# block 1

$ cat src/rtl/clock_pkg.sv
// Shared types and helpers for the BCD alarm clock.
//   bcd_t          : one BCD digit
//   bcd_time_t     : hh:mm:ss as six BCD digits, hour tens in the MSBs
//   alarm_state_t  : alarm FSM states
//   time_valid()   : true when a BCD time is a legal 24h time
package clock_pkg;

    typedef logic [3:0] bcd_t;

    typedef struct packed {
        bcd_t hr_t;
        bcd_t hr_o;
        bcd_t mn_t;
        bcd_t mn_o;
        bcd_t sc_t;
        bcd_t sc_o;
    } bcd_time_t;

    localparam bcd_t DIGIT_MAX = 4'd9;
    localparam bcd_t TENS_MAX  = 4'd5;
    localparam int   HOUR_MAX  = 23;

    typedef enum logic {
        ALM_IDLE,
        ALM_RINGING
    } alarm_state_t;

    function automatic logic time_valid(bcd_time_t t);
        int hr;
        hr = 10 * int'(t.hr_t) + int'(t.hr_o);
        return (t.hr_o <= DIGIT_MAX) && (t.mn_o <= DIGIT_MAX) &&
               (t.sc_o <= DIGIT_MAX) && (t.mn_t <= TENS_MAX)  &&
               (t.sc_t <= TENS_MAX)  && (hr <= HOUR_MAX);
    endfunction

endpackage

$ cat src/rtl/bcd_mod_counter.sv
// Single BCD digit counter with programmable modulus.
//   clk, reset : clock, synchronous active-high reset (clears to 0)
//   inc        : advance by one; wraps MOD-1 -> 0
//   load       : synchronous load of load_val (wins over inc)
//   q          : current digit
//   nxt        : value q takes on the next edge (lets the parent look ahead)
//   carry      : inc while at MOD-1, i.e. this digit is wrapping
module bcd_mod_counter #(
    parameter int MOD = 10
) (
    input  logic       clk,
    input  logic       reset,
    input  logic       inc,
    input  logic       load,
    input  logic [3:0] load_val,
    output logic [3:0] q,
    output logic [3:0] nxt,
    output logic       carry
);
    localparam logic [3:0] LAST = 4'(MOD - 1);

    assign carry = inc && (q == LAST);

    always_comb begin
        nxt = q;
        if (load)
            nxt = load_val;
        else if (carry)
            nxt = 4'd0;
        else if (inc)
            nxt = q + 4'd1;
    end

    always_ff @(posedge clk) begin
        if (reset)
            q <= 4'd0;
        else
            q <= nxt;
    end

endmodule

$ cat src/rtl/bcd_alarm_clock.sv
// BCD time-of-day clock with prescaler, load, 12h display and alarm.
//   clk, reset         : clock, synchronous active-high reset
//   clock_frequency    : clk cycles per second (0 behaves as 1)
//   load / set_time    : one-cycle request to load BCD hh:mm:ss
//   alarm_en           : arms the alarm; dropping it silences ringing
//   alarm_time         : BCD hh:mm alarm point (fires at hh:mm:00)
//   mode_12h           : selects 12h display
//   hour_tens..sec_ones: displayed BCD time, pm flag
//   one_sec_pulse      : one-cycle tick at each second boundary
//   alarm              : high while ringing
//   load_err           : one-cycle pulse after an illegal set_time
module bcd_alarm_clock #(
    parameter int FREQ_W    = 32,
    parameter int ALARM_LEN = 60
) (
    input  logic              clk,
    input  logic              reset,
    input  logic [FREQ_W-1:0] clock_frequency,
    input  logic              load,
    input  logic [23:0]       set_time,
    input  logic              alarm_en,
    input  logic [15:0]       alarm_time,
    input  logic              mode_12h,
    output logic [3:0]        hour_tens,
    output logic [3:0]        hour_ones,
    output logic [3:0]        min_tens,
    output logic [3:0]        min_ones,
    output logic [3:0]        sec_tens,
    output logic [3:0]        sec_ones,
    output logic              pm,
    output logic              one_sec_pulse,
    output logic              alarm,
    output logic              load_err
);
    import clock_pkg::*;

    localparam int RING_W = $clog2(ALARM_LEN + 1);

    // ---------------- prescaler ----------------
    logic [FREQ_W-1:0] presc_q, n_eff;
    logic              set_ok, load_ok, presc_hit, tick;

    assign n_eff     = (clock_frequency == '0) ? FREQ_W'(1) : clock_frequency;
    assign set_ok    = time_valid(bcd_time_t'(set_time));
    assign load_ok   = load && set_ok;
    // >= rather than == so a lowered frequency fires at once
    assign presc_hit = presc_q >= (n_eff - FREQ_W'(1));
    assign tick      = presc_hit && !load_ok && !reset;

    assign one_sec_pulse = tick;

    always_ff @(posedge clk) begin
        if (reset)
            presc_q <= '0;
        else if (load_ok || presc_hit)
            presc_q <= '0;
        else
            presc_q <= presc_q + FREQ_W'(1);
    end

    always_ff @(posedge clk) begin
        if (reset)
            load_err <= 1'b0;
        else
            load_err <= load && !set_ok;
    end

    // ---------------- time digits ----------------
    logic [3:0] q_so, q_st, q_mo, q_mt, q_ho, q_ht;
    logic [3:0] n_so, n_st, n_mo, n_mt, n_ho, n_ht;
    logic       c_so, c_st, c_mo, c_mt, c_ho, c_ht;
    logic       hour_wrap, hour_ld;

    // 23:59:59 -> 00:00:00 is done by loading zeros into the hour pair.
    // A tens-of-hours rollover cannot occur from legal times, but if it
    // ever did, clearing the pair keeps the hour legal.
    assign hour_wrap = (c_mt && q_ht == 4'd2 && q_ho == 4'd3) || c_ht;
    assign hour_ld   = load_ok || hour_wrap;

    bcd_mod_counter #(.MOD(10)) u_sec_ones (.clk(clk), .reset(reset), .inc(tick),
        .load(load_ok), .load_val(set_time[3:0]), .q(q_so), .nxt(n_so), .carry(c_so));
    bcd_mod_counter #(.MOD(6))  u_sec_tens (.clk(clk), .reset(reset), .inc(c_so),
        .load(load_ok), .load_val(set_time[7:4]), .q(q_st), .nxt(n_st), .carry(c_st));
    bcd_mod_counter #(.MOD(10)) u_min_ones (.clk(clk), .reset(reset), .inc(c_st),
        .load(load_ok), .load_val(set_time[11:8]), .q(q_mo), .nxt(n_mo), .carry(c_mo));
    bcd_mod_counter #(.MOD(6))  u_min_tens (.clk(clk), .reset(reset), .inc(c_mo),
        .load(load_ok), .load_val(set_time[15:12]), .q(q_mt), .nxt(n_mt), .carry(c_mt));
    bcd_mod_counter #(.MOD(10)) u_hr_ones  (.clk(clk), .reset(reset), .inc(c_mt),
        .load(hour_ld), .load_val(load_ok ? set_time[19:16] : 4'd0),
        .q(q_ho), .nxt(n_ho), .carry(c_ho));
    bcd_mod_counter #(.MOD(3))  u_hr_tens  (.clk(clk), .reset(reset), .inc(c_ho),
        .load(hour_ld), .load_val(load_ok ? set_time[23:20] : 4'd0),
        .q(q_ht), .nxt(n_ht), .carry(c_ht));

    // ---------------- alarm ----------------
    bcd_time_t    nxt_t, alm_t;
    logic         alarm_hit;
    alarm_state_t st_q, st_d;
    logic [RING_W-1:0] ring_q, ring_d;

    assign nxt_t = {n_ht, n_ho, n_mt, n_mo, n_st, n_so};
    assign alm_t = {alarm_time, 8'h00};
    // compare against the time about to be written so ringing starts on
    // the same edge the matching time appears
    assign alarm_hit = alarm_en && (tick || load_ok) && time_valid(alm_t) &&
                       (nxt_t == alm_t);

    always_ff @(posedge clk) begin
        if (reset) begin
            st_q   <= ALM_IDLE;
            ring_q <= '0;
        end else begin
            st_q   <= st_d;
            ring_q <= ring_d;
        end
    end

    always_comb begin
        st_d   = st_q;
        ring_d = ring_q;
        case (st_q)
            ALM_IDLE: begin
                if (alarm_hit) begin
                    st_d   = ALM_RINGING;
                    ring_d = '0;
                end
            end
            ALM_RINGING: begin
                if (!alarm_en) begin
                    st_d = ALM_IDLE;
                end else if (tick) begin
                    ring_d = ring_q + RING_W'(1);
                    if (ring_q == RING_W'(ALARM_LEN - 1))
                        st_d = ALM_IDLE;
                end
            end
            default: st_d = ALM_IDLE;
        endcase
    end

    assign alarm = (st_q == ALM_RINGING);

    // ---------------- display ----------------
    logic [4:0] hr24, hr12;

    assign hr24 = 5'(q_ht) * 5'd10 + 5'(q_ho);

    always_comb begin
        hr12 = hr24;
        if (hr24 == 5'd0)
            hr12 = 5'd12;
        else if (hr24 > 5'd12)
            hr12 = hr24 - 5'd12;
    end

    always_comb begin
        hour_tens = q_ht;
        hour_ones = q_ho;
        pm        = 1'b0;
        if (mode_12h) begin
            pm = (hr24 >= 5'd12);
            if (hr12 >= 5'd10) begin
                hour_tens = 4'd1;
                hour_ones = 4'(hr12 - 5'd10);
            end else begin
                hour_tens = 4'd0;
                hour_ones = hr12[3:0];
            end
        end
    end

    assign min_tens = q_mt;
    assign min_ones = q_mo;
    assign sec_tens = q_st;
    assign sec_ones = q_so;

endmodule

$ cat config.mk
export PLATFORM = sky130hd
export DESIGN_NAME = bcd_alarm_clock
export DESIGN_NICKNAME = d
export VERILOG_FILES = /design/src/rtl/clock_pkg.sv /design/src/rtl/bcd_mod_counter.sv /design/src/rtl/bcd_alarm_clock.sv
export SDC_FILE = /design/constraint.sdc
export NUM_CORES = 1
export LEC_CHECK = 0
export CAP_MARGIN = 15
export CORE_ASPECT_RATIO = 1.75
export CORE_MARGIN = 1.5
export CORE_UTILIZATION = 35
export CTS_BUF_LIST = sky130_fd_sc_hd__clkbuf_16
export DETAILED_ROUTE_END_ITERATION = 10
export GPL_TIMING_DRIVEN = 0
export PLACE_DENSITY = 0.54
export SYNTH_ARGS = -nofsm -noshare
export SYNTH_HDL_FRONTEND = slang
export SYNTH_SLANG_ARGS = --single-unit
$ cat constraint.sdc
create_clock -name clk -period 11.3 [get_ports clk]
set_input_delay 1.13 -clock clk [delete_from_list [all_inputs] [get_ports clk]]
set_output_delay 1.13 -clock clk [all_outputs]
set_load 0.05 [all_outputs]
# block 2

<file path="config.mk">
export PLATFORM = sky130hd
export DESIGN_NAME = instr_sequencer
export DESIGN_NICKNAME = d
export VERILOG_FILES = /design/src/rtl/isa_pkg.sv /design/src/rtl/instr_decode.sv /design/src/rtl/instr_sequencer.sv
export SDC_FILE = /design/constraint.sdc
export NUM_CORES = 1
export LEC_CHECK = 0
export CAP_MARGIN = 20
export CORE_ASPECT_RATIO = 0.75
export CORE_MARGIN = 2
export CORE_UTILIZATION = 45
export CTS_BUF_LIST = sky130_fd_sc_hd__clkbuf_4 sky130_fd_sc_hd__clkbuf_8
export DETAILED_ROUTE_END_ITERATION = 12
export GPL_TIMING_DRIVEN = 1
export HOLD_SLACK_MARGIN = 0.02
export PLACE_DENSITY = 0.81
export SLEW_MARGIN = 10
export SYNTH_ARGS = -nofsm -noshare
export SYNTH_HDL_FRONTEND = slang
export SYNTH_HIERARCHICAL = 1
export SYNTH_SLANG_ARGS = --single-unit
</file>
<file path="constraint.sdc">
create_clock -name clk -period 1.8 [get_ports clk]
set_clock_uncertainty 0.1 [all_clocks]
set_input_delay 0.36 -clock clk [delete_from_list [all_inputs] [get_ports clk]]
set_output_delay 0.36 -clock clk [all_outputs]
set_load 0.03 [all_outputs]
</file>
<file path="src/rtl/isa_pkg.sv">
// ISA definitions shared by the sequencer and its decoder: field positions,
// opcodes, ALU op codes, FSM phases and the decoded-control bundle.
package isa_pkg;

    localparam int unsigned OPC_HI = 15;
    localparam int unsigned OPC_LO = 12;
    localparam int unsigned RD_HI  = 11;
    localparam int unsigned RD_LO  = 9;
    localparam int unsigned RS_HI  = 8;
    localparam int unsigned RS_LO  = 6;
    localparam int unsigned IMM_HI = 7;
    localparam int unsigned IMM_LO = 0;
    localparam int unsigned TGT_HI = 11;
    localparam int unsigned TGT_LO = 8;
    localparam int unsigned OPC_W  = OPC_HI - OPC_LO + 1;

    typedef logic [OPC_W-1:0] opcode_t;

    localparam opcode_t OP_NOP  = 4'b0000;
    localparam opcode_t OP_LOAD = 4'b0001;
    localparam opcode_t OP_ADD  = 4'b0010;
    localparam opcode_t OP_SUB  = 4'b0011;
    localparam opcode_t OP_SUBI = 4'b1011;
    localparam opcode_t OP_MOV  = 4'b1110;
    localparam opcode_t OP_JMP  = 4'b1000;
    localparam opcode_t OP_BR   = 4'b1100;
    localparam opcode_t OP_OUT  = 4'b1111;

    localparam logic [1:0] ALU_PASS_RS  = 2'b00;
    localparam logic [1:0] ALU_ADD      = 2'b01;
    localparam logic [1:0] ALU_SUB      = 2'b10;
    localparam logic [1:0] ALU_PASS_IMM = 2'b11;

    typedef enum logic [2:0] {
        ST_IDLE,
        ST_FETCH,
        ST_DECODE,
        ST_EXECUTE,
        ST_WRITEBACK
    } state_t;

    typedef struct packed {
        logic [1:0] alu_op;
        logic       alu_src_imm;
        logic       reg_we;
        logic       out_we;
        logic       is_jmp;
        logic       is_br;
        logic       flag_upd;
        logic       illegal;
    } dec_t;

endpackage

</file>
<file path="src/rtl/instr_decode.sv">
// Combinational opcode decoder: maps the instruction opcode onto ALU controls
// and the write/out/branch/jump/flag-update enables; flags undefined opcodes.
module instr_decode
    import isa_pkg::*;
(
    input  logic [OPC_W-1:0] opcode,
    output dec_t             dec
);

    always_comb begin
        dec = '0;
        case (opcode)
            OP_NOP: ;
            OP_LOAD: begin
                dec.alu_op      = ALU_PASS_IMM;
                dec.alu_src_imm = 1'b1;
                dec.reg_we      = 1'b1;
            end
            OP_ADD: begin
                dec.alu_op   = ALU_ADD;
                dec.reg_we   = 1'b1;
                dec.flag_upd = 1'b1;
            end
            OP_SUB: begin
                dec.alu_op   = ALU_SUB;
                dec.reg_we   = 1'b1;
                dec.flag_upd = 1'b1;
            end
            OP_SUBI: begin
                dec.alu_op      = ALU_SUB;
                dec.alu_src_imm = 1'b1;
                dec.reg_we      = 1'b1;
                dec.flag_upd    = 1'b1;
            end
            OP_MOV: begin
                dec.alu_op = ALU_PASS_RS;
                dec.reg_we = 1'b1;
            end
            OP_JMP: dec.is_jmp = 1'b1;
            OP_BR:  dec.is_br  = 1'b1;
            OP_OUT: dec.out_we = 1'b1;
            // Undefined opcodes run as nop apart from the illegal flag.
            default: dec.illegal = 1'b1;
        endcase
    end

endmodule

</file>
<file path="src/rtl/instr_sequencer.sv">
// Multi-cycle FETCH/DECODE/EXECUTE/WRITEBACK control unit owning pc and ir.
// Optional macro SINGLE_STEP_EN: a step pulse in IDLE runs one instruction.
module instr_sequencer
    import isa_pkg::*;
#(
    parameter int unsigned PC_W   = 4,
    parameter int unsigned INST_W = 16,
    parameter int unsigned RST_PC = 0
) (
    input  logic              clk,
    input  logic              rst_n,
    input  logic              run,
    input  logic              step,
    input  logic [INST_W-1:0] rom_inst,
    input  logic              alu_zero,
    output logic [PC_W-1:0]   rom_addr,
    output logic [PC_W-1:0]   pc,
    output logic [2:0]        rd_sel,
    output logic [2:0]        rs_sel,
    output logic [7:0]        imm,
    output logic [1:0]        alu_op,
    output logic              alu_src_imm,
    output logic              reg_we,
    output logic              out_we,
    output logic              illegal,
    output logic              busy
);

    state_t            state_q, state_d;
    logic [PC_W-1:0]   pc_q, pc_d;
    logic [INST_W-1:0] ir_q, ir_d;
    logic              zflag_q, zflag_d;
    logic              reg_we_q, reg_we_d;
    logic              out_we_q, out_we_d;
    logic              start_req;
    dec_t              dec;

    instr_decode u_decode (
        .opcode (ir_q[OPC_HI:OPC_LO]),
        .dec    (dec)
    );

`ifdef SINGLE_STEP_EN
    assign start_req = run | step;
`else
    logic unused_step;
    assign unused_step = step;
    assign start_req   = run;
`endif

    always_comb begin
        state_d  = state_q;
        pc_d     = pc_q;
        ir_d     = ir_q;
        zflag_d  = zflag_q;
        reg_we_d = 1'b0;
        out_we_d = 1'b0;
        case (state_q)
            ST_IDLE: begin
                if (start_req) state_d = ST_FETCH;
            end
            ST_FETCH: begin
                ir_d    = rom_inst;
                state_d = ST_DECODE;
            end
            ST_DECODE: begin
                state_d = ST_EXECUTE;
            end
            ST_EXECUTE: begin
                if (dec.flag_upd) zflag_d = alu_zero;
                // Strobes registered here so they are high for exactly the WRITEBACK cycle.
                reg_we_d = dec.reg_we;
                out_we_d = dec.out_we;
                state_d  = ST_WRITEBACK;
            end
            ST_WRITEBACK: begin
                if (dec.is_jmp || (dec.is_br && zflag_q)) begin
                    pc_d = PC_W'(ir_q[TGT_HI:TGT_LO]);
                end else begin
                    pc_d = pc_q + PC_W'(1);
                end
                state_d = run ? ST_FETCH : ST_IDLE;
            end
            default: state_d = ST_IDLE;
        endcase
    end

    always_ff @(posedge clk) begin
        if (!rst_n) begin
            state_q  <= ST_IDLE;
            pc_q     <= PC_W'(RST_PC);
            ir_q     <= '0;
            zflag_q  <= 1'b0;
            reg_we_q <= 1'b0;
            out_we_q <= 1'b0;
        end else begin
            state_q  <= state_d;
            pc_q     <= pc_d;
            ir_q     <= ir_d;
            zflag_q  <= zflag_d;
            reg_we_q <= reg_we_d;
            out_we_q <= out_we_d;
        end
    end

    assign rom_addr    = pc_q;
    assign pc          = pc_q;
    assign rd_sel      = ir_q[RD_HI:RD_LO];
    assign rs_sel      = ir_q[RS_HI:RS_LO];
    assign imm         = ir_q[IMM_HI:IMM_LO];
    assign alu_op      = dec.alu_op;
    assign alu_src_imm = dec.alu_src_imm;
    assign reg_we      = reg_we_q;
    assign out_we      = out_we_q;
    assign illegal     = (state_q == ST_DECODE) && dec.illegal;
    assign busy        = (state_q != ST_IDLE);

endmodule

</file>
# block 3

$ cat src/rtl/timed_event_scheduler.sv
// timed_event_scheduler: parallel one-shot delay slots released one at a time on valid/ready; TIMED_EVENT_SCHEDULER_RR_EN selects round-robin release
module timed_event_scheduler #(
  parameter int NSLOTS = 4,
  parameter int DW = 16,
  parameter int TAGW = 8
) (
  input  logic                      clk,
  input  logic                      rst,
  input  logic                      tick_i,
  input  logic                      arm_valid_i,
  output logic                      arm_ready_o,
  input  logic [DW-1:0]             arm_delay_i,
  input  logic [TAGW-1:0]           arm_tag_i,
  output logic                      ev_valid_o,
  input  logic                      ev_ready_i,
  output logic [TAGW-1:0]           ev_tag_o,
  output logic [$clog2(NSLOTS)-1:0] ev_slot_o,
  input  logic                      flush_i,
  output logic                      busy_o,
  output logic [31:0]               fire_count_o
);
  localparam int SW = $clog2(NSLOTS);
  localparam logic [1:0] FREE = 2'd0, WAIT = 2'd1, PEND = 2'd2;
  logic [1:0]      st_q  [NSLOTS];
  logic [1:0]      st_d  [NSLOTS];
  logic [DW-1:0]   cnt_q [NSLOTS];
  logic [DW-1:0]   cnt_d [NSLOTS];
  logic [TAGW-1:0] tag_q [NSLOTS];
  logic [TAGW-1:0] tag_d [NSLOTS];
  logic [31:0]     fire_count_q, fire_count_d;
  logic [SW-1:0]   arm_idx, sel;
  logic            arm_hit, sel_hit, fire, arm;
  assign fire = sel_hit && ev_ready_i;
  assign arm = arm_valid_i && arm_hit;
  assign arm_ready_o = arm_hit;
  assign ev_valid_o = sel_hit;
  assign ev_slot_o = sel;
  assign ev_tag_o = sel_hit ? tag_q[sel] : '0;
  assign fire_count_o = fire_count_q;
  // lowest-index free slot receives the next arm; any non-free slot means busy
  always_comb begin
    arm_hit = 1'b0;
    arm_idx = '0;
    busy_o = 1'b0;
    for (int i = NSLOTS - 1; i >= 0; i--) begin
      if (st_q[i] == FREE) begin
        arm_hit = 1'b1;
        arm_idx = SW'(i);
      end else busy_o = 1'b1;
    end
  end
`ifdef TIMED_EVENT_SCHEDULER_RR_EN
  logic [SW-1:0] ptr_q, ptr_d, rr_idx;
  // first pending slot at or after the pointer, wrapping around
  always_comb begin
    sel_hit = 1'b0;
    sel = '0;
    rr_idx = '0;
    for (int k = NSLOTS - 1; k >= 0; k--) begin
      rr_idx = SW'((int'(ptr_q) + k) % NSLOTS);
      if (st_q[rr_idx] == PEND) begin
        sel_hit = 1'b1;
        sel = rr_idx;
      end
    end
    ptr_d = (fire && !flush_i) ? ((sel == SW'(NSLOTS - 1)) ? '0 : sel + SW'(1)) : ptr_q;
  end
  // pointer advances past each accepted slot, survives flush
  always_ff @(posedge clk) begin
    if (rst) ptr_q <= '0;
    else ptr_q <= ptr_d;
  end
`else
  // fixed priority: lowest-index pending slot
  always_comb begin
    sel_hit = 1'b0;
    sel = '0;
    for (int i = NSLOTS - 1; i >= 0; i--) begin
      if (st_q[i] == PEND) begin
        sel_hit = 1'b1;
        sel = SW'(i);
      end
    end
  end
`endif
  // per-slot FREE->WAIT->PEND->FREE transitions; flush overrides arm and fire
  always_comb begin
    st_d = st_q;
    cnt_d = cnt_q;
    tag_d = tag_q;
    for (int i = 0; i < NSLOTS; i++) begin
      if (st_q[i] == WAIT && cnt_q[i] == '0) st_d[i] = PEND;
      if (st_q[i] == WAIT && cnt_q[i] != '0 && tick_i) cnt_d[i] = cnt_q[i] - DW'(1);
      if (fire && sel == SW'(i)) st_d[i] = FREE;
      if (arm && arm_idx == SW'(i)) begin
        st_d[i] = WAIT;
        cnt_d[i] = arm_delay_i;
        tag_d[i] = arm_tag_i;
      end
      if (flush_i) st_d[i] = FREE;
    end
    fire_count_d = fire_count_q + 32'(fire && !flush_i);
  end
  // state registers with synchronous reset
  always_ff @(posedge clk) begin
    if (rst) begin
      for (int i = 0; i < NSLOTS; i++) begin
        st_q[i] <= FREE;
        cnt_q[i] <= '0;
        tag_q[i] <= '0;
      end
      fire_count_q <= '0;
    end else begin
      st_q <= st_d;
      cnt_q <= cnt_d;
      tag_q <= tag_d;
      fire_count_q <= fire_count_d;
    end
  end
endmodule

$ cat config.mk
export PLATFORM = sky130hd
export DESIGN_NAME = timed_event_scheduler
export DESIGN_NICKNAME = d
export VERILOG_FILES = /design/src/rtl/timed_event_scheduler.sv
export SDC_FILE = /design/constraint.sdc
export NUM_CORES = 1
export LEC_CHECK = 0
export ABC_AREA = 1
export CAP_MARGIN = 30
export CORE_MARGIN = 2
export CORE_UTILIZATION = 25
export CTS_CLUSTER_DIAMETER = 100
export DETAILED_ROUTE_END_ITERATION = 8
export PLACE_DENSITY = 0.46
export RECOVER_POWER = 50
export SLEW_MARGIN = 20
export SYNTH_ARGS = -nofsm -noshare
export SYNTH_HDL_FRONTEND = slang
export SYNTH_SLANG_ARGS = --single-unit
export TNS_END_PERCENT = 10
$ cat constraint.sdc
create_clock -name clk -period 6.5 [get_ports clk]
set_clock_uncertainty 0.15 [all_clocks]
set_input_delay 0.65 -clock clk [delete_from_list [all_inputs] [get_ports clk]]
set_output_delay 0.65 -clock clk [all_outputs]
set_load 0.005 [all_outputs]
**Block 1: cell classes on the final placement**

The bar under the picture is 20 um long.
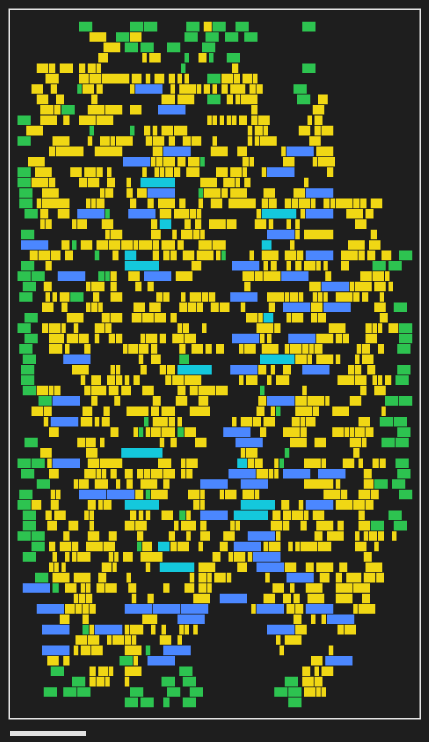
class	color	cells	share of their area
combinational and other logic	yellow	771	66%
clock drivers and dummy loads	cyan	16	3.8%
other buffers and delay cells	green	132	14%
flops	blue	64	16%
Post-Route Utilization: 44.53%
Finished Cell Area: 8274 um2
sequential cell area share: 15.48%

==> results.py, block 1 <==
# Physical implementation metrics
metrics = {
    "status": {
        "status": "finished clean",
    },
    "critical_path": {
        "reg2reg_from": "presc_q[0]$_SDFF_PP0_",
        "crit_path_max_fanout": 8,
        "critPathTopFamily": "simple AND/OR/NAND/NOR gates",
        "crit_end": "one_sec_pulse",
        "endpoint_kind": "output port",
        "required_ns": 10.17,
        "crit_top_cell": "nand2b_1",
        "r2r-end": "ring_q[3]$_SDFFE_PP0P_",
    },
    "die": {
        "design.core.area_um2": 18580,
    },
    "logic_synthesis": {
        "edf_count": 0,
        "compound_area_share_pct": 19.05,
        "synth-seq-cells": 64,
        "mux_share_pct": 2.506,
        "async_flop_share_pct": 0,
        "xor_area_share_pct": 12.53,
        "synth_dominant_cell_count": "nor2_1",
        "ys_area_um2": 6641,
        "synthCells": 864,
    },
    "power": {
        "comb_power_mw": 0.123,
        "max-vdd-ir-drop_v": 0.00007883,
        "comb_power_share_pct": 19.2,
        "internal-power_mw": 0.4570,
        "p_seq_share_pct": 35.8,
        "clock_power_share_pct": 45.0,
        "p_per_area_nw_per_um2": 77.36,
    },
    "global_route": {
        "antenna_found_initial": 0,
        "grt_max_degree": 14,
        "use_met1_pct": 22.92,
        "grt.total_usage_pct": 23.25,
    },
    "clock_network": {
        "cts_setup_buffers": 0,
        "cts_sinks": 64,
        "cts_buffers": 9,
        "cts_buffer_depth": 2,
        "clk_latency_ns": 0.34,
        "ctsResizeCount": 0,
    },
    "finish": {
        "drive_above_1_share_pct": 5.086,
        "ff_count": 64,
        "layout.cells.non_filler": 1221,
        "sh_comb_area_pct": 61.83,
        "comb_cells": 738,
        "buffers": 132,
        "clock_buffers": 9,
        "largest_register": "presc_q",
        "layout.nonclk_buf_share_pct": 13.91,
        "area_dominant_class": "logic gates",
        "layout_top_cell": "nor2_1",
    },
    "flow_run": {
        "warnings": 37,
        "cap_violations": 0,
    },
    "place": {
        "io_buffers": 103,
        "pre_cts_slack_ns": 2.264,
    },
    "drt": {
        "met1Wirelength_um": 8206,
        "ant_nets": 0,
        "met3_wirelength_um": 703,
        "routed.top_layer": "met4",
        "via_per_inst": 5.545,
    },
    "timing": {
        "grt_setup_unrepaired": "no",
        "fin_ws_ns": 2.425,
        "hold_violations": 0,
        "slew_violations": 0,
    },
}
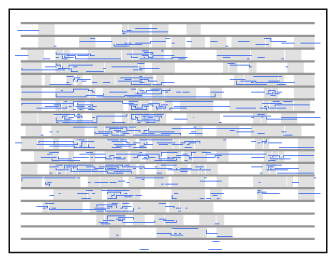
**Above:** block 2 (signal wires on met1).
Supply wires on this layer in gray.
share of all routed wire	42%
nets with wire on the layer	180
main direction	horizontal
met1 Resource Use GR: 18.66%
vias: 1162

==> results.py, block 2 <==
# Physical implementation metrics
metrics = {
    "flow_run": {
        "cap_violations": 0,
    },
    "critical_path": {
        "worst-r2r-cell-count": 5,
        "worst-path-buf-inv": 1,
    },
    "global_route": {
        "grt_max_degree": 21,
        "antenna_found_initial": 0,
    },
    "finish": {
        "final_cell_mix": "nand2_1, clkdlybuf4s50_1, dfxtp_1",
        "sh_comb_area_pct": 34.84,
    },
    "status": {
        "violations": "negative setup slack",
        "status": "complete, but fails checks",
    },
    "die": {
        "design.core.area_um2": 2914,
    },
    "timing": {
        "slew_violations": 0,
        "finalSetupViolations": 1,
        "fin_ws_ns": -0.1110,
    },
    "clock_network": {
        "path_clk_slew_ns": 0.08,
    },
    "power": {
        "pg_seq_mw": 0.642,
        "p_seq_share_pct": 44.9,
    },
}
**Block 3: sizing map**

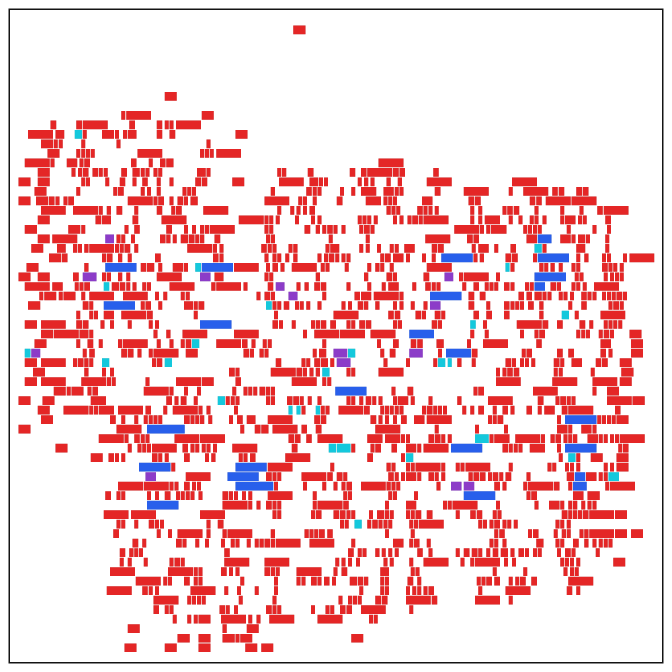
size	color	cells	most used
_2 cells	cyan	27	nor2_2
_3 and _4 cells	purple	14	clkinv_4
_6 and larger	blue	25	clkbuf_16
_0 and _1 cells	red	1386	nand2_1
Area growth syn-to-layout: 19.48%
Finished Cell Area: 9953 um2
final setup margin: 2.695 ns
Signal buffers: 77

**Block 3: clock network drawn from the DEF**

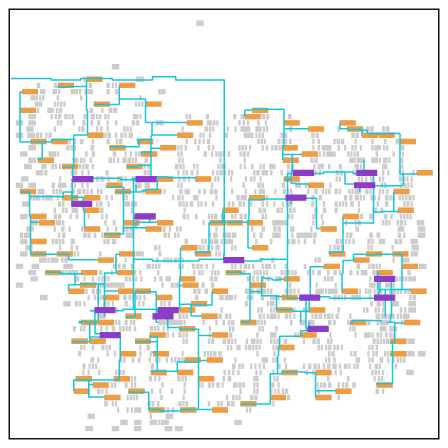
[clock wires] cyan | length: 2330 um
[flip-flops] orange | count: 136
[clock drivers] purple | count: 17
routed clock nets	18
Power Clock: 1.00 mW
clk latency late pin: 0.43 ns
Clock Power Share: 47.5%

==> results.py, block 3 <==
# Physical implementation metrics
metrics = {
    "hold_path": {
        "whs_path_depth": 2,
    },
    "drt": {
        "met3_wirelength_um": 1122,
        "num_vias": 8443,
    },
    "timing": {
        "tightestPinTransition_ns": 1.395,
        "hold_violations": 0,
        "tns_ns": 0,
        "whs_ns": 0.3224,
        "relSlewSlack_pct": 6.704,
    },
    "global_route": {
        "grt_busiest_layer": "met2",
        "antenna_found_initial": 0,
        "gr-usage-met3_pct": 3.141,
        "grt-ovfl-total": 0,
    },
    "logic_synthesis": {
        "async_flop_share_pct": 0,
        "ys_cells": 1382,
        "xor_area_share_pct": 3.049,
        "ys_area_um2": 8330,
        "topCellsByArea": "dfxtp_1, nand2_1, nor2_1, nand3_1, inv_1",
        "mux_share_pct": 0,
        "synth_dominant_cell_count": "nand2_1",
        "ys_seq_share_pct": 32.68,
        "yosysTopAreaCell": "dfxtp_1",
        "flop_cell": "dfxtp_1",
        "simple_gate_share_pct": 45.87,
    },
    "clock_network": {
        "cts_buffer_depth": 2,
        "hold_buffers": 0,
        "cts_sinks": 136,
        "htreeDepth": 4,
        "cts_root_buf": "clkbuf_16",
    },
    "critical_path": {
        "worst-path-buf-inv": 3,
        "reg2reg_slack_ns": 2.81,
        "worst-r2r-cell-count": 9,
        "r2r-end": "tag_q[18]$_SDFFE_PP0P_",
        "slowest_stage": "nand2_1",
        "endpoint_kind": "flip-flop",
    },
    "finish": {
        "comb_cells": 1040,
        "seqCellArea_um2": 2723,
        "drive_above_1_share_pct": 4.545,
        "fin_util_pct": 30.44,
        "diodes": 0,
        "combGateArea_um2": 4696,
        "fill_cells": 3712,
    },
    "die": {
        "dieArea_um2": 34800,
        "design.core.area_um2": 32700,
        "die_w_um": 186.5,
        "row_count": 66,
        "fp_util_pct": 25.47,
    },
    "power": {
        "p_leak_nw": 4.703,
        "p_seq_share_pct": 41.0,
        "comb_power_share_pct": 11.5,
        "p_per_area_nw_per_um2": 212.1,
        "p_sw_mw": 0.6034,
    },
    "status": {
        "status": "finished clean",
    },
    "place": {
        "post_dp_cell_area_um2": 9404,
        "placed_cells": 1861,
    },
}

==> layout pictures side by side <==
Clock routing.
picture 1
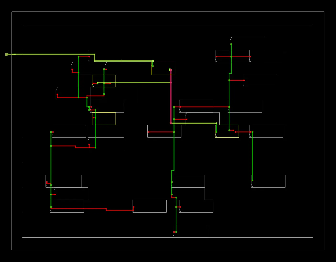
picture 2
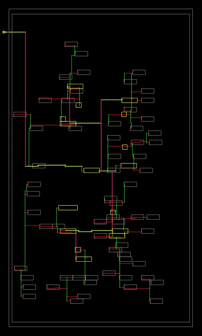
picture 3
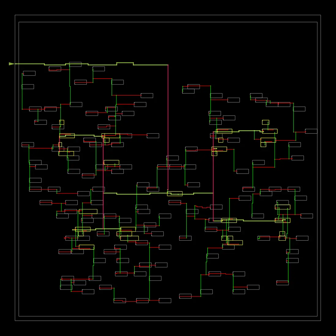
| from | picture |
|---|---|
| block 2 | picture 1 |
| block 1 | picture 2 |
| block 3 | picture 3 |
- most sequential cells: picture 3


# block 4

**Block 4: clock network drawn from the DEF**

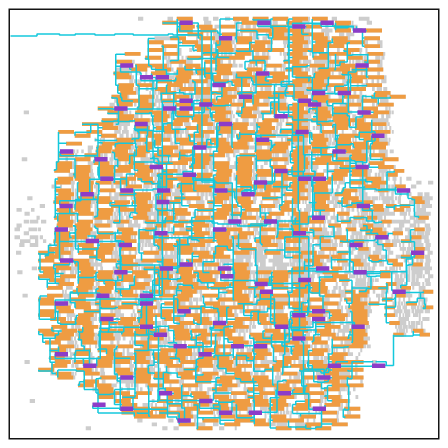

## src/rtl/axi_stream_pckg.sv

```systemverilog
// Shared types and helpers for the AXI-Stream frame receiver.
package axi_stream_pckg;

  typedef enum logic [2:0] {
    S_IDLE,
    S_RECV,
    S_FLUSH,
    S_DRAIN,
    S_DONE
  } rx_state_t;

  localparam int unsigned RX_ERR_SHORT = 0;
  localparam int unsigned RX_ERR_LONG  = 1;

  // Reverse the low wdt bits of val; bits above wdt come back as zero.
  function automatic logic [31:0] bit_rev(input logic [31:0] val, input int unsigned wdt);
    logic [31:0] res;
    res = '0;
    for (int i = 0; i < 32; i++) begin
      if (i < int'(wdt)) res[int'(wdt) - 1 - i] = val[i];
    end
    return res;
  endfunction

endpackage

```

## src/rtl/axis_rx_fifo.sv

```systemverilog
// Synchronous count-based FIFO with a registered read port (data valid one cycle after rd_en).
module axis_rx_fifo #(
  parameter int unsigned DATA_WDT = 32,
  parameter int unsigned ADDR_WDT = 4
) (
  input  logic                clk,
  input  logic                rst_n,
  input  logic                wr_en,
  input  logic [DATA_WDT-1:0] wr_data,
  input  logic                rd_en,
  output logic [DATA_WDT-1:0] rd_data,
  output logic                full,
  output logic                empty,
  output logic [ADDR_WDT:0]   count
);

  localparam int unsigned DEPTH   = 2 ** ADDR_WDT;
  localparam int unsigned CNT_WDT = ADDR_WDT + 1;

  logic [DATA_WDT-1:0] mem [DEPTH];
  logic [ADDR_WDT-1:0] wr_ptr;
  logic [ADDR_WDT-1:0] rd_ptr;
  logic                do_wr;
  logic                do_rd;

  assign full  = (count == CNT_WDT'(DEPTH));
  assign empty = (count == '0);
  // A write into a full FIFO is fine when a read frees a slot in the same cycle.
  assign do_wr = wr_en && (!full || rd_en);
  assign do_rd = rd_en && !empty;

  always_ff @(posedge clk) begin
    if (do_wr) mem[wr_ptr] <= wr_data;
  end

  always_ff @(posedge clk) begin
    if (!rst_n) begin
      wr_ptr  <= '0;
      rd_ptr  <= '0;
      count   <= '0;
      rd_data <= '0;
    end else begin
      if (do_wr) wr_ptr <= wr_ptr + 1'b1;
      if (do_rd) begin
        rd_ptr  <= rd_ptr + 1'b1;
        rd_data <= mem[rd_ptr];
      end
      case ({do_wr, do_rd})
        2'b10:   count <= count + 1'b1;
        2'b01:   count <= count - 1'b1;
        default: count <= count;
      endcase
    end
  end

  a_no_wr_on_full: assert property (@(posedge clk) disable iff (!rst_n) !(wr_en && full && !rd_en));
  a_no_rd_on_empty: assert property (@(posedge clk) disable iff (!rst_n) !(rd_en && empty));

endmodule

```

## src/rtl/axis_frame_rx.sv

```systemverilog
// AXI-Stream frame receiver: buffers beats, serialises lanes into the activation memory, checks TLAST.
// Build option AXIS_FRAME_RX_BITREV_EN: bit-reversed sample addressing instead of natural order.
module axis_frame_rx
  import axi_stream_pckg::*;
#(
  parameter int unsigned SAMPLE_WDT     = 16,
  parameter int unsigned LANES          = 2,
  parameter int unsigned FRAME_LEN_LOG2 = 10,
  parameter int unsigned FIFO_ADDR_WDT  = 4
) (
  input  logic                          clk,
  input  logic                          rst_n,
  input  logic [2*LANES*SAMPLE_WDT-1:0] S_AXIS_TDATA,
  input  logic                          S_AXIS_TLAST,
  input  logic                          S_AXIS_TVALID,
  output logic                          S_AXIS_TREADY,
  output logic [FRAME_LEN_LOG2-1:0]     s_axis_if_addr,
  output logic [SAMPLE_WDT-1:0]         data_re_0_in,
  output logic [SAMPLE_WDT-1:0]         data_im_0_in,
  output logic                          push,
  input  logic                          comp_busy,
  input  logic                          m_axis_if_busy,
  output logic                          rx_done,
  output logic [1:0]                    rx_err,
  output logic                          s_axis_if_busy
);

  localparam int unsigned TDATA_WDT    = 2 * LANES * SAMPLE_WDT;
  localparam int unsigned LANE_WDT     = 2 * SAMPLE_WDT;
  localparam int unsigned LANE_LOG2    = $clog2(LANES);
  localparam int unsigned LANE_IDX_WDT = (LANE_LOG2 == 0) ? 1 : LANE_LOG2;
  localparam int unsigned BEATS        = (2 ** FRAME_LEN_LOG2) / LANES;
  localparam int unsigned BEAT_WDT     = FRAME_LEN_LOG2 - LANE_LOG2 + 1;
  localparam int unsigned FIFO_DEPTH   = 2 ** FIFO_ADDR_WDT;
  localparam int unsigned CNT_WDT      = FIFO_ADDR_WDT + 1;

  rx_state_t               state;
  logic [BEAT_WDT-1:0]     beat_cnt;
  logic [FRAME_LEN_LOG2-1:0] sample_cnt;
  logic [LANE_IDX_WDT-1:0] lane;
  logic                    ser_full;
  logic                    last_lane;
  logic                    beat_acc;
  logic                    start;
  logic                    fifo_wr;
  logic                    fifo_rd;
  logic                    fifo_full;
  logic                    fifo_empty;
  logic [CNT_WDT-1:0]      fifo_count;
  logic [TDATA_WDT-1:0]    fifo_rd_data;
  logic [LANE_WDT-1:0]     lane_data;

  // Ready depends on state and FIFO fill only, never on TVALID.
  assign S_AXIS_TREADY = ((state == S_RECV) && !fifo_full) || (state == S_FLUSH);
  assign beat_acc      = S_AXIS_TVALID && S_AXIS_TREADY;
  assign fifo_wr       = beat_acc && (state == S_RECV);
  assign start         = (state == S_IDLE) && !comp_busy && !m_axis_if_busy;

  // The FIFO output register doubles as the serialiser beat holder; refill on the last lane keeps pushes gap-free.
  assign last_lane = (lane == LANE_IDX_WDT'(LANES - 1));
  assign fifo_rd   = !fifo_empty && (!ser_full || last_lane);

  axis_rx_fifo #(
    .DATA_WDT (TDATA_WDT),
    .ADDR_WDT (FIFO_ADDR_WDT)
  ) u_fifo (
    .clk     (clk),
    .rst_n   (rst_n),
    .wr_en   (fifo_wr),
    .wr_data (S_AXIS_TDATA),
    .rd_en   (fifo_rd),
    .rd_data (fifo_rd_data),
    .full    (fifo_full),
    .empty   (fifo_empty),
    .count   (fifo_count)
  );

  always_comb begin
    lane_data = '0;
    for (int k = 0; k < int'(LANES); k++) begin
      if (ser_full && (lane == LANE_IDX_WDT'(k))) lane_data = fifo_rd_data[LANE_WDT*k +: LANE_WDT];
    end
  end

  assign data_re_0_in = lane_data[LANE_WDT-1:SAMPLE_WDT];
  assign data_im_0_in = lane_data[SAMPLE_WDT-1:0];
  assign push         = ser_full;

`ifdef AXIS_FRAME_RX_BITREV_EN
  assign s_axis_if_addr = FRAME_LEN_LOG2'(bit_rev(32'(sample_cnt), FRAME_LEN_LOG2));
`else
  assign s_axis_if_addr = sample_cnt;
`endif

  // Serialiser lane sequencing and sample address counter.
  always_ff @(posedge clk) begin
    if (!rst_n) begin
      ser_full   <= 1'b0;
      lane       <= '0;
      sample_cnt <= '0;
    end else begin
      ser_full <= fifo_rd || (ser_full && !last_lane);
      if (fifo_rd) lane <= '0;
      else if (ser_full) lane <= lane + 1'b1;
      if (start) sample_cnt <= '0;
      else if (ser_full) sample_cnt <= sample_cnt + 1'b1;
    end
  end

  // Frame control FSM with registered status outputs.
  always_ff @(posedge clk) begin
    if (!rst_n) begin
      state          <= S_IDLE;
      beat_cnt       <= '0;
      rx_err         <= '0;
      rx_done        <= 1'b0;
      s_axis_if_busy <= 1'b0;
    end else begin
      rx_done <= 1'b0;
      if (beat_acc && (beat_cnt != BEAT_WDT'(BEATS))) beat_cnt <= beat_cnt + 1'b1;
      case (state)
        S_IDLE: begin
          if (start) begin
            state          <= S_RECV;
            rx_err         <= '0;
            beat_cnt       <= '0;
            s_axis_if_busy <= 1'b1;
          end
        end
        S_RECV: begin
          if (beat_acc) begin
            if (S_AXIS_TLAST) begin
              state <= S_DRAIN;
              if (beat_cnt < BEAT_WDT'(BEATS - 1)) rx_err[RX_ERR_SHORT] <= 1'b1;
            end else if (beat_cnt == BEAT_WDT'(BEATS - 1)) begin
              state               <= S_FLUSH;
              rx_err[RX_ERR_LONG] <= 1'b1;
            end
          end
        end
        S_FLUSH: begin
          if (beat_acc && S_AXIS_TLAST) state <= S_DRAIN;
        end
        S_DRAIN: begin
          // The final lane may still be pushing this cycle; nothing follows it.
          if (fifo_empty && (!ser_full || last_lane)) begin
            state   <= S_DONE;
            rx_done <= 1'b1;
          end
        end
        S_DONE: begin
          state          <= S_IDLE;
          s_axis_if_busy <= 1'b0;
        end
        default: state <= S_IDLE;
      endcase
    end
  end

  a_fifo_bound: assert property (@(posedge clk) disable iff (!rst_n) fifo_count <= CNT_WDT'(FIFO_DEPTH));

endmodule

```

## config.mk

```make
export PLATFORM = sky130hd
export DESIGN_NAME = axis_frame_rx
export DESIGN_NICKNAME = d
export VERILOG_FILES = /design/src/rtl/axi_stream_pckg.sv /design/src/rtl/axis_rx_fifo.sv /design/src/rtl/axis_frame_rx.sv
export SDC_FILE = /design/constraint.sdc
export NUM_CORES = 1
export LEC_CHECK = 0
export ABC_AREA = 1
export CAP_MARGIN = 25
export CORE_MARGIN = 3
export CORE_UTILIZATION = 53
export CTS_BUF_LIST = sky130_fd_sc_hd__clkbuf_16
export DETAILED_ROUTE_END_ITERATION = 12
export PLACE_DENSITY = 0.77
export SYNTH_ARGS = -nofsm -noshare
export SYNTH_HDL_FRONTEND = slang
export SYNTH_SLANG_ARGS = --single-unit
```

## constraint.sdc

```tcl
create_clock -name clk -period 5.8 [get_ports clk]
set_clock_uncertainty 0.15 [all_clocks]
set_input_delay 1.16 -clock clk [delete_from_list [all_inputs] [get_ports clk]]
set_output_delay 1.16 -clock clk [all_outputs]
set_load 0.01 [all_outputs]
```

# block 5

## config.mk

```make
export PLATFORM = sky130hd
export DESIGN_NAME = cpu_run_ctrl
export DESIGN_NICKNAME = d
export VERILOG_FILES = /design/src/rtl/cpu_run_ctrl.sv
export SDC_FILE = /design/constraint.sdc
export NUM_CORES = 1
export LEC_CHECK = 0
export ABC_AREA = 1
export ABC_CLOCK_PERIOD_IN_PS = 6300
export CORE_ASPECT_RATIO = 0.9
export CORE_MARGIN = 10
export CORE_UTILIZATION = 49
export CTS_CLUSTER_DIAMETER = 40
export DETAILED_ROUTE_END_ITERATION = 8
export GPL_TIMING_DRIVEN = 0
export PLACE_DENSITY = 0.77
export SLEW_MARGIN = 20
export SYNTH_ARGS = -nofsm -noshare
export SYNTH_HDL_FRONTEND = slang
export SYNTH_SLANG_ARGS = --single-unit
```

## constraint.sdc

```tcl
create_clock -name clk -period 6.3 [get_ports clk]
set_input_delay 1.26 -clock clk [delete_from_list [all_inputs] [get_ports clk]]
set_output_delay 1.26 -clock clk [all_outputs]
set_load 0.05 [all_outputs]
```

## src/rtl/cpu_run_ctrl.sv

```systemverilog
// Run/step controller: turns conditioned button pulses and switches into a
// single-cycle CPU clock enable, with free-run, single-step and N-step burst
// modes, a PC breakpoint and a saturating executed-instruction counter.
module cpu_run_ctrl #(
  parameter int CNT_W = 32,
  parameter int DIV_W = 24,  // must hold 2^21 - 1, the slowest run-rate limit
  parameter int PC_W  = 32
) (
  input  logic             clk,
  input  logic             rst,
  input  logic [3:0]       button_pulse,
  input  logic [7:0]       SW_OK,
  input  logic [PC_W-1:0]  pc,
  input  logic [PC_W-1:0]  bp_addr,
  input  logic             bp_en,
  output logic             cpu_ce,
  output logic [1:0]       state,
  output logic [CNT_W-1:0] step_cnt,
  output logic [4:0]       burst_rem,
  output logic             bp_hit
);

  typedef enum logic [1:0] {
    HALT  = 2'b00,
    RUN   = 2'b01,
    STEP  = 2'b10,
    BURST = 2'b11
  } state_t;

  state_t           state_q;
  logic [DIV_W-1:0] div_cnt;
  logic [DIV_W-1:0] limit;
  logic [4:0]       shamt;
  logic             bp_skip;
  logic             active;
  logic             tick;
  logic             bp_stop;
  logic             unused_sw;

  assign state     = state_q;
  assign unused_sw = SW_OK[3];

  // Run-rate divider compare, breakpoint detect and clock-enable decode
  always_comb begin
    shamt   = {2'b00, SW_OK[2:0]} + {1'b0, SW_OK[2:0], 1'b0};
    limit   = (DIV_W'(1) << shamt) - DIV_W'(1);
    active  = (state_q == RUN) || (state_q == BURST);
    // >= rather than == so lowering the speed select mid-run cannot strand div_cnt above limit
    tick    = active && (div_cnt >= limit);
    bp_stop = bp_en && (pc == bp_addr) && !bp_skip && tick;
    cpu_ce  = (state_q == STEP) || (tick && !bp_stop);
  end

  // Mode FSM, divider, breakpoint bookkeeping and step counter
  always_ff @(posedge clk) begin
    if (rst) begin
      state_q   <= HALT;
      div_cnt   <= '0;
      bp_skip   <= 1'b0;
      bp_hit    <= 1'b0;
      burst_rem <= '0;
      step_cnt  <= '0;
    end else begin
      // Held at zero outside RUN/BURST so every entry starts a fresh period
      if (active) begin
        div_cnt <= tick ? '0 : div_cnt + DIV_W'(1);
      end else begin
        div_cnt <= '0;
      end

      if (cpu_ce) begin
        bp_skip <= 1'b0;
      end

      if (button_pulse[3]) begin
        step_cnt <= '0;
      end else if (cpu_ce && (step_cnt != '1)) begin
        step_cnt <= step_cnt + CNT_W'(1);
      end

      case (state_q)
        HALT: begin
          if (button_pulse[0]) begin
            state_q <= RUN;
            bp_skip <= 1'b1;
            bp_hit  <= 1'b0;
          end else if (button_pulse[1]) begin
            state_q <= STEP;
            bp_skip <= 1'b1;
            bp_hit  <= 1'b0;
          end else if (button_pulse[2]) begin
            state_q   <= BURST;
            bp_skip   <= 1'b1;
            bp_hit    <= 1'b0;
            burst_rem <= (SW_OK[7:4] == 4'd0) ? 5'd16 : {1'b0, SW_OK[7:4]};
          end
        end
        STEP: begin
          state_q <= HALT;
        end
        RUN: begin
          if (bp_stop || button_pulse[0]) begin
            state_q <= HALT;
          end
          if (bp_stop) begin
            bp_hit <= 1'b1;
          end
        end
        BURST: begin
          if (button_pulse[0]) begin
            state_q   <= HALT;
            burst_rem <= '0;
          end else if (cpu_ce) begin
            burst_rem <= burst_rem - 5'd1;
            if (burst_rem == 5'd1) begin
              state_q <= HALT;
            end
          end
          // burst_rem is left untouched on a breakpoint stop (cpu_ce is low then)
          if (bp_stop) begin
            state_q <= HALT;
            bp_hit  <= 1'b1;
          end
        end
        default: begin
          state_q <= HALT;
        end
      endcase
    end
  end

endmodule

```

# block 6

$ cat config.mk
export PLATFORM = sky130hd
export DESIGN_NAME = varredor_matriz_param_flat
export DESIGN_NICKNAME = d
export VERILOG_FILES = /design/src/rtl/varredor_matriz_param_pkg.sv /design/src/rtl/varredor_matriz_param_if.sv /design/src/rtl/varredor_matriz_param_contador_coluna.sv /design/src/rtl/varredor_matriz_param.sv /design/src/flat_wrapper.sv
export SDC_FILE = /design/constraint.sdc
export NUM_CORES = 1
export LEC_CHECK = 0
export ABC_AREA = 0
export ABC_CLOCK_PERIOD_IN_PS = 3400
export CORE_ASPECT_RATIO = 0.6
export CORE_UTILIZATION = 56
export CTS_BUF_LIST = sky130_fd_sc_hd__clkbuf_8
export CTS_CLUSTER_DIAMETER = 60
export DETAILED_ROUTE_END_ITERATION = 7
export GPL_TIMING_DRIVEN = 1
export PLACE_DENSITY = 0.87
export SYNTH_ARGS = -nofsm -noshare
export SYNTH_HDL_FRONTEND = slang
export SYNTH_SLANG_ARGS = --single-unit
export TNS_END_PERCENT = 20
$ cat constraint.sdc
create_clock -name displayClock -period 3.4 [get_ports displayClock]
set_input_delay 0.68 -clock displayClock [delete_from_list [all_inputs] [get_ports displayClock]]
set_output_delay 0.68 -clock displayClock [all_outputs]
set_load 0.02 [all_outputs]
$ cat src/rtl/varredor_matriz_param_pkg.sv
// Shared types, geometry defaults and width helpers for the LED matrix scan driver.
package varredor_pkg;

    typedef enum logic [1:0] {
        StOcioso = 2'd0,
        StExibe  = 2'd1,
        StApaga  = 2'd2
    } estado_e;

    localparam int unsigned ColunasPadrao = 5;
    localparam int unsigned LinhasPadrao  = 7;
    localparam int unsigned DwellPadrao   = 4;
    localparam int unsigned BlankPadrao   = 1;

    // Width of an index/counter covering 0..n-1, never less than one bit.
    function automatic int unsigned largura(input int unsigned n);
        return (n < 2) ? 1 : $clog2(n);
    endfunction

    function automatic int unsigned maior(input int unsigned a, input int unsigned b);
        return (a > b) ? a : b;
    endfunction

endpackage

$ cat src/rtl/varredor_matriz_param_if.sv
// Pattern-generator side bundle of the matrix scan driver: frame load and pin drive.
interface varredor_matriz_param_if
    import varredor_pkg::*;
#(
    parameter int unsigned COLUNAS = ColunasPadrao,
    parameter int unsigned LINHAS  = LinhasPadrao
) ();

    localparam int unsigned ColW = largura(COLUNAS);

    logic                       habilita;
    logic [COLUNAS*LINHAS-1:0]  quadro;
    logic                       carregar;
    logic                       carregado;
    logic [COLUNAS-1:0]         colunas;
    logic [LINHAS-1:0]          linhas;
    logic [ColW-1:0]            coluna_atual;
    logic                       fim_quadro;

    modport master (
        output habilita,
        output quadro,
        output carregar,
        input  carregado,
        input  colunas,
        input  linhas,
        input  coluna_atual,
        input  fim_quadro
    );

    modport slave (
        input  habilita,
        input  quadro,
        input  carregar,
        output carregado,
        output colunas,
        output linhas,
        output coluna_atual,
        output fim_quadro
    );

endinterface

$ cat src/rtl/varredor_matriz_param_contador_coluna.sv
// Scan sequencer: idle/lit/blank FSM, dwell/blank counter and column index with wrap.
module contador_coluna
    import varredor_pkg::*;
#(
    parameter int unsigned COLUNAS = ColunasPadrao,
    parameter int unsigned DWELL   = DwellPadrao,
    parameter int unsigned BLANK   = BlankPadrao,
    parameter int unsigned ColW    = largura(COLUNAS)
) (
    input  logic            clk,
    input  logic            reset,
    input  logic            habilita,
    output estado_e         estado,
    output estado_e         estado_prox,
    output logic [ColW-1:0] coluna_atual,
    output logic [ColW-1:0] coluna_prox,
    output logic            avanca,
    output logic            fim_quadro
);

    localparam int unsigned CntW = largura(maior(DWELL, BLANK));
    localparam logic [CntW-1:0] DwellFim = CntW'(DWELL - 1);
    localparam logic [CntW-1:0] BlankFim = CntW'((BLANK == 0) ? 0 : BLANK - 1);
    localparam logic [ColW-1:0] ColFim   = ColW'(COLUNAS - 1);

    estado_e         estado_q, estado_d;
    logic [CntW-1:0] cnt_q, cnt_d;
    logic [ColW-1:0] col_q, col_d;
    logic [ColW-1:0] col_seguinte;
    logic            fim_q, fim_d;

    always_comb begin
        col_seguinte = (col_q == ColFim) ? '0 : col_q + 1'b1;
        estado_d     = estado_q;
        cnt_d        = cnt_q;
        col_d        = col_q;
        avanca       = 1'b0;

        case (estado_q)
            StOcioso: begin
                cnt_d = '0;
                col_d = '0;
                if (habilita) begin
                    estado_d = StExibe;
                end
            end
            StExibe: begin
                if (cnt_q == DwellFim) begin
                    cnt_d = '0;
                    if (BLANK == 0) begin
                        avanca = 1'b1;
                        col_d  = col_seguinte;
                    end else begin
                        estado_d = StApaga;
                    end
                end else begin
                    cnt_d = cnt_q + 1'b1;
                end
            end
            StApaga: begin
                if (cnt_q == BlankFim) begin
                    cnt_d    = '0;
                    avanca   = 1'b1;
                    col_d    = col_seguinte;
                    estado_d = StExibe;
                end else begin
                    cnt_d = cnt_q + 1'b1;
                end
            end
            default: begin
                estado_d = StOcioso;
                cnt_d    = '0;
                col_d    = '0;
            end
        endcase

        // Dropping the enable abandons the frame outright: no advance, no end-of-frame.
        if (!habilita) begin
            estado_d = StOcioso;
            cnt_d    = '0;
            col_d    = '0;
            avanca   = 1'b0;
        end

        fim_d = (estado_d == StExibe) && (col_d == ColFim) && (cnt_d == DwellFim);
    end

    always_ff @(posedge clk) begin
        if (reset) begin
            estado_q <= StOcioso;
            cnt_q    <= '0;
            col_q    <= '0;
            fim_q    <= 1'b0;
        end else begin
            estado_q <= estado_d;
            cnt_q    <= cnt_d;
            col_q    <= col_d;
            fim_q    <= fim_d;
        end
    end

    assign estado       = estado_q;
    assign estado_prox  = estado_d;
    assign coluna_atual = col_q;
    assign coluna_prox  = col_d;
    assign fim_quadro   = fim_q;

endmodule

$ cat src/rtl/varredor_matriz_param.sv
// LED dot-matrix scan driver: double-buffered frames, per-column dwell and blanking.
module varredor_matriz_param
    import varredor_pkg::*;
#(
    parameter int unsigned COLUNAS         = ColunasPadrao,
    parameter int unsigned LINHAS          = LinhasPadrao,
    parameter int unsigned DWELL           = DwellPadrao,
    parameter int unsigned BLANK           = BlankPadrao,
    parameter bit          COL_ATIVO_BAIXO = 1'b0,
    parameter bit          LIN_ATIVO_BAIXO = 1'b0
) (
    input  logic                   displayClock,
    input  logic                   reset,
    varredor_matriz_param_if.slave bus
);

    localparam int unsigned ColW = largura(COLUNAS);
    localparam int unsigned Bits = COLUNAS * LINHAS;
    localparam logic [ColW-1:0]    ColFim     = ColW'(COLUNAS - 1);
    localparam logic [COLUNAS-1:0] ColInativo = COL_ATIVO_BAIXO ? '1 : '0;
    localparam logic [LINHAS-1:0]  LinInativo = LIN_ATIVO_BAIXO ? '1 : '0;

    estado_e         estado, estado_prox;
    logic [ColW-1:0] coluna_atual, coluna_prox;
    logic            avanca, fim_quadro, fronteira;

    logic [Bits-1:0]    shadow_q, shadow_d;
    logic [Bits-1:0]    display_q, display_d;
    logic               pendente_q, pendente_d;
    logic               carregado_q, carregado_d;
    logic [COLUNAS-1:0] colunas_q, colunas_d;
    logic [LINHAS-1:0]  linhas_q, linhas_d;

    contador_coluna #(
        .COLUNAS (COLUNAS),
        .DWELL   (DWELL),
        .BLANK   (BLANK),
        .ColW    (ColW)
    ) u_contador (
        .clk          (displayClock),
        .reset        (reset),
        .habilita     (bus.habilita),
        .estado       (estado),
        .estado_prox  (estado_prox),
        .coluna_atual (coluna_atual),
        .coluna_prox  (coluna_prox),
        .avanca       (avanca),
        .fim_quadro   (fim_quadro)
    );

    always_comb begin
        // Scan start counts as a boundary so a frame loaded while idle shows immediately.
        fronteira = ((estado == StOcioso) && (estado_prox == StExibe))
                  || (avanca && (coluna_atual == ColFim));

        shadow_d    = shadow_q;
        display_d   = display_q;
        pendente_d  = pendente_q;
        carregado_d = 1'b0;

        if (bus.carregar) begin
            shadow_d   = bus.quadro;
            pendente_d = 1'b1;
        end

        if (fronteira) begin
            if (bus.carregar) begin
                display_d   = bus.quadro;
                pendente_d  = 1'b0;
                carregado_d = 1'b1;
            end else if (pendente_q) begin
                display_d   = shadow_q;
                pendente_d  = 1'b0;
                carregado_d = 1'b1;
            end
        end

        // Outputs are built from next-cycle state so the pins line up with coluna_atual.
        colunas_d = ColInativo;
        linhas_d  = LinInativo;
        if (estado_prox == StExibe) begin
            colunas_d = ColInativo ^ (COLUNAS'(1) << coluna_prox);
            linhas_d  = LinInativo ^ display_d[int'(coluna_prox) * LINHAS +: LINHAS];
        end
    end

    always_ff @(posedge displayClock) begin
        if (reset) begin
            shadow_q    <= '0;
            display_q   <= '0;
            pendente_q  <= 1'b0;
            carregado_q <= 1'b0;
            colunas_q   <= ColInativo;
            linhas_q    <= LinInativo;
        end else begin
            shadow_q    <= shadow_d;
            display_q   <= display_d;
            pendente_q  <= pendente_d;
            carregado_q <= carregado_d;
            colunas_q   <= colunas_d;
            linhas_q    <= linhas_d;
        end
    end

    assign bus.carregado    = carregado_q;
    assign bus.colunas      = colunas_q;
    assign bus.linhas       = linhas_q;
    assign bus.coluna_atual = coluna_atual;
    assign bus.fim_quadro   = fim_quadro;

endmodule

$ cat src/flat_wrapper.sv
// flat-port wrapper written by rule: the top's interface ports become plain ports
module varredor_matriz_param_flat import varredor_pkg::*;
#(
    parameter int unsigned COLUNAS         = ColunasPadrao,
    parameter int unsigned LINHAS          = LinhasPadrao,
    parameter int unsigned DWELL           = DwellPadrao,
    parameter int unsigned BLANK           = BlankPadrao,
    parameter bit          COL_ATIVO_BAIXO = 1'b0,
    parameter bit          LIN_ATIVO_BAIXO = 1'b0
)
  (displayClock, reset, bus_habilita, bus_quadro, bus_carregar, bus_carregado, bus_colunas, bus_linhas, bus_coluna_atual, bus_fim_quadro);
  varredor_matriz_param_if #(.COLUNAS(COLUNAS), .LINHAS(LINHAS)) bus_i ();
  input  logic displayClock;
  input  logic reset;
  input wire logic [$bits(bus_i.habilita)-1:0] bus_habilita;
  input wire logic [$bits(bus_i.quadro)-1:0] bus_quadro;
  input wire logic [$bits(bus_i.carregar)-1:0] bus_carregar;
  output wire logic [$bits(bus_i.carregado)-1:0] bus_carregado;
  output wire logic [$bits(bus_i.colunas)-1:0] bus_colunas;
  output wire logic [$bits(bus_i.linhas)-1:0] bus_linhas;
  output wire logic [$bits(bus_i.coluna_atual)-1:0] bus_coluna_atual;
  output wire logic [$bits(bus_i.fim_quadro)-1:0] bus_fim_quadro;
  assign bus_i.habilita = bus_habilita;
  assign bus_i.quadro = bus_quadro;
  assign bus_i.carregar = bus_carregar;
  assign bus_carregado = bus_i.carregado;
  assign bus_colunas = bus_i.colunas;
  assign bus_linhas = bus_i.linhas;
  assign bus_coluna_atual = bus_i.coluna_atual;
  assign bus_fim_quadro = bus_i.fim_quadro;
  varredor_matriz_param #(.COLUNAS(COLUNAS), .LINHAS(LINHAS), .DWELL(DWELL), .BLANK(BLANK), .COL_ATIVO_BAIXO(COL_ATIVO_BAIXO), .LIN_ATIVO_BAIXO(LIN_ATIVO_BAIXO)) u_core (.displayClock(displayClock), .reset(reset), .bus(bus_i));
endmodule
# block 7

<file path="src/rtl/pyjamask96_loader_if.sv">
// Bus between the Pyjamask-96 block loader, its upstream block source and
// the downstream cipher core.
//
// Handshake: a block transfers on a rising clock edge where pt_valid and
// pt_ready are both 1. While pt_ready is 0 the loader ignores pt_valid and
// the block data. pt_data, key and reuse_key are only sampled on that
// transfer edge. pt_valid does not have to stay high until the transfer.
// core_valid is a level from the core. The loader looks at it only while it
// waits for the core to finish.
interface pyjamask96_loader_if;
    logic         pt_valid;
    logic         pt_ready;
    logic [95:0]  pt_data;
    logic [127:0] key;
    logic         reuse_key;
    logic         core_valid;
    logic         load;
    logic         load_key;
    logic         load_state;
    logic         start;
    logic [7:0]   byte_in;
    logic [7:0]   byte_key_in;

    // Environment side: the block source and the core status.
    modport master (
        output pt_valid, pt_data, key, reuse_key, core_valid,
        input  pt_ready, load, load_key, load_state, start, byte_in, byte_key_in
    );

    // Loader side.
    modport slave (
        input  pt_valid, pt_data, key, reuse_key, core_valid,
        output pt_ready, load, load_key, load_state, start, byte_in, byte_key_in
    );
endinterface

</file>
<file path="src/rtl/pyjamask96_loader.sv">
// Pyjamask-96 block loader.
// The loader accepts one plaintext block and key, then feeds them byte-serially to the
// cipher core. It pulses start, waits for the core's valid pulse to come and
// go, and then returns to idle. All outputs come straight from flops.
module pyjamask96_loader #(
    parameter int KEY_BYTES   = 16,
    parameter int STATE_BYTES = 12
) (
    input  logic                clk,
    input  logic                reset_n,   // active-high, asynchronous
    pyjamask96_loader_if.slave  bus,
    output logic [2:0]          state_dbg
);

    typedef enum logic [2:0] {
        IDLE   = 3'd0,
        LOAD   = 3'd1,
        SHIFT  = 3'd2,
        START  = 3'd3,
        WAIT_V = 3'd4,
        DRAIN  = 3'd5
    } state_t;

    localparam logic [4:0] KEY_LAST = 5'(KEY_BYTES - 1);
    localparam logic [4:0] ST_LAST  = 5'(STATE_BYTES - 1);
    localparam logic [4:0] ST_N     = 5'(STATE_BYTES);

    state_t       state;
    logic [4:0]   idx;        // byte currently presented on the byte outputs
    logic [95:0]  pt_reg;
    logic [127:0] key_reg;
    logic         reuse_reg;

    logic [4:0]   nxt;
    logic [4:0]   last;

    // The FSM state is made visible so that checkers can bind to it.
    assign state_dbg = state;

    // Next byte index, and the last index of this block (key reuse ends after the state bytes).
    assign nxt  = idx + 5'd1;
    assign last = reuse_reg ? ST_LAST : KEY_LAST;

    // Key byte i, MSB first. Indices past the key yield zero.
    function automatic logic [7:0] key_byte(input logic [127:0] k, input logic [4:0] i);
        key_byte = 8'h00;
        for (int b = 0; b < 16; b++) begin
            if (i == 5'(b)) key_byte = k[127 - 8*b -: 8];
        end
    endfunction

    // Plaintext byte i, MSB first. Indices past the block yield zero.
    function automatic logic [7:0] pt_byte(input logic [95:0] p, input logic [4:0] i);
        pt_byte = 8'h00;
        for (int b = 0; b < 12; b++) begin
            if (i == 5'(b)) pt_byte = p[95 - 8*b -: 8];
        end
    endfunction

    // Control FSM. Each output is registered together with the state it belongs to.
    always_ff @(posedge clk or posedge reset_n) begin
        if (reset_n) begin
            state           <= IDLE;
            idx             <= 5'd0;
            pt_reg          <= '0;
            key_reg         <= '0;
            reuse_reg       <= 1'b0;
            bus.pt_ready    <= 1'b1;
            bus.load        <= 1'b0;
            bus.load_key    <= 1'b0;
            bus.load_state  <= 1'b0;
            bus.start       <= 1'b0;
            bus.byte_in     <= 8'h00;
            bus.byte_key_in <= 8'h00;
        end else begin
            case (state)
                IDLE: begin
                    if (bus.pt_valid) begin
                        pt_reg       <= bus.pt_data;
                        key_reg      <= bus.key;
                        reuse_reg    <= bus.reuse_key;
                        bus.pt_ready <= 1'b0;
                        bus.load     <= 1'b1;
                        state        <= LOAD;
                    end
                end
                LOAD: begin
                    // Entering SHIFT: present byte 0 right away.
                    bus.load        <= 1'b0;
                    idx             <= 5'd0;
                    bus.load_key    <= !reuse_reg;
                    bus.byte_key_in <= reuse_reg ? 8'h00 : key_byte(key_reg, 5'd0);
                    bus.load_state  <= (5'd0 < ST_N);
                    bus.byte_in     <= pt_byte(pt_reg, 5'd0);
                    state           <= SHIFT;
                end
                SHIFT: begin
                    if (idx == last) begin
                        bus.load_key    <= 1'b0;
                        bus.load_state  <= 1'b0;
                        bus.byte_in     <= 8'h00;
                        bus.byte_key_in <= 8'h00;
                        bus.start       <= 1'b1;
                        state           <= START;
                    end else begin
                        idx             <= nxt;
                        bus.load_key    <= !reuse_reg;
                        bus.byte_key_in <= reuse_reg ? 8'h00 : key_byte(key_reg, nxt);
                        bus.load_state  <= (nxt < ST_N);
                        bus.byte_in     <= (nxt < ST_N) ? pt_byte(pt_reg, nxt) : 8'h00;
                    end
                end
                START: begin
                    bus.start <= 1'b0;
                    state     <= WAIT_V;
                end
                WAIT_V: begin
                    if (bus.core_valid) state <= DRAIN;
                end
                DRAIN: begin
                    if (!bus.core_valid) begin
                        bus.pt_ready <= 1'b1;
                        state        <= IDLE;
                    end
                end
                default: begin
                    bus.pt_ready    <= 1'b1;
                    bus.load        <= 1'b0;
                    bus.load_key    <= 1'b0;
                    bus.load_state  <= 1'b0;
                    bus.start       <= 1'b0;
                    bus.byte_in     <= 8'h00;
                    bus.byte_key_in <= 8'h00;
                    state           <= IDLE;
                end
            endcase
        end
    end

endmodule
</file>
<file path="src/flat_wrapper.sv">
// flat-port wrapper written by rule: the top's interface ports become plain ports
module pyjamask96_loader_flat 
#(
    parameter int KEY_BYTES   = 16,
    parameter int STATE_BYTES = 12
)
  (clk, reset_n, state_dbg, bus_pt_valid, bus_pt_data, bus_key, bus_reuse_key, bus_core_valid, bus_pt_ready, bus_load, bus_load_key, bus_load_state, bus_start, bus_byte_in, bus_byte_key_in);
  pyjamask96_loader_if bus_i ();
  input  logic clk;
  input  logic reset_n;
  output logic [2:0] state_dbg;
  input wire logic [$bits(bus_i.pt_valid)-1:0] bus_pt_valid;
  input wire logic [$bits(bus_i.pt_data)-1:0] bus_pt_data;
  input wire logic [$bits(bus_i.key)-1:0] bus_key;
  input wire logic [$bits(bus_i.reuse_key)-1:0] bus_reuse_key;
  input wire logic [$bits(bus_i.core_valid)-1:0] bus_core_valid;
  output wire logic [$bits(bus_i.pt_ready)-1:0] bus_pt_ready;
  output wire logic [$bits(bus_i.load)-1:0] bus_load;
  output wire logic [$bits(bus_i.load_key)-1:0] bus_load_key;
  output wire logic [$bits(bus_i.load_state)-1:0] bus_load_state;
  output wire logic [$bits(bus_i.start)-1:0] bus_start;
  output wire logic [$bits(bus_i.byte_in)-1:0] bus_byte_in;
  output wire logic [$bits(bus_i.byte_key_in)-1:0] bus_byte_key_in;
  assign bus_i.pt_valid = bus_pt_valid;
  assign bus_i.pt_data = bus_pt_data;
  assign bus_i.key = bus_key;
  assign bus_i.reuse_key = bus_reuse_key;
  assign bus_i.core_valid = bus_core_valid;
  assign bus_pt_ready = bus_i.pt_ready;
  assign bus_load = bus_i.load;
  assign bus_load_key = bus_i.load_key;
  assign bus_load_state = bus_i.load_state;
  assign bus_start = bus_i.start;
  assign bus_byte_in = bus_i.byte_in;
  assign bus_byte_key_in = bus_i.byte_key_in;
  pyjamask96_loader #(.KEY_BYTES(KEY_BYTES), .STATE_BYTES(STATE_BYTES)) u_core (.clk(clk), .reset_n(reset_n), .bus(bus_i), .state_dbg(state_dbg));
endmodule
</file>
<file path="config.mk">
export PLATFORM = sky130hd
export DESIGN_NAME = pyjamask96_loader_flat
export DESIGN_NICKNAME = d
export VERILOG_FILES = /design/src/rtl/pyjamask96_loader_if.sv /design/src/rtl/pyjamask96_loader.sv /design/src/flat_wrapper.sv
export SDC_FILE = /design/constraint.sdc
export NUM_CORES = 1
export LEC_CHECK = 0
export CORE_ASPECT_RATIO = 1.1
export CORE_MARGIN = 1.5
export CORE_UTILIZATION = 35
export DETAILED_ROUTE_END_ITERATION = 16
export MAX_ROUTING_LAYER = met4
export PLACE_DENSITY = 0.56
export RECOVER_POWER = 100
export SLEW_MARGIN = 20
export SYNTH_ARGS = -nofsm -noshare
export SYNTH_HDL_FRONTEND = slang
export SYNTH_SLANG_ARGS = --single-unit
</file>
<file path="constraint.sdc">
create_clock -name clk -period 19.1 [get_ports clk]
set_clock_uncertainty 0.1 [all_clocks]
set_input_delay 4.775 -clock clk [delete_from_list [all_inputs] [get_ports clk]]
set_output_delay 4.775 -clock clk [all_outputs]
set_load 0.1 [all_outputs]
</file>
**Block 5: clock routing**

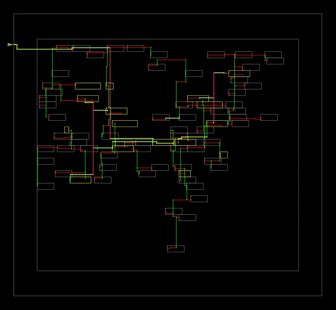
CTS buffer count: 9
Setup Skew: 0.007939 ns
Clock buffer cells: 10
clk latency late pin: 0.33 ns
Power Clock: 0.592 mW

==> results.py, block 5 <==
# Physical implementation metrics
metrics = {
    "finish": {
        "sh_comb_area_pct": 51.59,
        "largest_register_ffs": 32,
        "area_delta_synth_final_pct": 31.96,
        "reg_top3": "step_cnt (32), div_cnt (24), burst_rem (5)",
        "area_dominant_class": "logic gates",
        "seqCellArea_um2": 1301,
        "largest_register": "step_cnt",
        "fill_cells": 1089,
        "drive_above_1_share_pct": 6.094,
        "layout_top_cell": "nand2_1",
        "layout.cells.non_filler": 1239,
        "fin_area_um2": 7547,
    },
    "global_route": {
        "grt_max_degree": 16,
        "grt_busiest_layer": "met2",
        "first_global_vias": 5691,
    },
    "logic_synthesis": {
        "synth-seq-cells": 65,
        "adder_share_pct": 6.913,
        "yosysTopAreaCell": "dfxtp_1",
        "top_area_share_pct": 22.75,
        "ys_seq_share_pct": 22.75,
        "edf_count": 0,
        "avgSynthCellArea_um2": 6.046,
        "synthCells": 946,
        "flop_cell": "dfxtp_1",
    },
    "die": {
        "io_pins": 120,
        "fp_util_pct": 50.02,
        "design.core.area_um2": 11430,
    },
    "power": {
        "power_leader": "clock",
        "netSwitchingFraction_pct": 28.81,
        "pg_seq_mw": 0.425,
        "p_seq_share_pct": 31.4,
        "p_per_area_nw_per_um2": 179.5,
    },
    "critical_path": {
        "max_stage_delay_ns": 0.39,
        "slowest_stage": "fa_2",
        "reg2reg_slack_ns": 3.89,
        "endpoint_kind": "output port",
        "r2r-end": "step_cnt[24]$_SDFFE_PP0P_",
        "reg2reg_from": "div_cnt[3]$_SDFF_PP0_",
        "crit_type": "input pin to output port",
        "worst-r2r-cell-count": 15,
        "crit_chain": "clkdlybuf4s15_1 -> inv_1 -> fa_2 -> xnor2_4 -> nor2_4 -> buf_12 -> nand2_1 -> nand2_1 -> nor2_2 -> nand2_2 -> nor2_1 -> nand3_2 -> buf_4 -> xor2_1 -> ha_1 -> nand2_1 -> nor2_1 -> nand4_1 -> nor2_1 -> nand2_1 -> nand3_1 -> nand3_2 -> nand2_4 -> buf_6",
        "crit_end": "cpu_ce",
    },
    "status": {
        "status": "finished clean",
    },
    "timing": {
        "slew_violations": 0,
        "whs_ns": 0.4558,
        "relSlewSlack_pct": 63.23,
    },
    "drt": {
        "routedWlPerCell_um": 13.62,
        "ant_nets": 0,
        "met3_wirelength_um": 1045,
        "wl_met2_um": 7273,
        "drt_pass1_iterations": 5,
    },
    "place": {
        "routabilityCongestion": 0.9537,
        "post_dp_cell_area_um2": 7086,
        "placed_cells": 1219,
        "pre_cts_slack_ns": -1.202,
    },
    "clock_network": {
        "cts_tree": "built",
    },
    "hold_path": {
        "hp-class": "flip-flop to flip-flop",
    },
}
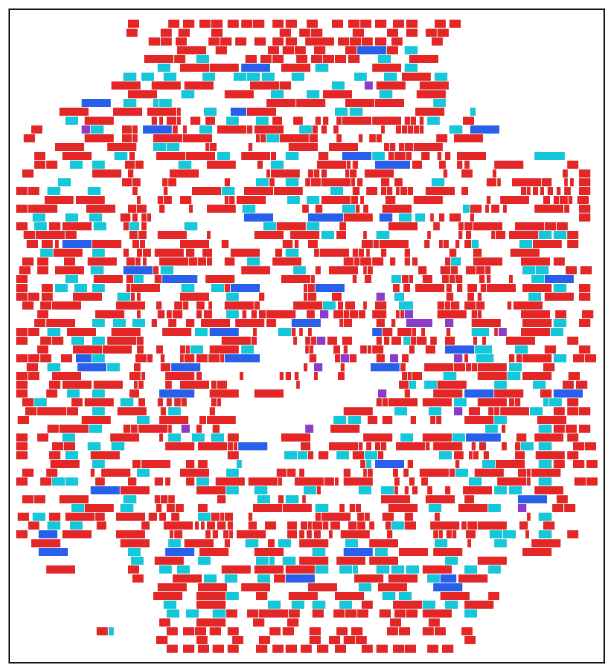
**Above:** block 7 (sizing map).
size	color	cells	most used
_2 cells	cyan	252	mux2_2
_3 and _4 cells	purple	18	buf_4
_6 and larger	blue	41	clkbuf_16
_0 and _1 cells	red	1035	dfrtp_1
Signal buffers: 272
Finished Cell Area: 16440 um2
Area growth syn-to-layout: 31.19%
final setup margin: 7.115 ns

==> results.py, block 7 <==
# Physical implementation metrics
metrics = {
    "critical_path": {
        "reg2reg_from": "u_core.state_dbg[2]$_DFFE_PP0P_",
        "critPathTopFamily": "buffers and inverters",
    },
    "power": {
        "p_per_area_nw_per_um2": 174.3,
        "p_leak_nw": 6.496,
        "clk-power_mw": 0.610,
        "comb_power_share_pct": 42.9,
        "p_sw_mw": 1.137,
    },
    "logic_synthesis": {
        "flop_cell": "dfrtp_1",
        "syn-num-nets": 1341,
        "ys_area_um2": 12530,
    },
    "timing": {
        "slew_violations": 421,
        "tightestPinTransition_ns": 5.291,
    },
    "clock_network": {
        "cts_root_buf": "clkbuf_16",
        "ctsResizeCount": 0,
        "cts_tree": "built",
    },
    "place": {
        "placed_cells": 1773,
    },
    "finish": {
        "clock_area_share_pct": 6.353,
        "comb_cells": 754,
        "drive_above_1_share_pct": 23.11,
        "seq_share_pct": 38.66,
        "seqCellArea_um2": 6357,
        "combGateArea_um2": 5737,
    },
    "status": {
        "violations": "max-capacitance violations, max-slew violations",
        "status": "complete, but fails checks",
    },
    "flow_run": {
        "cap_violations": 5,
    },
    "die": {
        "taps": 481,
    },
}
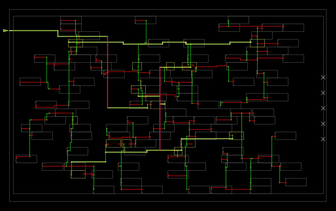
**Above:** block 6 (clock routing).
clk latency late pin: 0.37 ns
CTS buffer count: 9
Clock buffer cells: 9
Setup Skew: 0.01217 ns

**Block 6: sizing map**

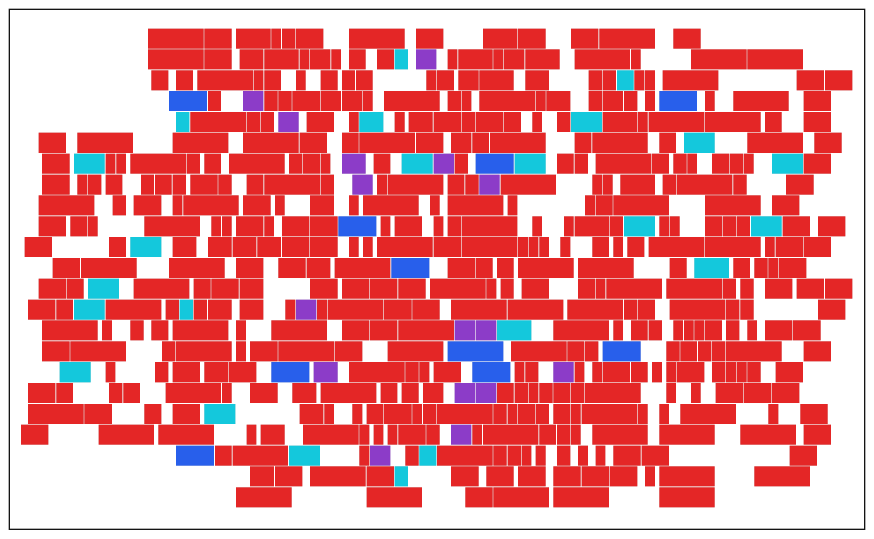
size	color	cells	most used
_2 cells	cyan	23	mux2_2
_6 and larger	blue	10	clkbuf_8
_0 and _1 cells	red	448	dfxtp_1
_3 and _4 cells	purple	16	buf_4
Signal buffers: 68
Finished Cell Area: 4811 um2
Area growth syn-to-layout: 19.60%
final setup margin: 0.3595 ns

==> results.py, block 6 <==
# Physical implementation metrics
metrics = {
    "status": {
        "status": "complete, but fails checks",
        "violations": "design-rule violations",
    },
    "logic_synthesis": {
        "edf_count": 0,
        "top_area_share_pct": 45.79,
        "flop_cell": "dfxtp_1",
        "synthCells": 446,
    },
    "clock_network": {
        "path_clk_slew_ns": 0.09,
        "hold_buffers": 0,
        "cts_buffer_depth": 2,
    },
    "critical_path": {
        "crit_type": "flip-flop to flip-flop",
        "crit_top_cell": "buf_4",
        "crit_chain": "inv_1 -> ha_1 -> and3b_1 -> or4b_1 -> buf_4 -> nand2_1 -> buf_4 -> o221ai_1 -> mux2i_1 -> a221o_1",
        "required_ns": 3.72,
    },
    "finish": {
        "sh_comb_area_pct": 40.75,
        "clock_area_share_pct": 3.459,
        "seq_share_pct": 38.28,
    },
    "die": {
        "die_w_um": 111.4,
        "row_count": 23,
        "dieArea_um2": 7537,
    },
    "global_route": {
        "grt_use_met2_pct": 41.80,
    },
    "drt": {
        "drc": 10,
        "routed.top_layer": "met4",
        "via_per_inst": 5.961,
    },
    "timing": {
        "timing.final.crit_share_pct": 89.43,
    },
}
**Block 4: sizing map**

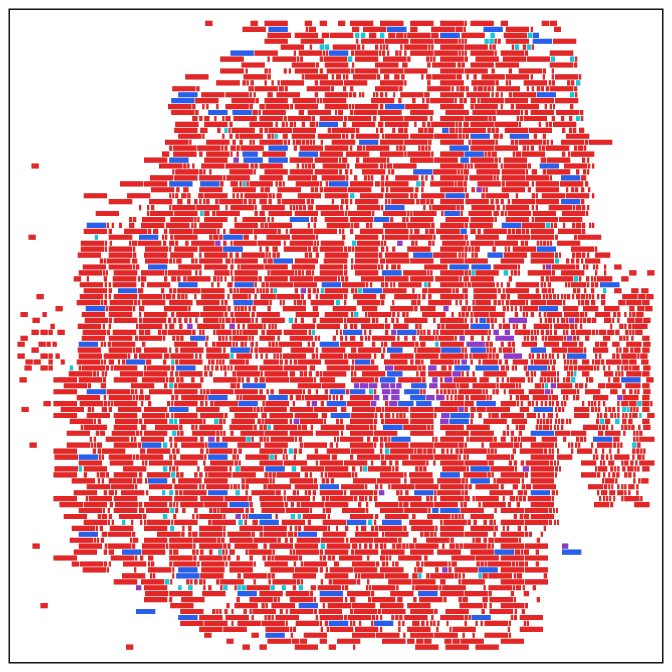
size	color	cells	most used
_3 and _4 cells	purple	56	buf_4
_2 cells	cyan	95	nor2_2
_6 and larger	blue	146	clkbuf_16
_0 and _1 cells	red	3574	edfxtp_1
Signal buffers: 164
Finished Cell Area: 50890 um2

Notes on 'clock network drawn from the DEF' of block 4 above:
[flip-flops] orange | count: 1130
[clock drivers] purple | count: 108
[clock wires] cyan | length: 11800 um
flops lie	spread over the die
routed clock nets	109
Power Clock: 6.88 mW
clk latency late pin: 0.67 ns
Clock Power Share: 30.7%

==> results.py, block 4 <==
# Physical implementation metrics
metrics = {
    "power": {
        "p_per_area_nw_per_um2": 440.3,
    },
    "finish": {
        "ff_count": 1130,
        "layout.cells.non_filler": 5008,
    },
    "global_route": {
        "grt_pass1_wl_um": 172500,
        "grt.total_usage_pct": 25.35,
    },
    "logic_synthesis": {
        "synthesis.area_um2": 45360,
        "synth_dominant_cell_count": "edfxtp_1",
        "edf_count": 1024,
        "synth.distinct_cells": 32,
    },
    "timing": {
        "tns_ns": 0,
        "grt_setup_unrepaired": "no",
    },
    "drt": {
        "via_per_inst": 5.966,
    },
    "place": {
        "placed_cells": 4803,
        "routabilityCongestion": 0.8836,
    },
    "hold_path": {
        "hp-class": "flip-flop to flip-flop",
    },
    "status": {
        "status": "finished clean",
    },
    "critical_path": {
        "slowest_stage": "clkdlybuf4s50_1",
    },
}

==> notes/layouts.md <==
Pictures saved along the way, in no particular order.

Clock network drawn from the DEF.
(a)
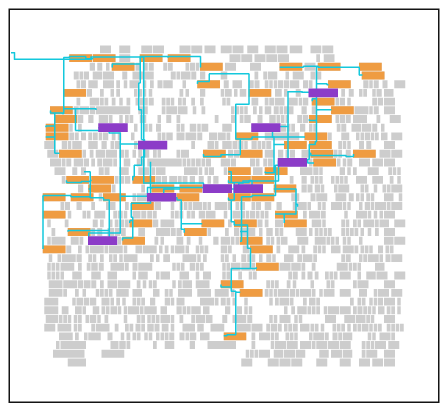
(b)
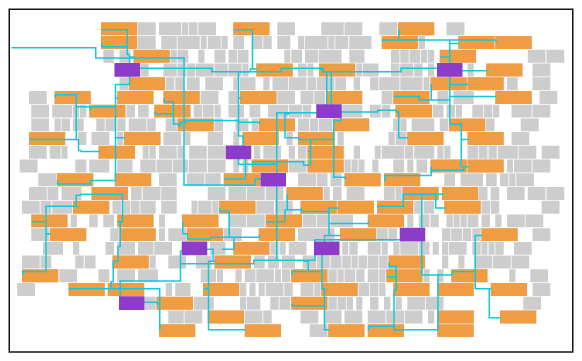
(c)
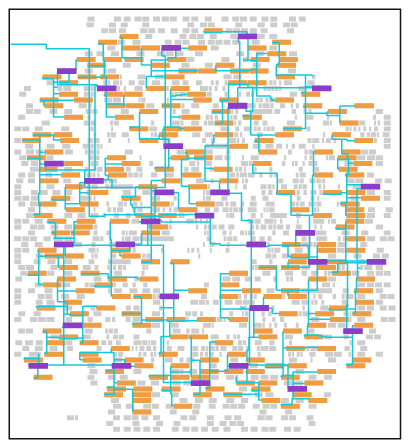
For block 7, see (c).
For block 5, see (a).
For block 6, see (b).


# block 8

**Block 8: clock network drawn from the DEF**

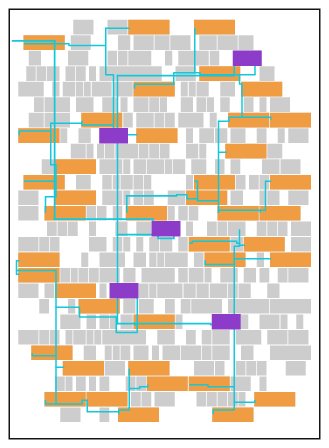

<file path="src/rtl/eth_stats_frame_monitor.sv">
// eth_stats_frame_monitor
// Passive AXI-Stream tap producing one statistics event per completed frame:
// byte count (popcount of tkeep, 17-bit saturating) and good/bad status.
// Optional build macro: ETH_STATS_SIZE_CHECK_EN adds runt/giant size gating.
// Handshake: a beat is counted only when s_axis_tvalid & s_axis_tready are
// both high at a clk edge; this block never drives tready. The event outputs
// are a single-cycle valid pulse with no back-pressure.
module eth_stats_frame_monitor #(
    parameter int DATA_W        = 32,
    parameter int KEEP_W        = DATA_W / 8,
    parameter bit SYNC_ON_RESET = 1'b1
`ifdef ETH_STATS_SIZE_CHECK_EN
    ,
    parameter int MIN_FRAME_LEN = 64,
    parameter int MAX_FRAME_LEN = 1518
`endif
) (
    input  logic              clk,
    input  logic              rst_n,
    input  logic [KEEP_W-1:0] s_axis_tkeep,
    input  logic              s_axis_tuser,
    input  logic              s_axis_tlast,
    input  logic              s_axis_tvalid,
    input  logic              s_axis_tready,
    output logic              valid,
    output logic [16:0]       frame_length,
    output logic              frame_good,
    output logic              overflow
`ifdef ETH_STATS_SIZE_CHECK_EN
    ,
    output logic              runt,
    output logic              giant
`endif
);

    localparam int          CNT_W   = $clog2(KEEP_W + 1);
    localparam logic [16:0] LEN_MAX = 17'h1FFFF;

    // SYNC: discarding a frame already in flight; IDLE: between frames;
    // ACTIVE: inside a frame. state_q is the observable state for checkers.
    typedef enum logic [1:0] {
        ST_SYNC   = 2'd0,
        ST_IDLE   = 2'd1,
        ST_ACTIVE = 2'd2
    } state_t;

    state_t state_q, state_d;

    logic             accept;
    logic [CNT_W-1:0] beat_bytes;
    logic             emit;
    logic             load;

    logic [16:0] len_q;
    logic        err_q;
    logic        sat_q;

    logic [16:0] base_len;
    logic        base_err;
    logic        base_sat;
    logic [17:0] sum_wide;
    logic [16:0] cur_len;
    logic        cur_err;
    logic        cur_sat;

    assign accept = s_axis_tvalid & s_axis_tready;

    // Popcount of tkeep; holes in tkeep are legal and simply not counted.
    always_comb begin
        beat_bytes = '0;
        for (int i = 0; i < KEEP_W; i++) begin
            beat_bytes = beat_bytes + CNT_W'(s_axis_tkeep[i]);
        end
    end

    // Running totals including the current beat; a frame starting in IDLE
    // begins from zero so back-to-back frames need no clearing cycle.
    always_comb begin
        base_len = (state_q == ST_ACTIVE) ? len_q : 17'd0;
        base_err = (state_q == ST_ACTIVE) ? err_q : 1'b0;
        base_sat = (state_q == ST_ACTIVE) ? sat_q : 1'b0;
        sum_wide = {1'b0, base_len} + 18'(beat_bytes);
        cur_sat  = base_sat | sum_wide[17];
        cur_len  = sum_wide[17] ? LEN_MAX : sum_wide[16:0];
        cur_err  = base_err | s_axis_tuser;
    end

    // State register.
    always_ff @(posedge clk) begin
        if (!rst_n) begin
            state_q <= SYNC_ON_RESET ? ST_SYNC : ST_IDLE;
        end else begin
            state_q <= state_d;
        end
    end

    // Next state plus the emit/load strobes for the datapath.
    always_comb begin
        state_d = state_q;
        emit    = 1'b0;
        load    = 1'b0;
        case (state_q)
            ST_SYNC: begin
                if (accept && s_axis_tlast) state_d = ST_IDLE;
            end
            ST_IDLE: begin
                if (accept) begin
                    if (s_axis_tlast) begin
                        emit = 1'b1;
                    end else begin
                        load    = 1'b1;
                        state_d = ST_ACTIVE;
                    end
                end
            end
            ST_ACTIVE: begin
                if (accept) begin
                    if (s_axis_tlast) begin
                        emit    = 1'b1;
                        state_d = ST_IDLE;
                    end else begin
                        load = 1'b1;
                    end
                end
            end
            default: state_d = ST_IDLE;
        endcase
    end

    // Frame accumulators; only meaningful while ACTIVE.
    always_ff @(posedge clk) begin
        if (!rst_n) begin
            len_q <= '0;
            err_q <= 1'b0;
            sat_q <= 1'b0;
        end else if (load) begin
            len_q <= cur_len;
            err_q <= cur_err;
            sat_q <= cur_sat;
        end
    end

`ifdef ETH_STATS_SIZE_CHECK_EN
    localparam logic [16:0] MIN_L = 17'(MIN_FRAME_LEN);
    localparam logic [16:0] MAX_L = 17'(MAX_FRAME_LEN);

    logic cur_runt;
    logic cur_giant;

    assign cur_runt  = cur_len < MIN_L;
    assign cur_giant = (cur_len > MAX_L) | cur_sat;

    // Registered event outputs; payload holds until the next event.
    always_ff @(posedge clk) begin
        if (!rst_n) begin
            valid        <= 1'b0;
            frame_length <= '0;
            frame_good   <= 1'b0;
            overflow     <= 1'b0;
            runt         <= 1'b0;
            giant        <= 1'b0;
        end else begin
            valid <= emit;
            if (emit) begin
                frame_length <= cur_len;
                frame_good   <= ~cur_err & ~cur_sat & ~cur_runt & ~cur_giant;
                overflow     <= cur_sat;
                runt         <= cur_runt;
                giant        <= cur_giant;
            end
        end
    end
`else
    // Registered event outputs; payload holds until the next event.
    always_ff @(posedge clk) begin
        if (!rst_n) begin
            valid        <= 1'b0;
            frame_length <= '0;
            frame_good   <= 1'b0;
            overflow     <= 1'b0;
        end else begin
            valid <= emit;
            if (emit) begin
                frame_length <= cur_len;
                frame_good   <= ~cur_err & ~cur_sat;
                overflow     <= cur_sat;
            end
        end
    end
`endif

endmodule

</file>
<file path="config.mk">
export PLATFORM = sky130hd
export DESIGN_NAME = eth_stats_frame_monitor
export DESIGN_NICKNAME = d
export VERILOG_FILES = /design/src/rtl/eth_stats_frame_monitor.sv
export SDC_FILE = /design/constraint.sdc
export NUM_CORES = 1
export LEC_CHECK = 0
export CAP_MARGIN = 5
export CORE_ASPECT_RATIO = 1.4
export CORE_UTILIZATION = 59
export DETAILED_ROUTE_END_ITERATION = 16
export PLACE_DENSITY = 0.85
export SYNTH_ARGS = -nofsm -noshare
export SYNTH_HDL_FRONTEND = slang
export SYNTH_SLANG_ARGS = --single-unit
</file>
<file path="constraint.sdc">
create_clock -name clk -period 5.5 [get_ports clk]
set_clock_uncertainty 0.05 [all_clocks]
set_input_delay 0.55 -clock clk [delete_from_list [all_inputs] [get_ports clk]]
set_output_delay 0.55 -clock clk [all_outputs]
set_load 0.05 [all_outputs]
</file>
# block 9

===== src/rtl/ifft_top.sv =====
// 8-point inverse FFT, 16-bit signed complex data, one radix-2 DIT butterfly per clock.
// Result is scaled by 1/8 (one halving per stage); busy_o while working, valid_o pulses once per result.
module ifft_top (
  input  logic               clk,
  input  logic               rst,
  input  logic               start_i,
  input  logic signed [15:0] X_0_R_i,
  input  logic signed [15:0] X_1_R_i,
  input  logic signed [15:0] X_2_R_i,
  input  logic signed [15:0] X_3_R_i,
  input  logic signed [15:0] X_4_R_i,
  input  logic signed [15:0] X_5_R_i,
  input  logic signed [15:0] X_6_R_i,
  input  logic signed [15:0] X_7_R_i,
  input  logic signed [15:0] X_0_I_i,
  input  logic signed [15:0] X_1_I_i,
  input  logic signed [15:0] X_2_I_i,
  input  logic signed [15:0] X_3_I_i,
  input  logic signed [15:0] X_4_I_i,
  input  logic signed [15:0] X_5_I_i,
  input  logic signed [15:0] X_6_I_i,
  input  logic signed [15:0] X_7_I_i,
  output logic signed [15:0] x_0_R_o,
  output logic signed [15:0] x_1_R_o,
  output logic signed [15:0] x_2_R_o,
  output logic signed [15:0] x_3_R_o,
  output logic signed [15:0] x_4_R_o,
  output logic signed [15:0] x_5_R_o,
  output logic signed [15:0] x_6_R_o,
  output logic signed [15:0] x_7_R_o,
  output logic signed [15:0] x_0_I_o,
  output logic signed [15:0] x_1_I_o,
  output logic signed [15:0] x_2_I_o,
  output logic signed [15:0] x_3_I_o,
  output logic signed [15:0] x_4_I_o,
  output logic signed [15:0] x_5_I_o,
  output logic signed [15:0] x_6_I_o,
  output logic signed [15:0] x_7_I_o,
  output logic               valid_o,
  output logic               busy_o
);

  // S_IDLE: waiting for start_i | S_CALC: 12 butterflies, one per edge | S_DONE: publish result
  typedef enum logic [1:0] {S_IDLE, S_CALC, S_DONE} state_t;

  state_t             r_state;
  state_t             w_state_nxt;
  logic               w_load;
  logic               w_bfly;
  logic               w_emit;
  logic [3:0]         r_cnt;
  logic signed [15:0] r_ram_re [8];
  logic signed [15:0] r_ram_im [8];
  logic signed [15:0] r_out_re [8];
  logic signed [15:0] r_out_im [8];
  logic signed [15:0] w_in_re  [8];
  logic signed [15:0] w_in_im  [8];

  function automatic logic [2:0] bitrev3(input logic [2:0] v);
    return {v[0], v[1], v[2]};
  endfunction

  assign w_in_re[0] = X_0_R_i;  assign w_in_im[0] = X_0_I_i;
  assign w_in_re[1] = X_1_R_i;  assign w_in_im[1] = X_1_I_i;
  assign w_in_re[2] = X_2_R_i;  assign w_in_im[2] = X_2_I_i;
  assign w_in_re[3] = X_3_R_i;  assign w_in_im[3] = X_3_I_i;
  assign w_in_re[4] = X_4_R_i;  assign w_in_im[4] = X_4_I_i;
  assign w_in_re[5] = X_5_R_i;  assign w_in_im[5] = X_5_I_i;
  assign w_in_re[6] = X_6_R_i;  assign w_in_im[6] = X_6_I_i;
  assign w_in_re[7] = X_7_R_i;  assign w_in_im[7] = X_7_I_i;

  assign x_0_R_o = r_out_re[0];  assign x_0_I_o = r_out_im[0];
  assign x_1_R_o = r_out_re[1];  assign x_1_I_o = r_out_im[1];
  assign x_2_R_o = r_out_re[2];  assign x_2_I_o = r_out_im[2];
  assign x_3_R_o = r_out_re[3];  assign x_3_I_o = r_out_im[3];
  assign x_4_R_o = r_out_re[4];  assign x_4_I_o = r_out_im[4];
  assign x_5_R_o = r_out_re[5];  assign x_5_I_o = r_out_im[5];
  assign x_6_R_o = r_out_re[6];  assign x_6_I_o = r_out_im[6];
  assign x_7_R_o = r_out_re[7];  assign x_7_I_o = r_out_im[7];

  always_ff @(posedge clk or posedge rst) begin
    if (rst) r_state <= S_IDLE;
    else     r_state <= w_state_nxt;
  end

  always_comb begin
    w_state_nxt = r_state;
    w_load      = 1'b0;
    w_bfly      = 1'b0;
    w_emit      = 1'b0;
    case (r_state)
      S_IDLE: if (start_i) begin
        w_state_nxt = S_CALC;
        w_load      = 1'b1;
      end
      S_CALC: begin
        w_bfly = 1'b1;
        if (r_cnt == 4'd11) w_state_nxt = S_DONE;
      end
      S_DONE: begin
        w_emit      = 1'b1;
        w_state_nxt = S_IDLE;
      end
      default: w_state_nxt = S_IDLE;
    endcase
  end

  assign busy_o = (r_state != S_IDLE);

  // Butterfly addressing: r_cnt[3:2] is the stage, r_cnt[1:0] the butterfly within it.
  logic [1:0] w_stage;
  logic [1:0] w_k;
  logic [2:0] w_a_idx;
  logic [2:0] w_b_idx;
  logic [1:0] w_tw_idx;

  assign w_stage = r_cnt[3:2];
  assign w_k     = r_cnt[1:0];

  always_comb begin
    w_a_idx  = 3'd0;
    w_b_idx  = 3'd0;
    w_tw_idx = 2'd0;
    case (w_stage)
      2'd0: begin
        w_a_idx  = {w_k, 1'b0};
        w_b_idx  = {w_k, 1'b1};
        w_tw_idx = 2'd0;
      end
      2'd1: begin
        w_a_idx  = {w_k[1], 1'b0, w_k[0]};
        w_b_idx  = {w_k[1], 1'b1, w_k[0]};
        w_tw_idx = {w_k[0], 1'b0};
      end
      default: begin
        w_a_idx  = {1'b0, w_k};
        w_b_idx  = {1'b1, w_k};
        w_tw_idx = w_k;
      end
    endcase
  end

  // Q2.14 twiddles e^{+j*pi*m/4}, m = 0..3
  logic signed [15:0] w_tw_re;
  logic signed [15:0] w_tw_im;

  always_comb begin
    w_tw_re = 16'sd16384;
    w_tw_im = 16'sd0;
    case (w_tw_idx)
      2'd0: begin w_tw_re =  16'sd16384; w_tw_im = 16'sd0;     end
      2'd1: begin w_tw_re =  16'sd11585; w_tw_im = 16'sd11585; end
      2'd2: begin w_tw_re =  16'sd0;     w_tw_im = 16'sd16384; end
      default: begin w_tw_re = -16'sd11585; w_tw_im = 16'sd11585; end
    endcase
  end

  logic signed [15:0] w_a_re, w_a_im, w_b_re, w_b_im;
  logic signed [31:0] w_b_re32, w_b_im32, w_tw_re32, w_tw_im32;
  logic signed [31:0] w_p_rr, w_p_ii, w_p_ri, w_p_ir;
  logic signed [31:0] w_sum_re, w_sum_im;
  logic signed [17:0] w_t_re, w_t_im;
  logic signed [17:0] w_a_re_x, w_a_im_x;
  logic signed [17:0] w_s_re, w_s_im, w_d_re, w_d_im;

  assign w_a_re = r_ram_re[w_a_idx];
  assign w_a_im = r_ram_im[w_a_idx];
  assign w_b_re = r_ram_re[w_b_idx];
  assign w_b_im = r_ram_im[w_b_idx];

  assign w_b_re32  = {{16{w_b_re[15]}}, w_b_re};
  assign w_b_im32  = {{16{w_b_im[15]}}, w_b_im};
  assign w_tw_re32 = {{16{w_tw_re[15]}}, w_tw_re};
  assign w_tw_im32 = {{16{w_tw_im[15]}}, w_tw_im};

  assign w_p_rr = w_b_re32 * w_tw_re32;
  assign w_p_ii = w_b_im32 * w_tw_im32;
  assign w_p_ri = w_b_re32 * w_tw_im32;
  assign w_p_ir = w_b_im32 * w_tw_re32;

  assign w_sum_re = w_p_rr - w_p_ii;
  assign w_sum_im = w_p_ri + w_p_ir;
  assign w_t_re   = 18'(w_sum_re >>> 14);
  assign w_t_im   = 18'(w_sum_im >>> 14);

  // 18 bits hold |a| + |t| <= 32768 + 46341 without wrap; bits [16:1] are the halved result.
  assign w_a_re_x = {{2{w_a_re[15]}}, w_a_re};
  assign w_a_im_x = {{2{w_a_im[15]}}, w_a_im};
  assign w_s_re   = w_a_re_x + w_t_re;
  assign w_s_im   = w_a_im_x + w_t_im;
  assign w_d_re   = w_a_re_x - w_t_re;
  assign w_d_im   = w_a_im_x - w_t_im;

  always_ff @(posedge clk or posedge rst) begin
    if (rst) begin
      r_cnt <= 4'd0;
      for (int i = 0; i < 8; i++) begin
        r_ram_re[i] <= 16'sd0;
        r_ram_im[i] <= 16'sd0;
      end
    end else if (w_load) begin
      r_cnt <= 4'd0;
      for (int i = 0; i < 8; i++) begin
        r_ram_re[i] <= w_in_re[bitrev3(3'(i))];
        r_ram_im[i] <= w_in_im[bitrev3(3'(i))];
      end
    end else if (w_bfly) begin
      r_cnt             <= r_cnt + 4'd1;
      r_ram_re[w_a_idx] <= w_s_re[16:1];
      r_ram_im[w_a_idx] <= w_s_im[16:1];
      r_ram_re[w_b_idx] <= w_d_re[16:1];
      r_ram_im[w_b_idx] <= w_d_im[16:1];
    end
  end

  always_ff @(posedge clk or posedge rst) begin
    if (rst) begin
      valid_o <= 1'b0;
      for (int i = 0; i < 8; i++) begin
        r_out_re[i] <= 16'sd0;
        r_out_im[i] <= 16'sd0;
      end
    end else begin
      valid_o <= w_emit;
      if (w_emit) begin
        for (int i = 0; i < 8; i++) begin
          r_out_re[i] <= r_ram_re[i];
          r_out_im[i] <= r_ram_im[i];
        end
      end
    end
  end

endmodule


===== config.mk =====
export PLATFORM = sky130hd
export DESIGN_NAME = ifft_top
export DESIGN_NICKNAME = d
export VERILOG_FILES = /design/src/rtl/ifft_top.sv
export SDC_FILE = /design/constraint.sdc
export NUM_CORES = 2
export LEC_CHECK = 0
export CAP_MARGIN = 15
export CORE_UTILIZATION = 55
export DETAILED_ROUTE_END_ITERATION = 8
export GPL_TIMING_DRIVEN = 0
export HOLD_SLACK_MARGIN = 0.1
export PLACE_DENSITY = 0.77
export SLEW_MARGIN = 10
export SYNTH_ARGS = -nofsm -noshare
export SYNTH_HDL_FRONTEND = slang
export SYNTH_SLANG_ARGS = --single-unit

===== constraint.sdc =====
create_clock -name clk -period 30.2 [get_ports clk]
set_input_delay 6.04 -clock clk [delete_from_list [all_inputs] [get_ports clk]]
set_output_delay 6.04 -clock clk [all_outputs]
set_load 0.01 [all_outputs]

# block 10

### config.mk
export PLATFORM = sky130hd
export DESIGN_NAME = led_marquee
export DESIGN_NICKNAME = d
export VERILOG_FILES = /design/src/rtl/led_marquee_pkg.sv /design/src/rtl/led_tick_gen.sv /design/src/rtl/led_marquee.sv
export SDC_FILE = /design/constraint.sdc
export NUM_CORES = 1
export LEC_CHECK = 0
export CAP_MARGIN = 10
export CORE_ASPECT_RATIO = 0.9
export CORE_UTILIZATION = 45
export DETAILED_ROUTE_END_ITERATION = 12
export PLACE_DENSITY = 0.8
export SLEW_MARGIN = 25
export SYNTH_ARGS = -nofsm -noshare
export SYNTH_HDL_FRONTEND = slang
export SYNTH_SLANG_ARGS = --single-unit
### constraint.sdc
create_clock -name clk -period 4.2 [get_ports clk]
set_input_delay 0.84 -clock clk [delete_from_list [all_inputs] [get_ports clk]]
set_output_delay 0.84 -clock clk [all_outputs]
set_load 0.01 [all_outputs]
### src/rtl/led_marquee_pkg.sv
// Shared definitions for the LED marquee: mode encodings, direction
// encodings and the mode decode used by the top level.
// Optional feature macro: LED_MARQUEE_FILL_EN (enables FILL mode).
package led_marquee_pkg;

    typedef enum logic [1:0] {
        MODE_ROTATE = 2'b00,
        MODE_BOUNCE = 2'b01,
        MODE_FILL   = 2'b10,
        MODE_RSVD   = 2'b11
    } mode_e;

    localparam logic DIR_LEFT  = 1'b0;   // toward MSB
    localparam logic DIR_RIGHT = 1'b1;   // toward LSB

    // Map the raw mode input onto the behaviour actually implemented:
    // the reserved code runs as ROTATE, and so does FILL when it is not built.
    function automatic mode_e decode_mode(input logic [1:0] m);
        mode_e r;
        case (m)
            2'b01:   r = MODE_BOUNCE;
`ifdef LED_MARQUEE_FILL_EN
            2'b10:   r = MODE_FILL;
`endif
            default: r = MODE_ROTATE;
        endcase
        return r;
    endfunction

endpackage

### src/rtl/led_tick_gen.sv
// Step-rate prescaler for the LED marquee. Counts 0..DIV-1 while enabled
// and flags the last count as a tick; freezes while disabled; clr restarts
// the period from zero.
module led_tick_gen #(
    parameter int DIV = 1
) (
    input  logic clk,
    input  logic rst,
    input  logic en,
    input  logic clr,
    output logic tick
);

    localparam int CW = (DIV > 1) ? $clog2(DIV) : 1;
    localparam logic [CW-1:0] LAST = CW'(DIV - 1);

    logic [CW-1:0] count;

    assign tick = en && (count == LAST);

    // Prescaler: clear wins, otherwise advance and wrap only while enabled.
    always_ff @(posedge clk or posedge rst) begin
        // NOTE: state registers use non-blocking assignments so every flop
        // samples the pre-edge values, independent of block ordering.
        if (rst) begin
            count <= '0;
        end else if (clr) begin
            count <= '0;
        end else if (en) begin
            count <= tick ? '0 : count + 1'b1;
        end
    end

endmodule

### src/rtl/led_marquee.sv
// Parametrised running-light generator: ROTATE, BOUNCE and (optionally)
// FILL patterns with direction control, pattern load, pause and a step
// strobe. All outputs are registered.
// Optional feature macro: LED_MARQUEE_FILL_EN (FILL mode and phase register).
module led_marquee
    import led_marquee_pkg::*;
#(
    parameter int               WIDTH = 8,
    parameter logic [WIDTH-1:0] INIT  = WIDTH'(3'b111),
    parameter int               DIV   = 1
) (
    input  logic             clk,
    input  logic             rst,
    input  logic             en,
    input  logic             dir,
    input  logic [1:0]       mode,
    input  logic             load,
    input  logic [WIDTH-1:0] pat,
    output logic [WIDTH-1:0] led,
    output logic             step,
    output logic             cur_dir
);

    logic             tick;
    mode_e            eff_mode;
    logic             bdir;
    logic [WIDTH-1:0] nxt_led;
    logic             nxt_bdir;
    logic             nxt_cur_dir;
    logic             bounce_dir;
`ifdef LED_MARQUEE_FILL_EN
    logic             phase;
    logic             nxt_phase;
    logic             fill_bit;
`endif

    led_tick_gen #(
        .DIV (DIV)
    ) u_tick (
        .clk  (clk),
        .rst  (rst),
        .en   (en),
        .clr  (load),
        .tick (tick)
    );

    assign eff_mode = decode_mode(mode);

    // Next pattern, bounce direction and applied direction for a tick.
    always_comb begin
        // NOTE: every output of this block gets a default up front so no
        // path through the case leaves a signal unassigned (no latches).
        nxt_led     = led;
        nxt_bdir    = dir;
        nxt_cur_dir = dir;
        bounce_dir  = bdir;
`ifdef LED_MARQUEE_FILL_EN
        nxt_phase   = phase;
        fill_bit    = 1'b0;
`endif
        case (eff_mode)
            MODE_BOUNCE: begin
                nxt_bdir    = bdir;
                nxt_cur_dir = bdir;
                // Empty pattern or lit at both ends: nowhere to move, hold.
                if (led != '0 && !(led[WIDTH-1] && led[0])) begin
                    if (bdir == DIR_LEFT && led[WIDTH-1]) begin
                        bounce_dir = DIR_RIGHT;
                    end else if (bdir == DIR_RIGHT && led[0]) begin
                        bounce_dir = DIR_LEFT;
                    end
                    nxt_led = (bounce_dir == DIR_LEFT) ? {led[WIDTH-2:0], 1'b0}
                                                       : {1'b0, led[WIDTH-1:1]};
                    nxt_bdir    = bounce_dir;
                    nxt_cur_dir = bounce_dir;
                end
            end
`ifdef LED_MARQUEE_FILL_EN
            MODE_FILL: begin
                // Phase flips on the tick that finds the bank full/empty, and
                // that same tick already shifts in the opposite bit.
                if (!phase && led == '1) begin
                    nxt_phase = 1'b1;
                end else if (phase && led == '0) begin
                    nxt_phase = 1'b0;
                end
                fill_bit = ~nxt_phase;
                nxt_led  = (dir == DIR_LEFT) ? {led[WIDTH-2:0], fill_bit}
                                             : {fill_bit, led[WIDTH-1:1]};
            end
`endif
            default: begin
                nxt_led = (dir == DIR_LEFT) ? {led[WIDTH-2:0], led[WIDTH-1]}
                                            : {led[0], led[WIDTH-1:1]};
            end
        endcase
    end

    // Pattern state and registered outputs: rst > load > tick > hold.
    always_ff @(posedge clk or posedge rst) begin
        if (rst) begin
            led     <= INIT;
            step    <= 1'b0;
            cur_dir <= 1'b0;
            bdir    <= 1'b0;
`ifdef LED_MARQUEE_FILL_EN
            phase   <= 1'b0;
`endif
        end else if (load) begin
            led     <= pat;
            step    <= 1'b0;
            bdir    <= dir;
`ifdef LED_MARQUEE_FILL_EN
            phase   <= 1'b0;
`endif
        end else if (tick) begin
            led     <= nxt_led;
            step    <= 1'b1;
            cur_dir <= nxt_cur_dir;
            bdir    <= nxt_bdir;
`ifdef LED_MARQUEE_FILL_EN
            phase   <= nxt_phase;
`endif
        end else begin
            step <= 1'b0;
            // Outside BOUNCE the bounce direction follows dir, so a later
            // switch into BOUNCE starts moving in the requested direction.
            if (eff_mode != MODE_BOUNCE) begin
                bdir <= dir;
            end
        end
    end

endmodule

**Block 9: clock routing**

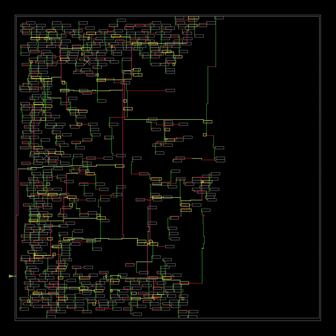
clk latency late pin: 0.67 ns
clock sinks: 519
CTS buffer count: 50
Clock buffer cells: 68

==> results.py, block 9 <==
# Physical implementation metrics
metrics = {
    "status": {
        "status": "complete, but fails checks",
        "violations": "design-rule violations",
    },
    "timing": {
        "finalClockSkew_ns": 0.03881,
        "relSlewSlack_pct": 3.594,
        "finalSetupViolations": 0,
    },
    "finish": {
        "clock_area_share_pct": 2.595,
        "reg_top3": "r_ram_im (128), r_ram_re (128)",
        "area_delta_synth_final_pct": 17.04,
        "fin_area_um2": 64980,
        "final_cell_mix": "inv_1, fa_1, dfrtp_1",
    },
    "place": {
        "dp_hpwl_um": 222400,
    },
    "drt": {
        "met3_wirelength_um": 35880,
        "routed.top_layer": "met5",
        "routedWlPerCell_um": 34.90,
        "drc": 2,
        "wl_um": 269600,
        "ant_nets": 0,
        "met1Wirelength_um": 91040,
        "drt_pass1_iterations": 9,
    },
    "hold_path": {
        "holdPathEnd": "x_1_I_o[9]$_DFFE_PP0P_",
        "hp-class": "flip-flop to flip-flop",
    },
    "logic_synthesis": {
        "synthesis.area_um2": 55520,
        "ys_seq_share_pct": 23.39,
        "synth-seq-cells": 519,
        "ys_top_logic_family": "adder cells",
        "mux_share_pct": 5.460,
    },
    "flow_run": {
        "cap_violations": 0,
        "warnings": 83,
    },
    "global_route": {
        "gr-usage-met3_pct": 20.47,
        "grt_busiest_layer": "met2",
    },
    "critical_path": {
        "crit_top_cell": "fa_1",
    },
}
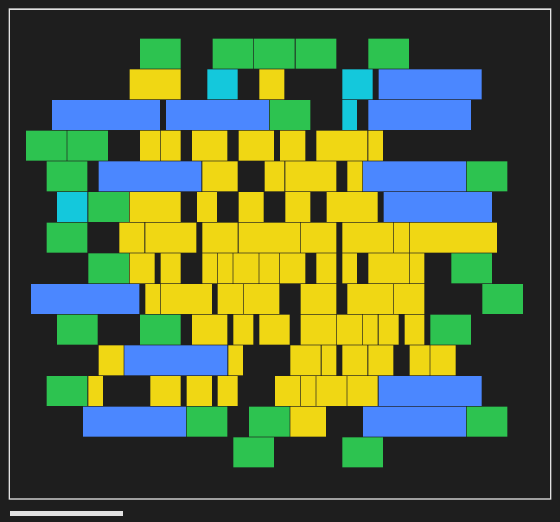
**Above:** block 10 (cell classes on the final placement).
The bar under the picture is 10 um long.
class	color	cells	share of their area
combinational and other logic	yellow	69	47%
clock drivers and dummy loads	cyan	4	2.5%
flops	blue	12	28%
other buffers and delay cells	green	24	22%
Post-Route Utilization: 64.07%
Core Box Area: 1717 um2
Rows: 14

==> results.py, block 10 <==
# Physical implementation metrics
metrics = {
    "finish": {
        "combGateArea_um2": 473.0,
        "final_cell_mix": "clkdlybuf4s50_1, dfrtp_1, inv_1",
        "layout.nonclk_buf_share_pct": 21.84,
        "fin_nets": 125,
        "fill_cells": 153,
    },
    "global_route": {
        "grt_busiest_layer": "met1",
        "grt-ovfl-total": 0,
        "first_global_vias": 748,
    },
    "clock_network": {
        "cts_tree": "built",
        "cts_buffers": 3,
        "cts_sinks": 12,
    },
    "drt": {
        "drc": 0,
        "num_vias": 818,
        "drt_iter0_markers": 51,
    },
    "status": {
        "status": "finished clean",
    },
    "logic_synthesis": {
        "simple_gate_share_pct": 14.81,
        "syn-num-nets": 103,
        "async_flop_share_pct": 100.0,
        "synth_dominant_cell_count": "dfrtp_1",
        "yosysTopAreaCell": "dfrtp_1",
        "flop_cell": "dfrtp_1",
    },
    "critical_path": {
        "max_stage_delay_ns": 0.70,
        "endpoint_kind": "flip-flop",
        "crit_type": "input pin to flip-flop",
        "start_kind": "input pin",
        "worst-path-buf-inv": 2,
        "cp_data_arrival_time_ns": 2.76,
    },
    "place": {
        "placed_cells": 129,
        "pre_cts_slack_ns": 1.329,
    },
    "timing": {
        "tightestPinTransition_ns": 0.5712,
        "finalClockSkew_ns": 0.002619,
        "whs_ns": 0.5011,
    },
    "hold_path": {
        "holdPathEnd": "cur_dir$_DFFE_PP0P_",
    },
    "die": {
        "io_pins": 25,
    },
}
**Block 8: sizing map**

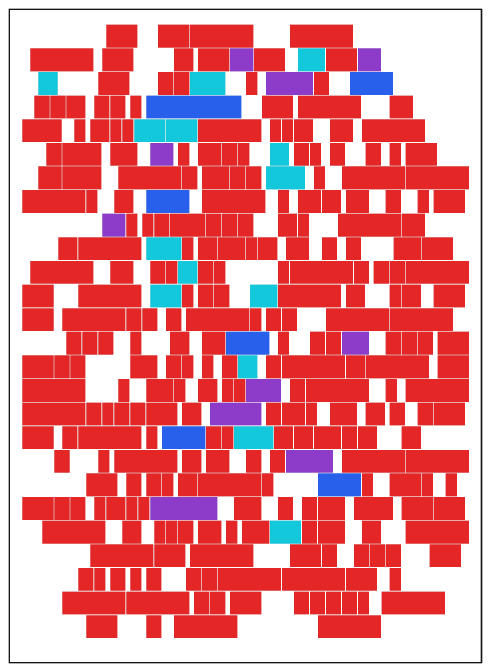
size	color	cells	most used
_0 and _1 cells	red	270	dfxtp_1
_2 cells	cyan	14	nor2_2
_6 and larger	blue	6	clkbuf_8
_3 and _4 cells	purple	10	buf_4
Finished Cell Area: 2644 um2
Signal buffers: 33
Area growth syn-to-layout: 17.39%
final setup margin: 2.267 ns

**Block 8: signal wires on met1**

Supply wires on this layer in gray.
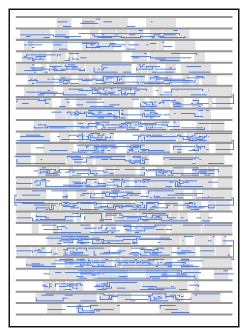
nets with wire on the layer	285
main direction	horizontal
wire length on this layer	2250 um
longest straight run	27.1 um
share of all routed wire	43%
drt total wl: 5213 um
met1 Resource Use GR: 35.40%
vias: 2084

## Picture notes: 'clock network drawn from the DEF' of block 8
[clock wires] cyan | length: 523 um
[clock drivers] purple | count: 5
[flip-flops] orange | count: 41
flops lie	spread over the die
clk latency late pin: 0.31 ns

==> results.py, block 8 <==
# Physical implementation metrics
metrics = {
    "finish": {
        "clock_buffers": 6,
        "final_cell_mix": "dfxtp_1, o21ai_0, nand2_1, clkdlybuf4s50_1, a21oi_1",
        "combGateArea_um2": 1309,
        "layout.nonclk_buf_share_pct": 12.12,
        "layout.cells.non_filler": 342,
        "fin_util_pct": 72.56,
        "comb_cells": 210,
    },
    "critical_path": {
        "slowest_stage": "fa_1",
        "critPathTopFamily": "adder cells",
        "r2r-end": "len_q[13]$_SDFFE_PN0P_",
        "crit_top_cell": "fa_1",
        "crit_type": "input pin to flip-flop",
        "crit_end": "len_q[16]$_SDFFE_PN0P_",
        "endpoint_kind": "flip-flop",
    },
    "timing": {
        "hold_violations": 0,
        "relSlewSlack_pct": 44.15,
        "slew_violations": 0,
        "tightestPinTransition_ns": 0.8347,
        "finalCriticalPeriod_ns": 3.233,
        "finalSetupViolations": 0,
    },
    "logic_synthesis": {
        "ys_seq_share_pct": 36.44,
        "topCellsByArea": "dfxtp_1, o21ai_0, a21oi_1, nand2_1, nand3_1",
        "adder_share_pct": 4.889,
        "synthesis.area_um2": 2252,
        "yosysTopAreaCell": "dfxtp_1",
        "ys_top_logic_family": "AND-OR/OR-AND gates",
        "compound_area_share_pct": 24.50,
        "edf_count": 0,
        "xor_area_share_pct": 2.333,
    },
    "hold_path": {
        "hp-start": "frame_good$_SDFFE_PN0P_",
        "holdPathEnd": "frame_good$_SDFFE_PN0P_",
    },
    "clock_network": {
        "ctsResizeCount": 0,
        "cts_buffers": 5,
        "cts_setup_buffers": 0,
        "cts_root_buf": "clkbuf_8",
    },
    "global_route": {
        "grt-ovfl-total": 0,
        "grt_busiest_layer": "met2",
        "grt_max_degree": 43,
    },
    "die": {
        "io_pins": 30,
        "die_w_um": 54.22,
        "row_count": 26,
        "design.core.area_um2": 3643,
    },
    "status": {
        "status": "finished clean",
    },
    "drt": {
        "wl_met2_um": 2532,
        "drt_pass1_iterations": 4,
        "drc": 0,
        "met3_wirelength_um": 310,
        "drt_iter0_markers": 135,
    },
}

# block 11

`src/rtl/result_drain.sv`:
```
// result_drain: walks the core result memory after finish, buffers words in a FIFO, streams them out.
// Optional feature macro: RESULT_CHECKSUM_EN (running mod-2**DATA_W sum of drained words on checksum).
// Ports: clk, rst (sync, active-low); finish edge starts a drain; read_n/r_addr/ry/read_data core read port;
//   out_valid/out_ready/out_data/out_last output stream; busy, drain_done pulse, err_timeout (sticky), checksum.
module result_drain #(
  parameter int NUM_RESULTS  = 16,
  parameter int ADDR_W       = 8,
  parameter int DATA_W       = 9,
  parameter int FIFO_DEPTH   = 4,
  parameter int READ_TIMEOUT = 15
) (
  input  logic              clk,
  input  logic              rst,
  input  logic              finish,
  input  logic              ry,
  input  logic [DATA_W-1:0] read_data,
  output logic              read_n,
  output logic [ADDR_W-1:0] r_addr,
  output logic              out_valid,
  input  logic              out_ready,
  output logic [DATA_W-1:0] out_data,
  output logic              out_last,
  output logic              busy,
  output logic              drain_done,
  output logic              err_timeout,
  output logic [DATA_W-1:0] checksum
);
  localparam int PW = $clog2(FIFO_DEPTH);
  localparam int TW = $clog2(READ_TIMEOUT + 1);
  typedef enum logic [2:0] {IDLE, REQ, WAIT, GAP, FLUSH, DONE} state_t;
  state_t state_q;
  logic finish_q;
  logic [ADDR_W-1:0] addr_q;
  logic [TW-1:0] timer_q;
  logic [DATA_W:0] mem_q [FIFO_DEPTH];
  logic [PW-1:0] wr_q, rd_q;
  logic [PW:0] cnt_q;
  logic start, push, pop, at_end;
  assign start = state_q == IDLE && finish && !finish_q;
  assign at_end = addr_q == ADDR_W'(NUM_RESULTS - 1);
  assign push = state_q == WAIT && ry;
  assign pop = out_valid && out_ready;
  assign out_valid = cnt_q != '0;
  // Entries carry {last, data}; the head reads as zero whenever the FIFO is empty.
  assign out_data = out_valid ? mem_q[rd_q][DATA_W-1:0] : '0;
  assign out_last = out_valid && mem_q[rd_q][DATA_W];
  always_ff @(posedge clk) begin
    if (!rst) begin
      state_q     <= IDLE;
      finish_q    <= 1'b0;
      addr_q      <= '0;
      timer_q     <= '0;
      read_n      <= 1'b1;
      r_addr      <= '0;
      busy        <= 1'b0;
      drain_done  <= 1'b0;
      err_timeout <= 1'b0;
    end else begin
      finish_q   <= finish;
      drain_done <= 1'b0;
      case (state_q)
        IDLE: if (start) begin
          addr_q      <= '0;
          err_timeout <= 1'b0;
          busy        <= 1'b1;
          state_q     <= REQ;
        end
        // Issue a read only when its word is guaranteed a FIFO slot.
        REQ: if (cnt_q < (PW+1)'(FIFO_DEPTH)) begin
          read_n  <= 1'b0;
          r_addr  <= addr_q;
          timer_q <= '0;
          state_q <= WAIT;
        end
        WAIT: if (ry) begin
          read_n  <= 1'b1;
          state_q <= GAP;
        end else if (timer_q == TW'(READ_TIMEOUT - 1)) begin
          read_n      <= 1'b1;
          err_timeout <= 1'b1;
          state_q     <= FLUSH;
        end else begin
          timer_q <= timer_q + 1'b1;
        end
        GAP: if (at_end) state_q <= FLUSH;
          else begin
            addr_q  <= addr_q + 1'b1;
            state_q <= REQ;
          end
        FLUSH: if (!out_valid) begin
          drain_done <= 1'b1;
          busy       <= 1'b0;
          state_q    <= DONE;
        end
        DONE: state_q <= IDLE;
        default: state_q <= IDLE;
      endcase
    end
  end
  always_ff @(posedge clk) begin
    if (!rst) begin
      wr_q  <= '0;
      rd_q  <= '0;
      cnt_q <= '0;
    end else begin
      if (push) begin
        mem_q[wr_q] <= {at_end, read_data};
        wr_q        <= wr_q + 1'b1;
      end
      if (pop) rd_q <= rd_q + 1'b1;
      cnt_q <= cnt_q + (PW+1)'(push) - (PW+1)'(pop);
    end
  end
`ifdef RESULT_CHECKSUM_EN
  logic [DATA_W-1:0] sum_q;
  always_ff @(posedge clk) begin
    if (!rst) sum_q <= '0;
    else if (start) sum_q <= '0;
    else if (push) sum_q <= sum_q + read_data;
  end
  assign checksum = sum_q;
`else
  assign checksum = '0;
`endif
endmodule

```
`config.mk`:
```
export PLATFORM = sky130hd
export DESIGN_NAME = result_drain
export DESIGN_NICKNAME = d
export VERILOG_FILES = /design/src/rtl/result_drain.sv
export SDC_FILE = /design/constraint.sdc
export NUM_CORES = 1
export LEC_CHECK = 0
export CAP_MARGIN = 20
export CORE_ASPECT_RATIO = 0.8
export CORE_UTILIZATION = 48
export CTS_CLUSTER_DIAMETER = 40
export DETAILED_ROUTE_END_ITERATION = 10
export PLACE_DENSITY = 0.73
export SYNTH_ARGS = -nofsm -noshare
export SYNTH_HDL_FRONTEND = slang
export SYNTH_SLANG_ARGS = --single-unit
```
`constraint.sdc`:
```
create_clock -name clk -period 2.4 [get_ports clk]
set_clock_uncertainty 0.05 [all_clocks]
set_input_delay 0.48 -clock clk [delete_from_list [all_inputs] [get_ports clk]]
set_output_delay 0.48 -clock clk [all_outputs]
set_load 0.01 [all_outputs]
```
==> results.py <==
# Physical implementation metrics
metrics = {
    "status": {
        "status": "finished clean",
    },
    "logic_synthesis": {
        "ys_seq_share_pct": 58.13,
        "synth.distinct_cells": 48,
        "ys_top_logic_family": "simple AND/OR/NAND/NOR gates",
        "adder_share_pct": 3.596,
        "ys_cells": 274,
        "synthCells": 274,
        "mux_share_pct": 6.742,
        "simple_gate_share_pct": 14.94,
        "yosysTopAreaCell": "edfxtp_1",
        "ys_area_um2": 3341,
        "synthesis.area_um2": 3341,
    },
    "critical_path": {
        "endpoint_kind": "output port",
        "worst-path-buf-inv": 2,
        "start_kind": "flip-flop",
        "slowest_stage": "mux4_2",
        "cp_data_arrival_time_ns": 1.80,
        "crit_end": "out_data[2]",
    },
    "drt": {
        "drt_pass1_iterations": 4,
        "wl_met2_um": 3140,
        "ant_nets": 0,
        "met3_wirelength_um": 370,
        "met1Wirelength_um": 2822,
        "drt_iter0_markers": 84,
    },
    "finish": {
        "diodes": 0,
        "final_cell_mix": "edfxtp_1, dfxtp_1, nand2_1, clkdlybuf4s50_1, nor2_1",
        "layout.nonclk_buf_share_pct": 12.54,
        "fin_util_pct": 62.55,
        "fin_nets": 349,
        "fin_area_um2": 4090,
        "combGateArea_um2": 1280,
        "clock_buffers": 11,
        "inverters": 8,
        "reg_top3": "mem_q (40), addr_q (8), r_addr (8)",
        "comb_cells": 176,
        "area_delta_synth_final_pct": 22.43,
        "seq_share_pct": 47.57,
        "largest_register": "mem_q",
        "sh_comb_area_pct": 31.29,
        "area_dominant_class": "registers",
    },
    "flow_run": {
        "cap_violations": 0,
    },
    "place": {
        "routabilityCongestion": 0.8575,
        "pre_cts_slack_ns": -0.03974,
    },
    "timing": {
        "grt_setup_unrepaired": "no",
        "fmax_mhz": 429.3,
        "finalSetupViolations": 0,
    },
    "global_route": {
        "antenna_found_initial": 0,
        "grt_pass1_wl_um": 10180,
        "grt_max_degree": 14,
        "grt-ovfl-total": 0,
        "gr-usage-met3_pct": 7.585,
    },
    "clock_network": {
        "clk_latency_ns": 0.35,
        "cts_buffers": 9,
        "path_clk_slew_ns": 0.08,
        "cts_tree": "built",
    },
    "power": {
        "max-vdd-ir-drop_v": 0.0006661,
        "comb_power_share_pct": 31.8,
        "clock_power_share_pct": 27.6,
        "p_sw_mw": 1.130,
        "internal-power_mw": 2.679,
        "p_per_area_nw_per_um2": 931.3,
        "clk-power_mw": 1.05,
    },
    "die": {
        "design.core.area_um2": 6539,
        "io_pins": 46,
        "dieArea_um2": 7300,
        "row_count": 26,
        "die_h_um": 76.62,
    },
    "hold_path": {
        "holdPathEnd": "busy$_SDFFE_PN0P_",
        "whs_path_depth": 2,
    },
}
**Block 11: signal wires on met1**

Supply wires on this layer in gray.
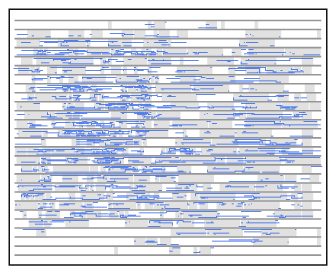
wire length on this layer	2820 um
nets with wire on the layer	305
main direction	horizontal
vias: 2204
met1 Resource Use GR: 23.86%
drt total wl: 6421 um



==> screenshots <==
Sizing map.
panel A
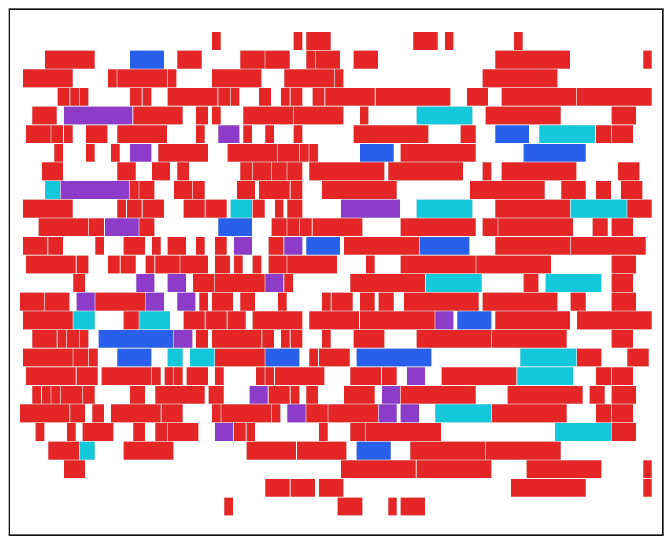
panel B
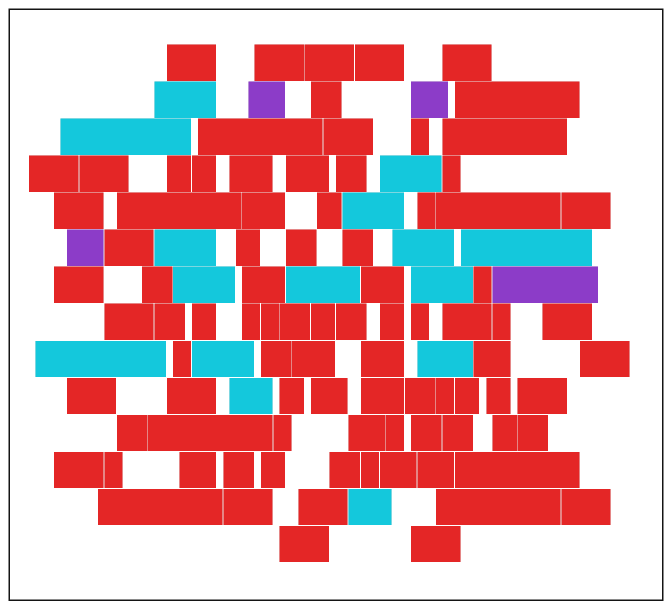
panel C
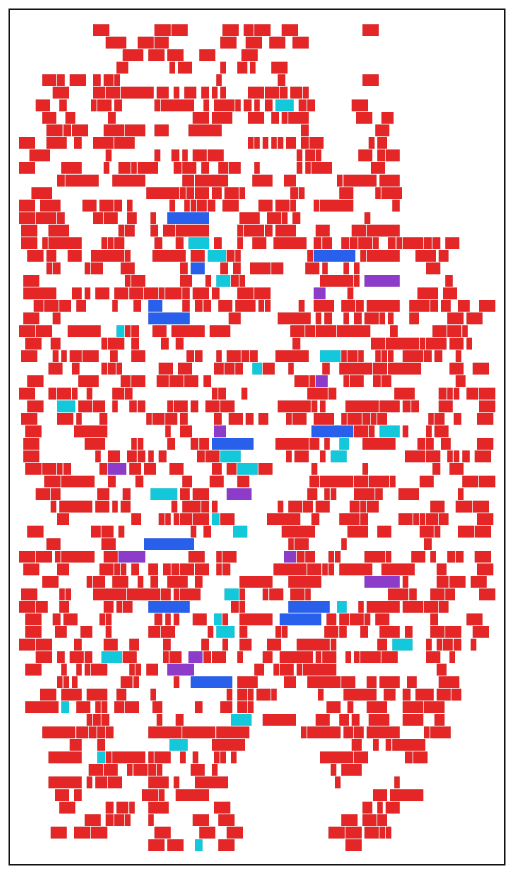
panel D
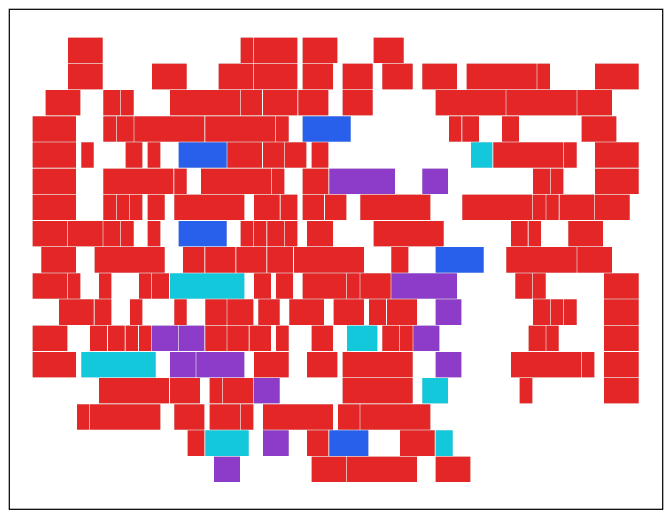
panel E
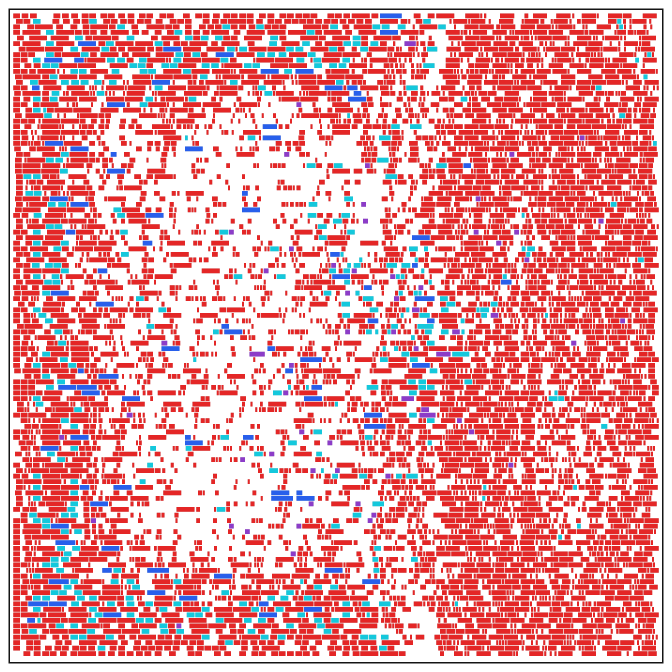
panel F
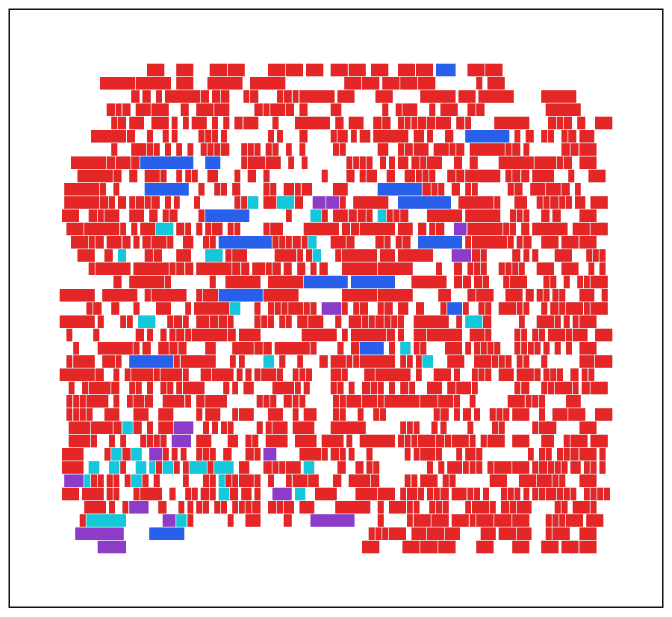
- most cells: panel E
- fewest cells: panel B
Block 10 is panel B.
Block 5 is panel F.
Block 9 is panel E.
Block 2 is panel D.
Block 11 is panel A.
Block 1 is panel C.


==> gallery <==
Signal wires on met1.
Supply wires on this layer in gray.
image #1
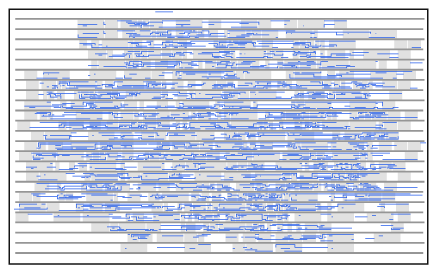
image #2
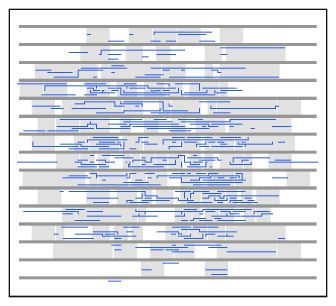
image #3
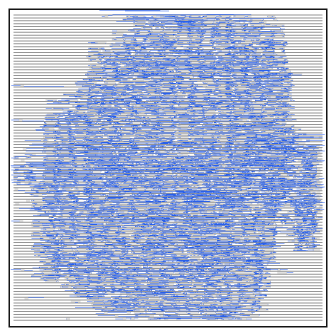
image #4
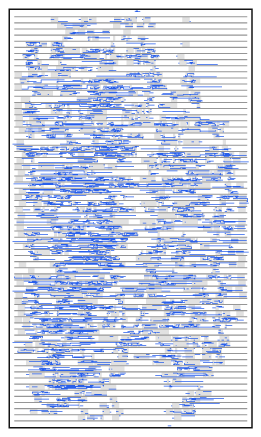
image #5
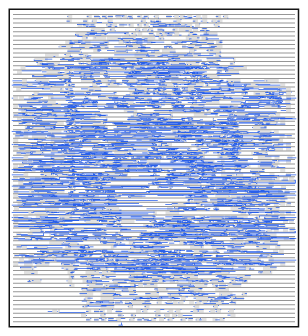
image #6
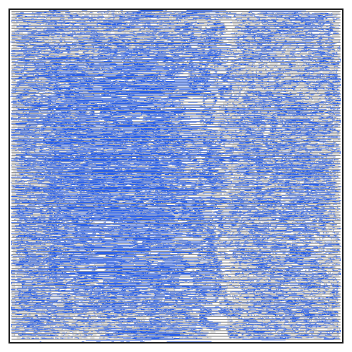
block 1: image #4
block 4: image #3
block 9: image #6
block 10: image #2
block 6: image #1
block 7: image #5

Key to image #3:
longest straight run	115 um
wire length on this layer	45.7 mm
share of all routed wire	40%
main direction	horizontal
nets with wire on the layer	3638

Power and IR drop assume default switching activity.
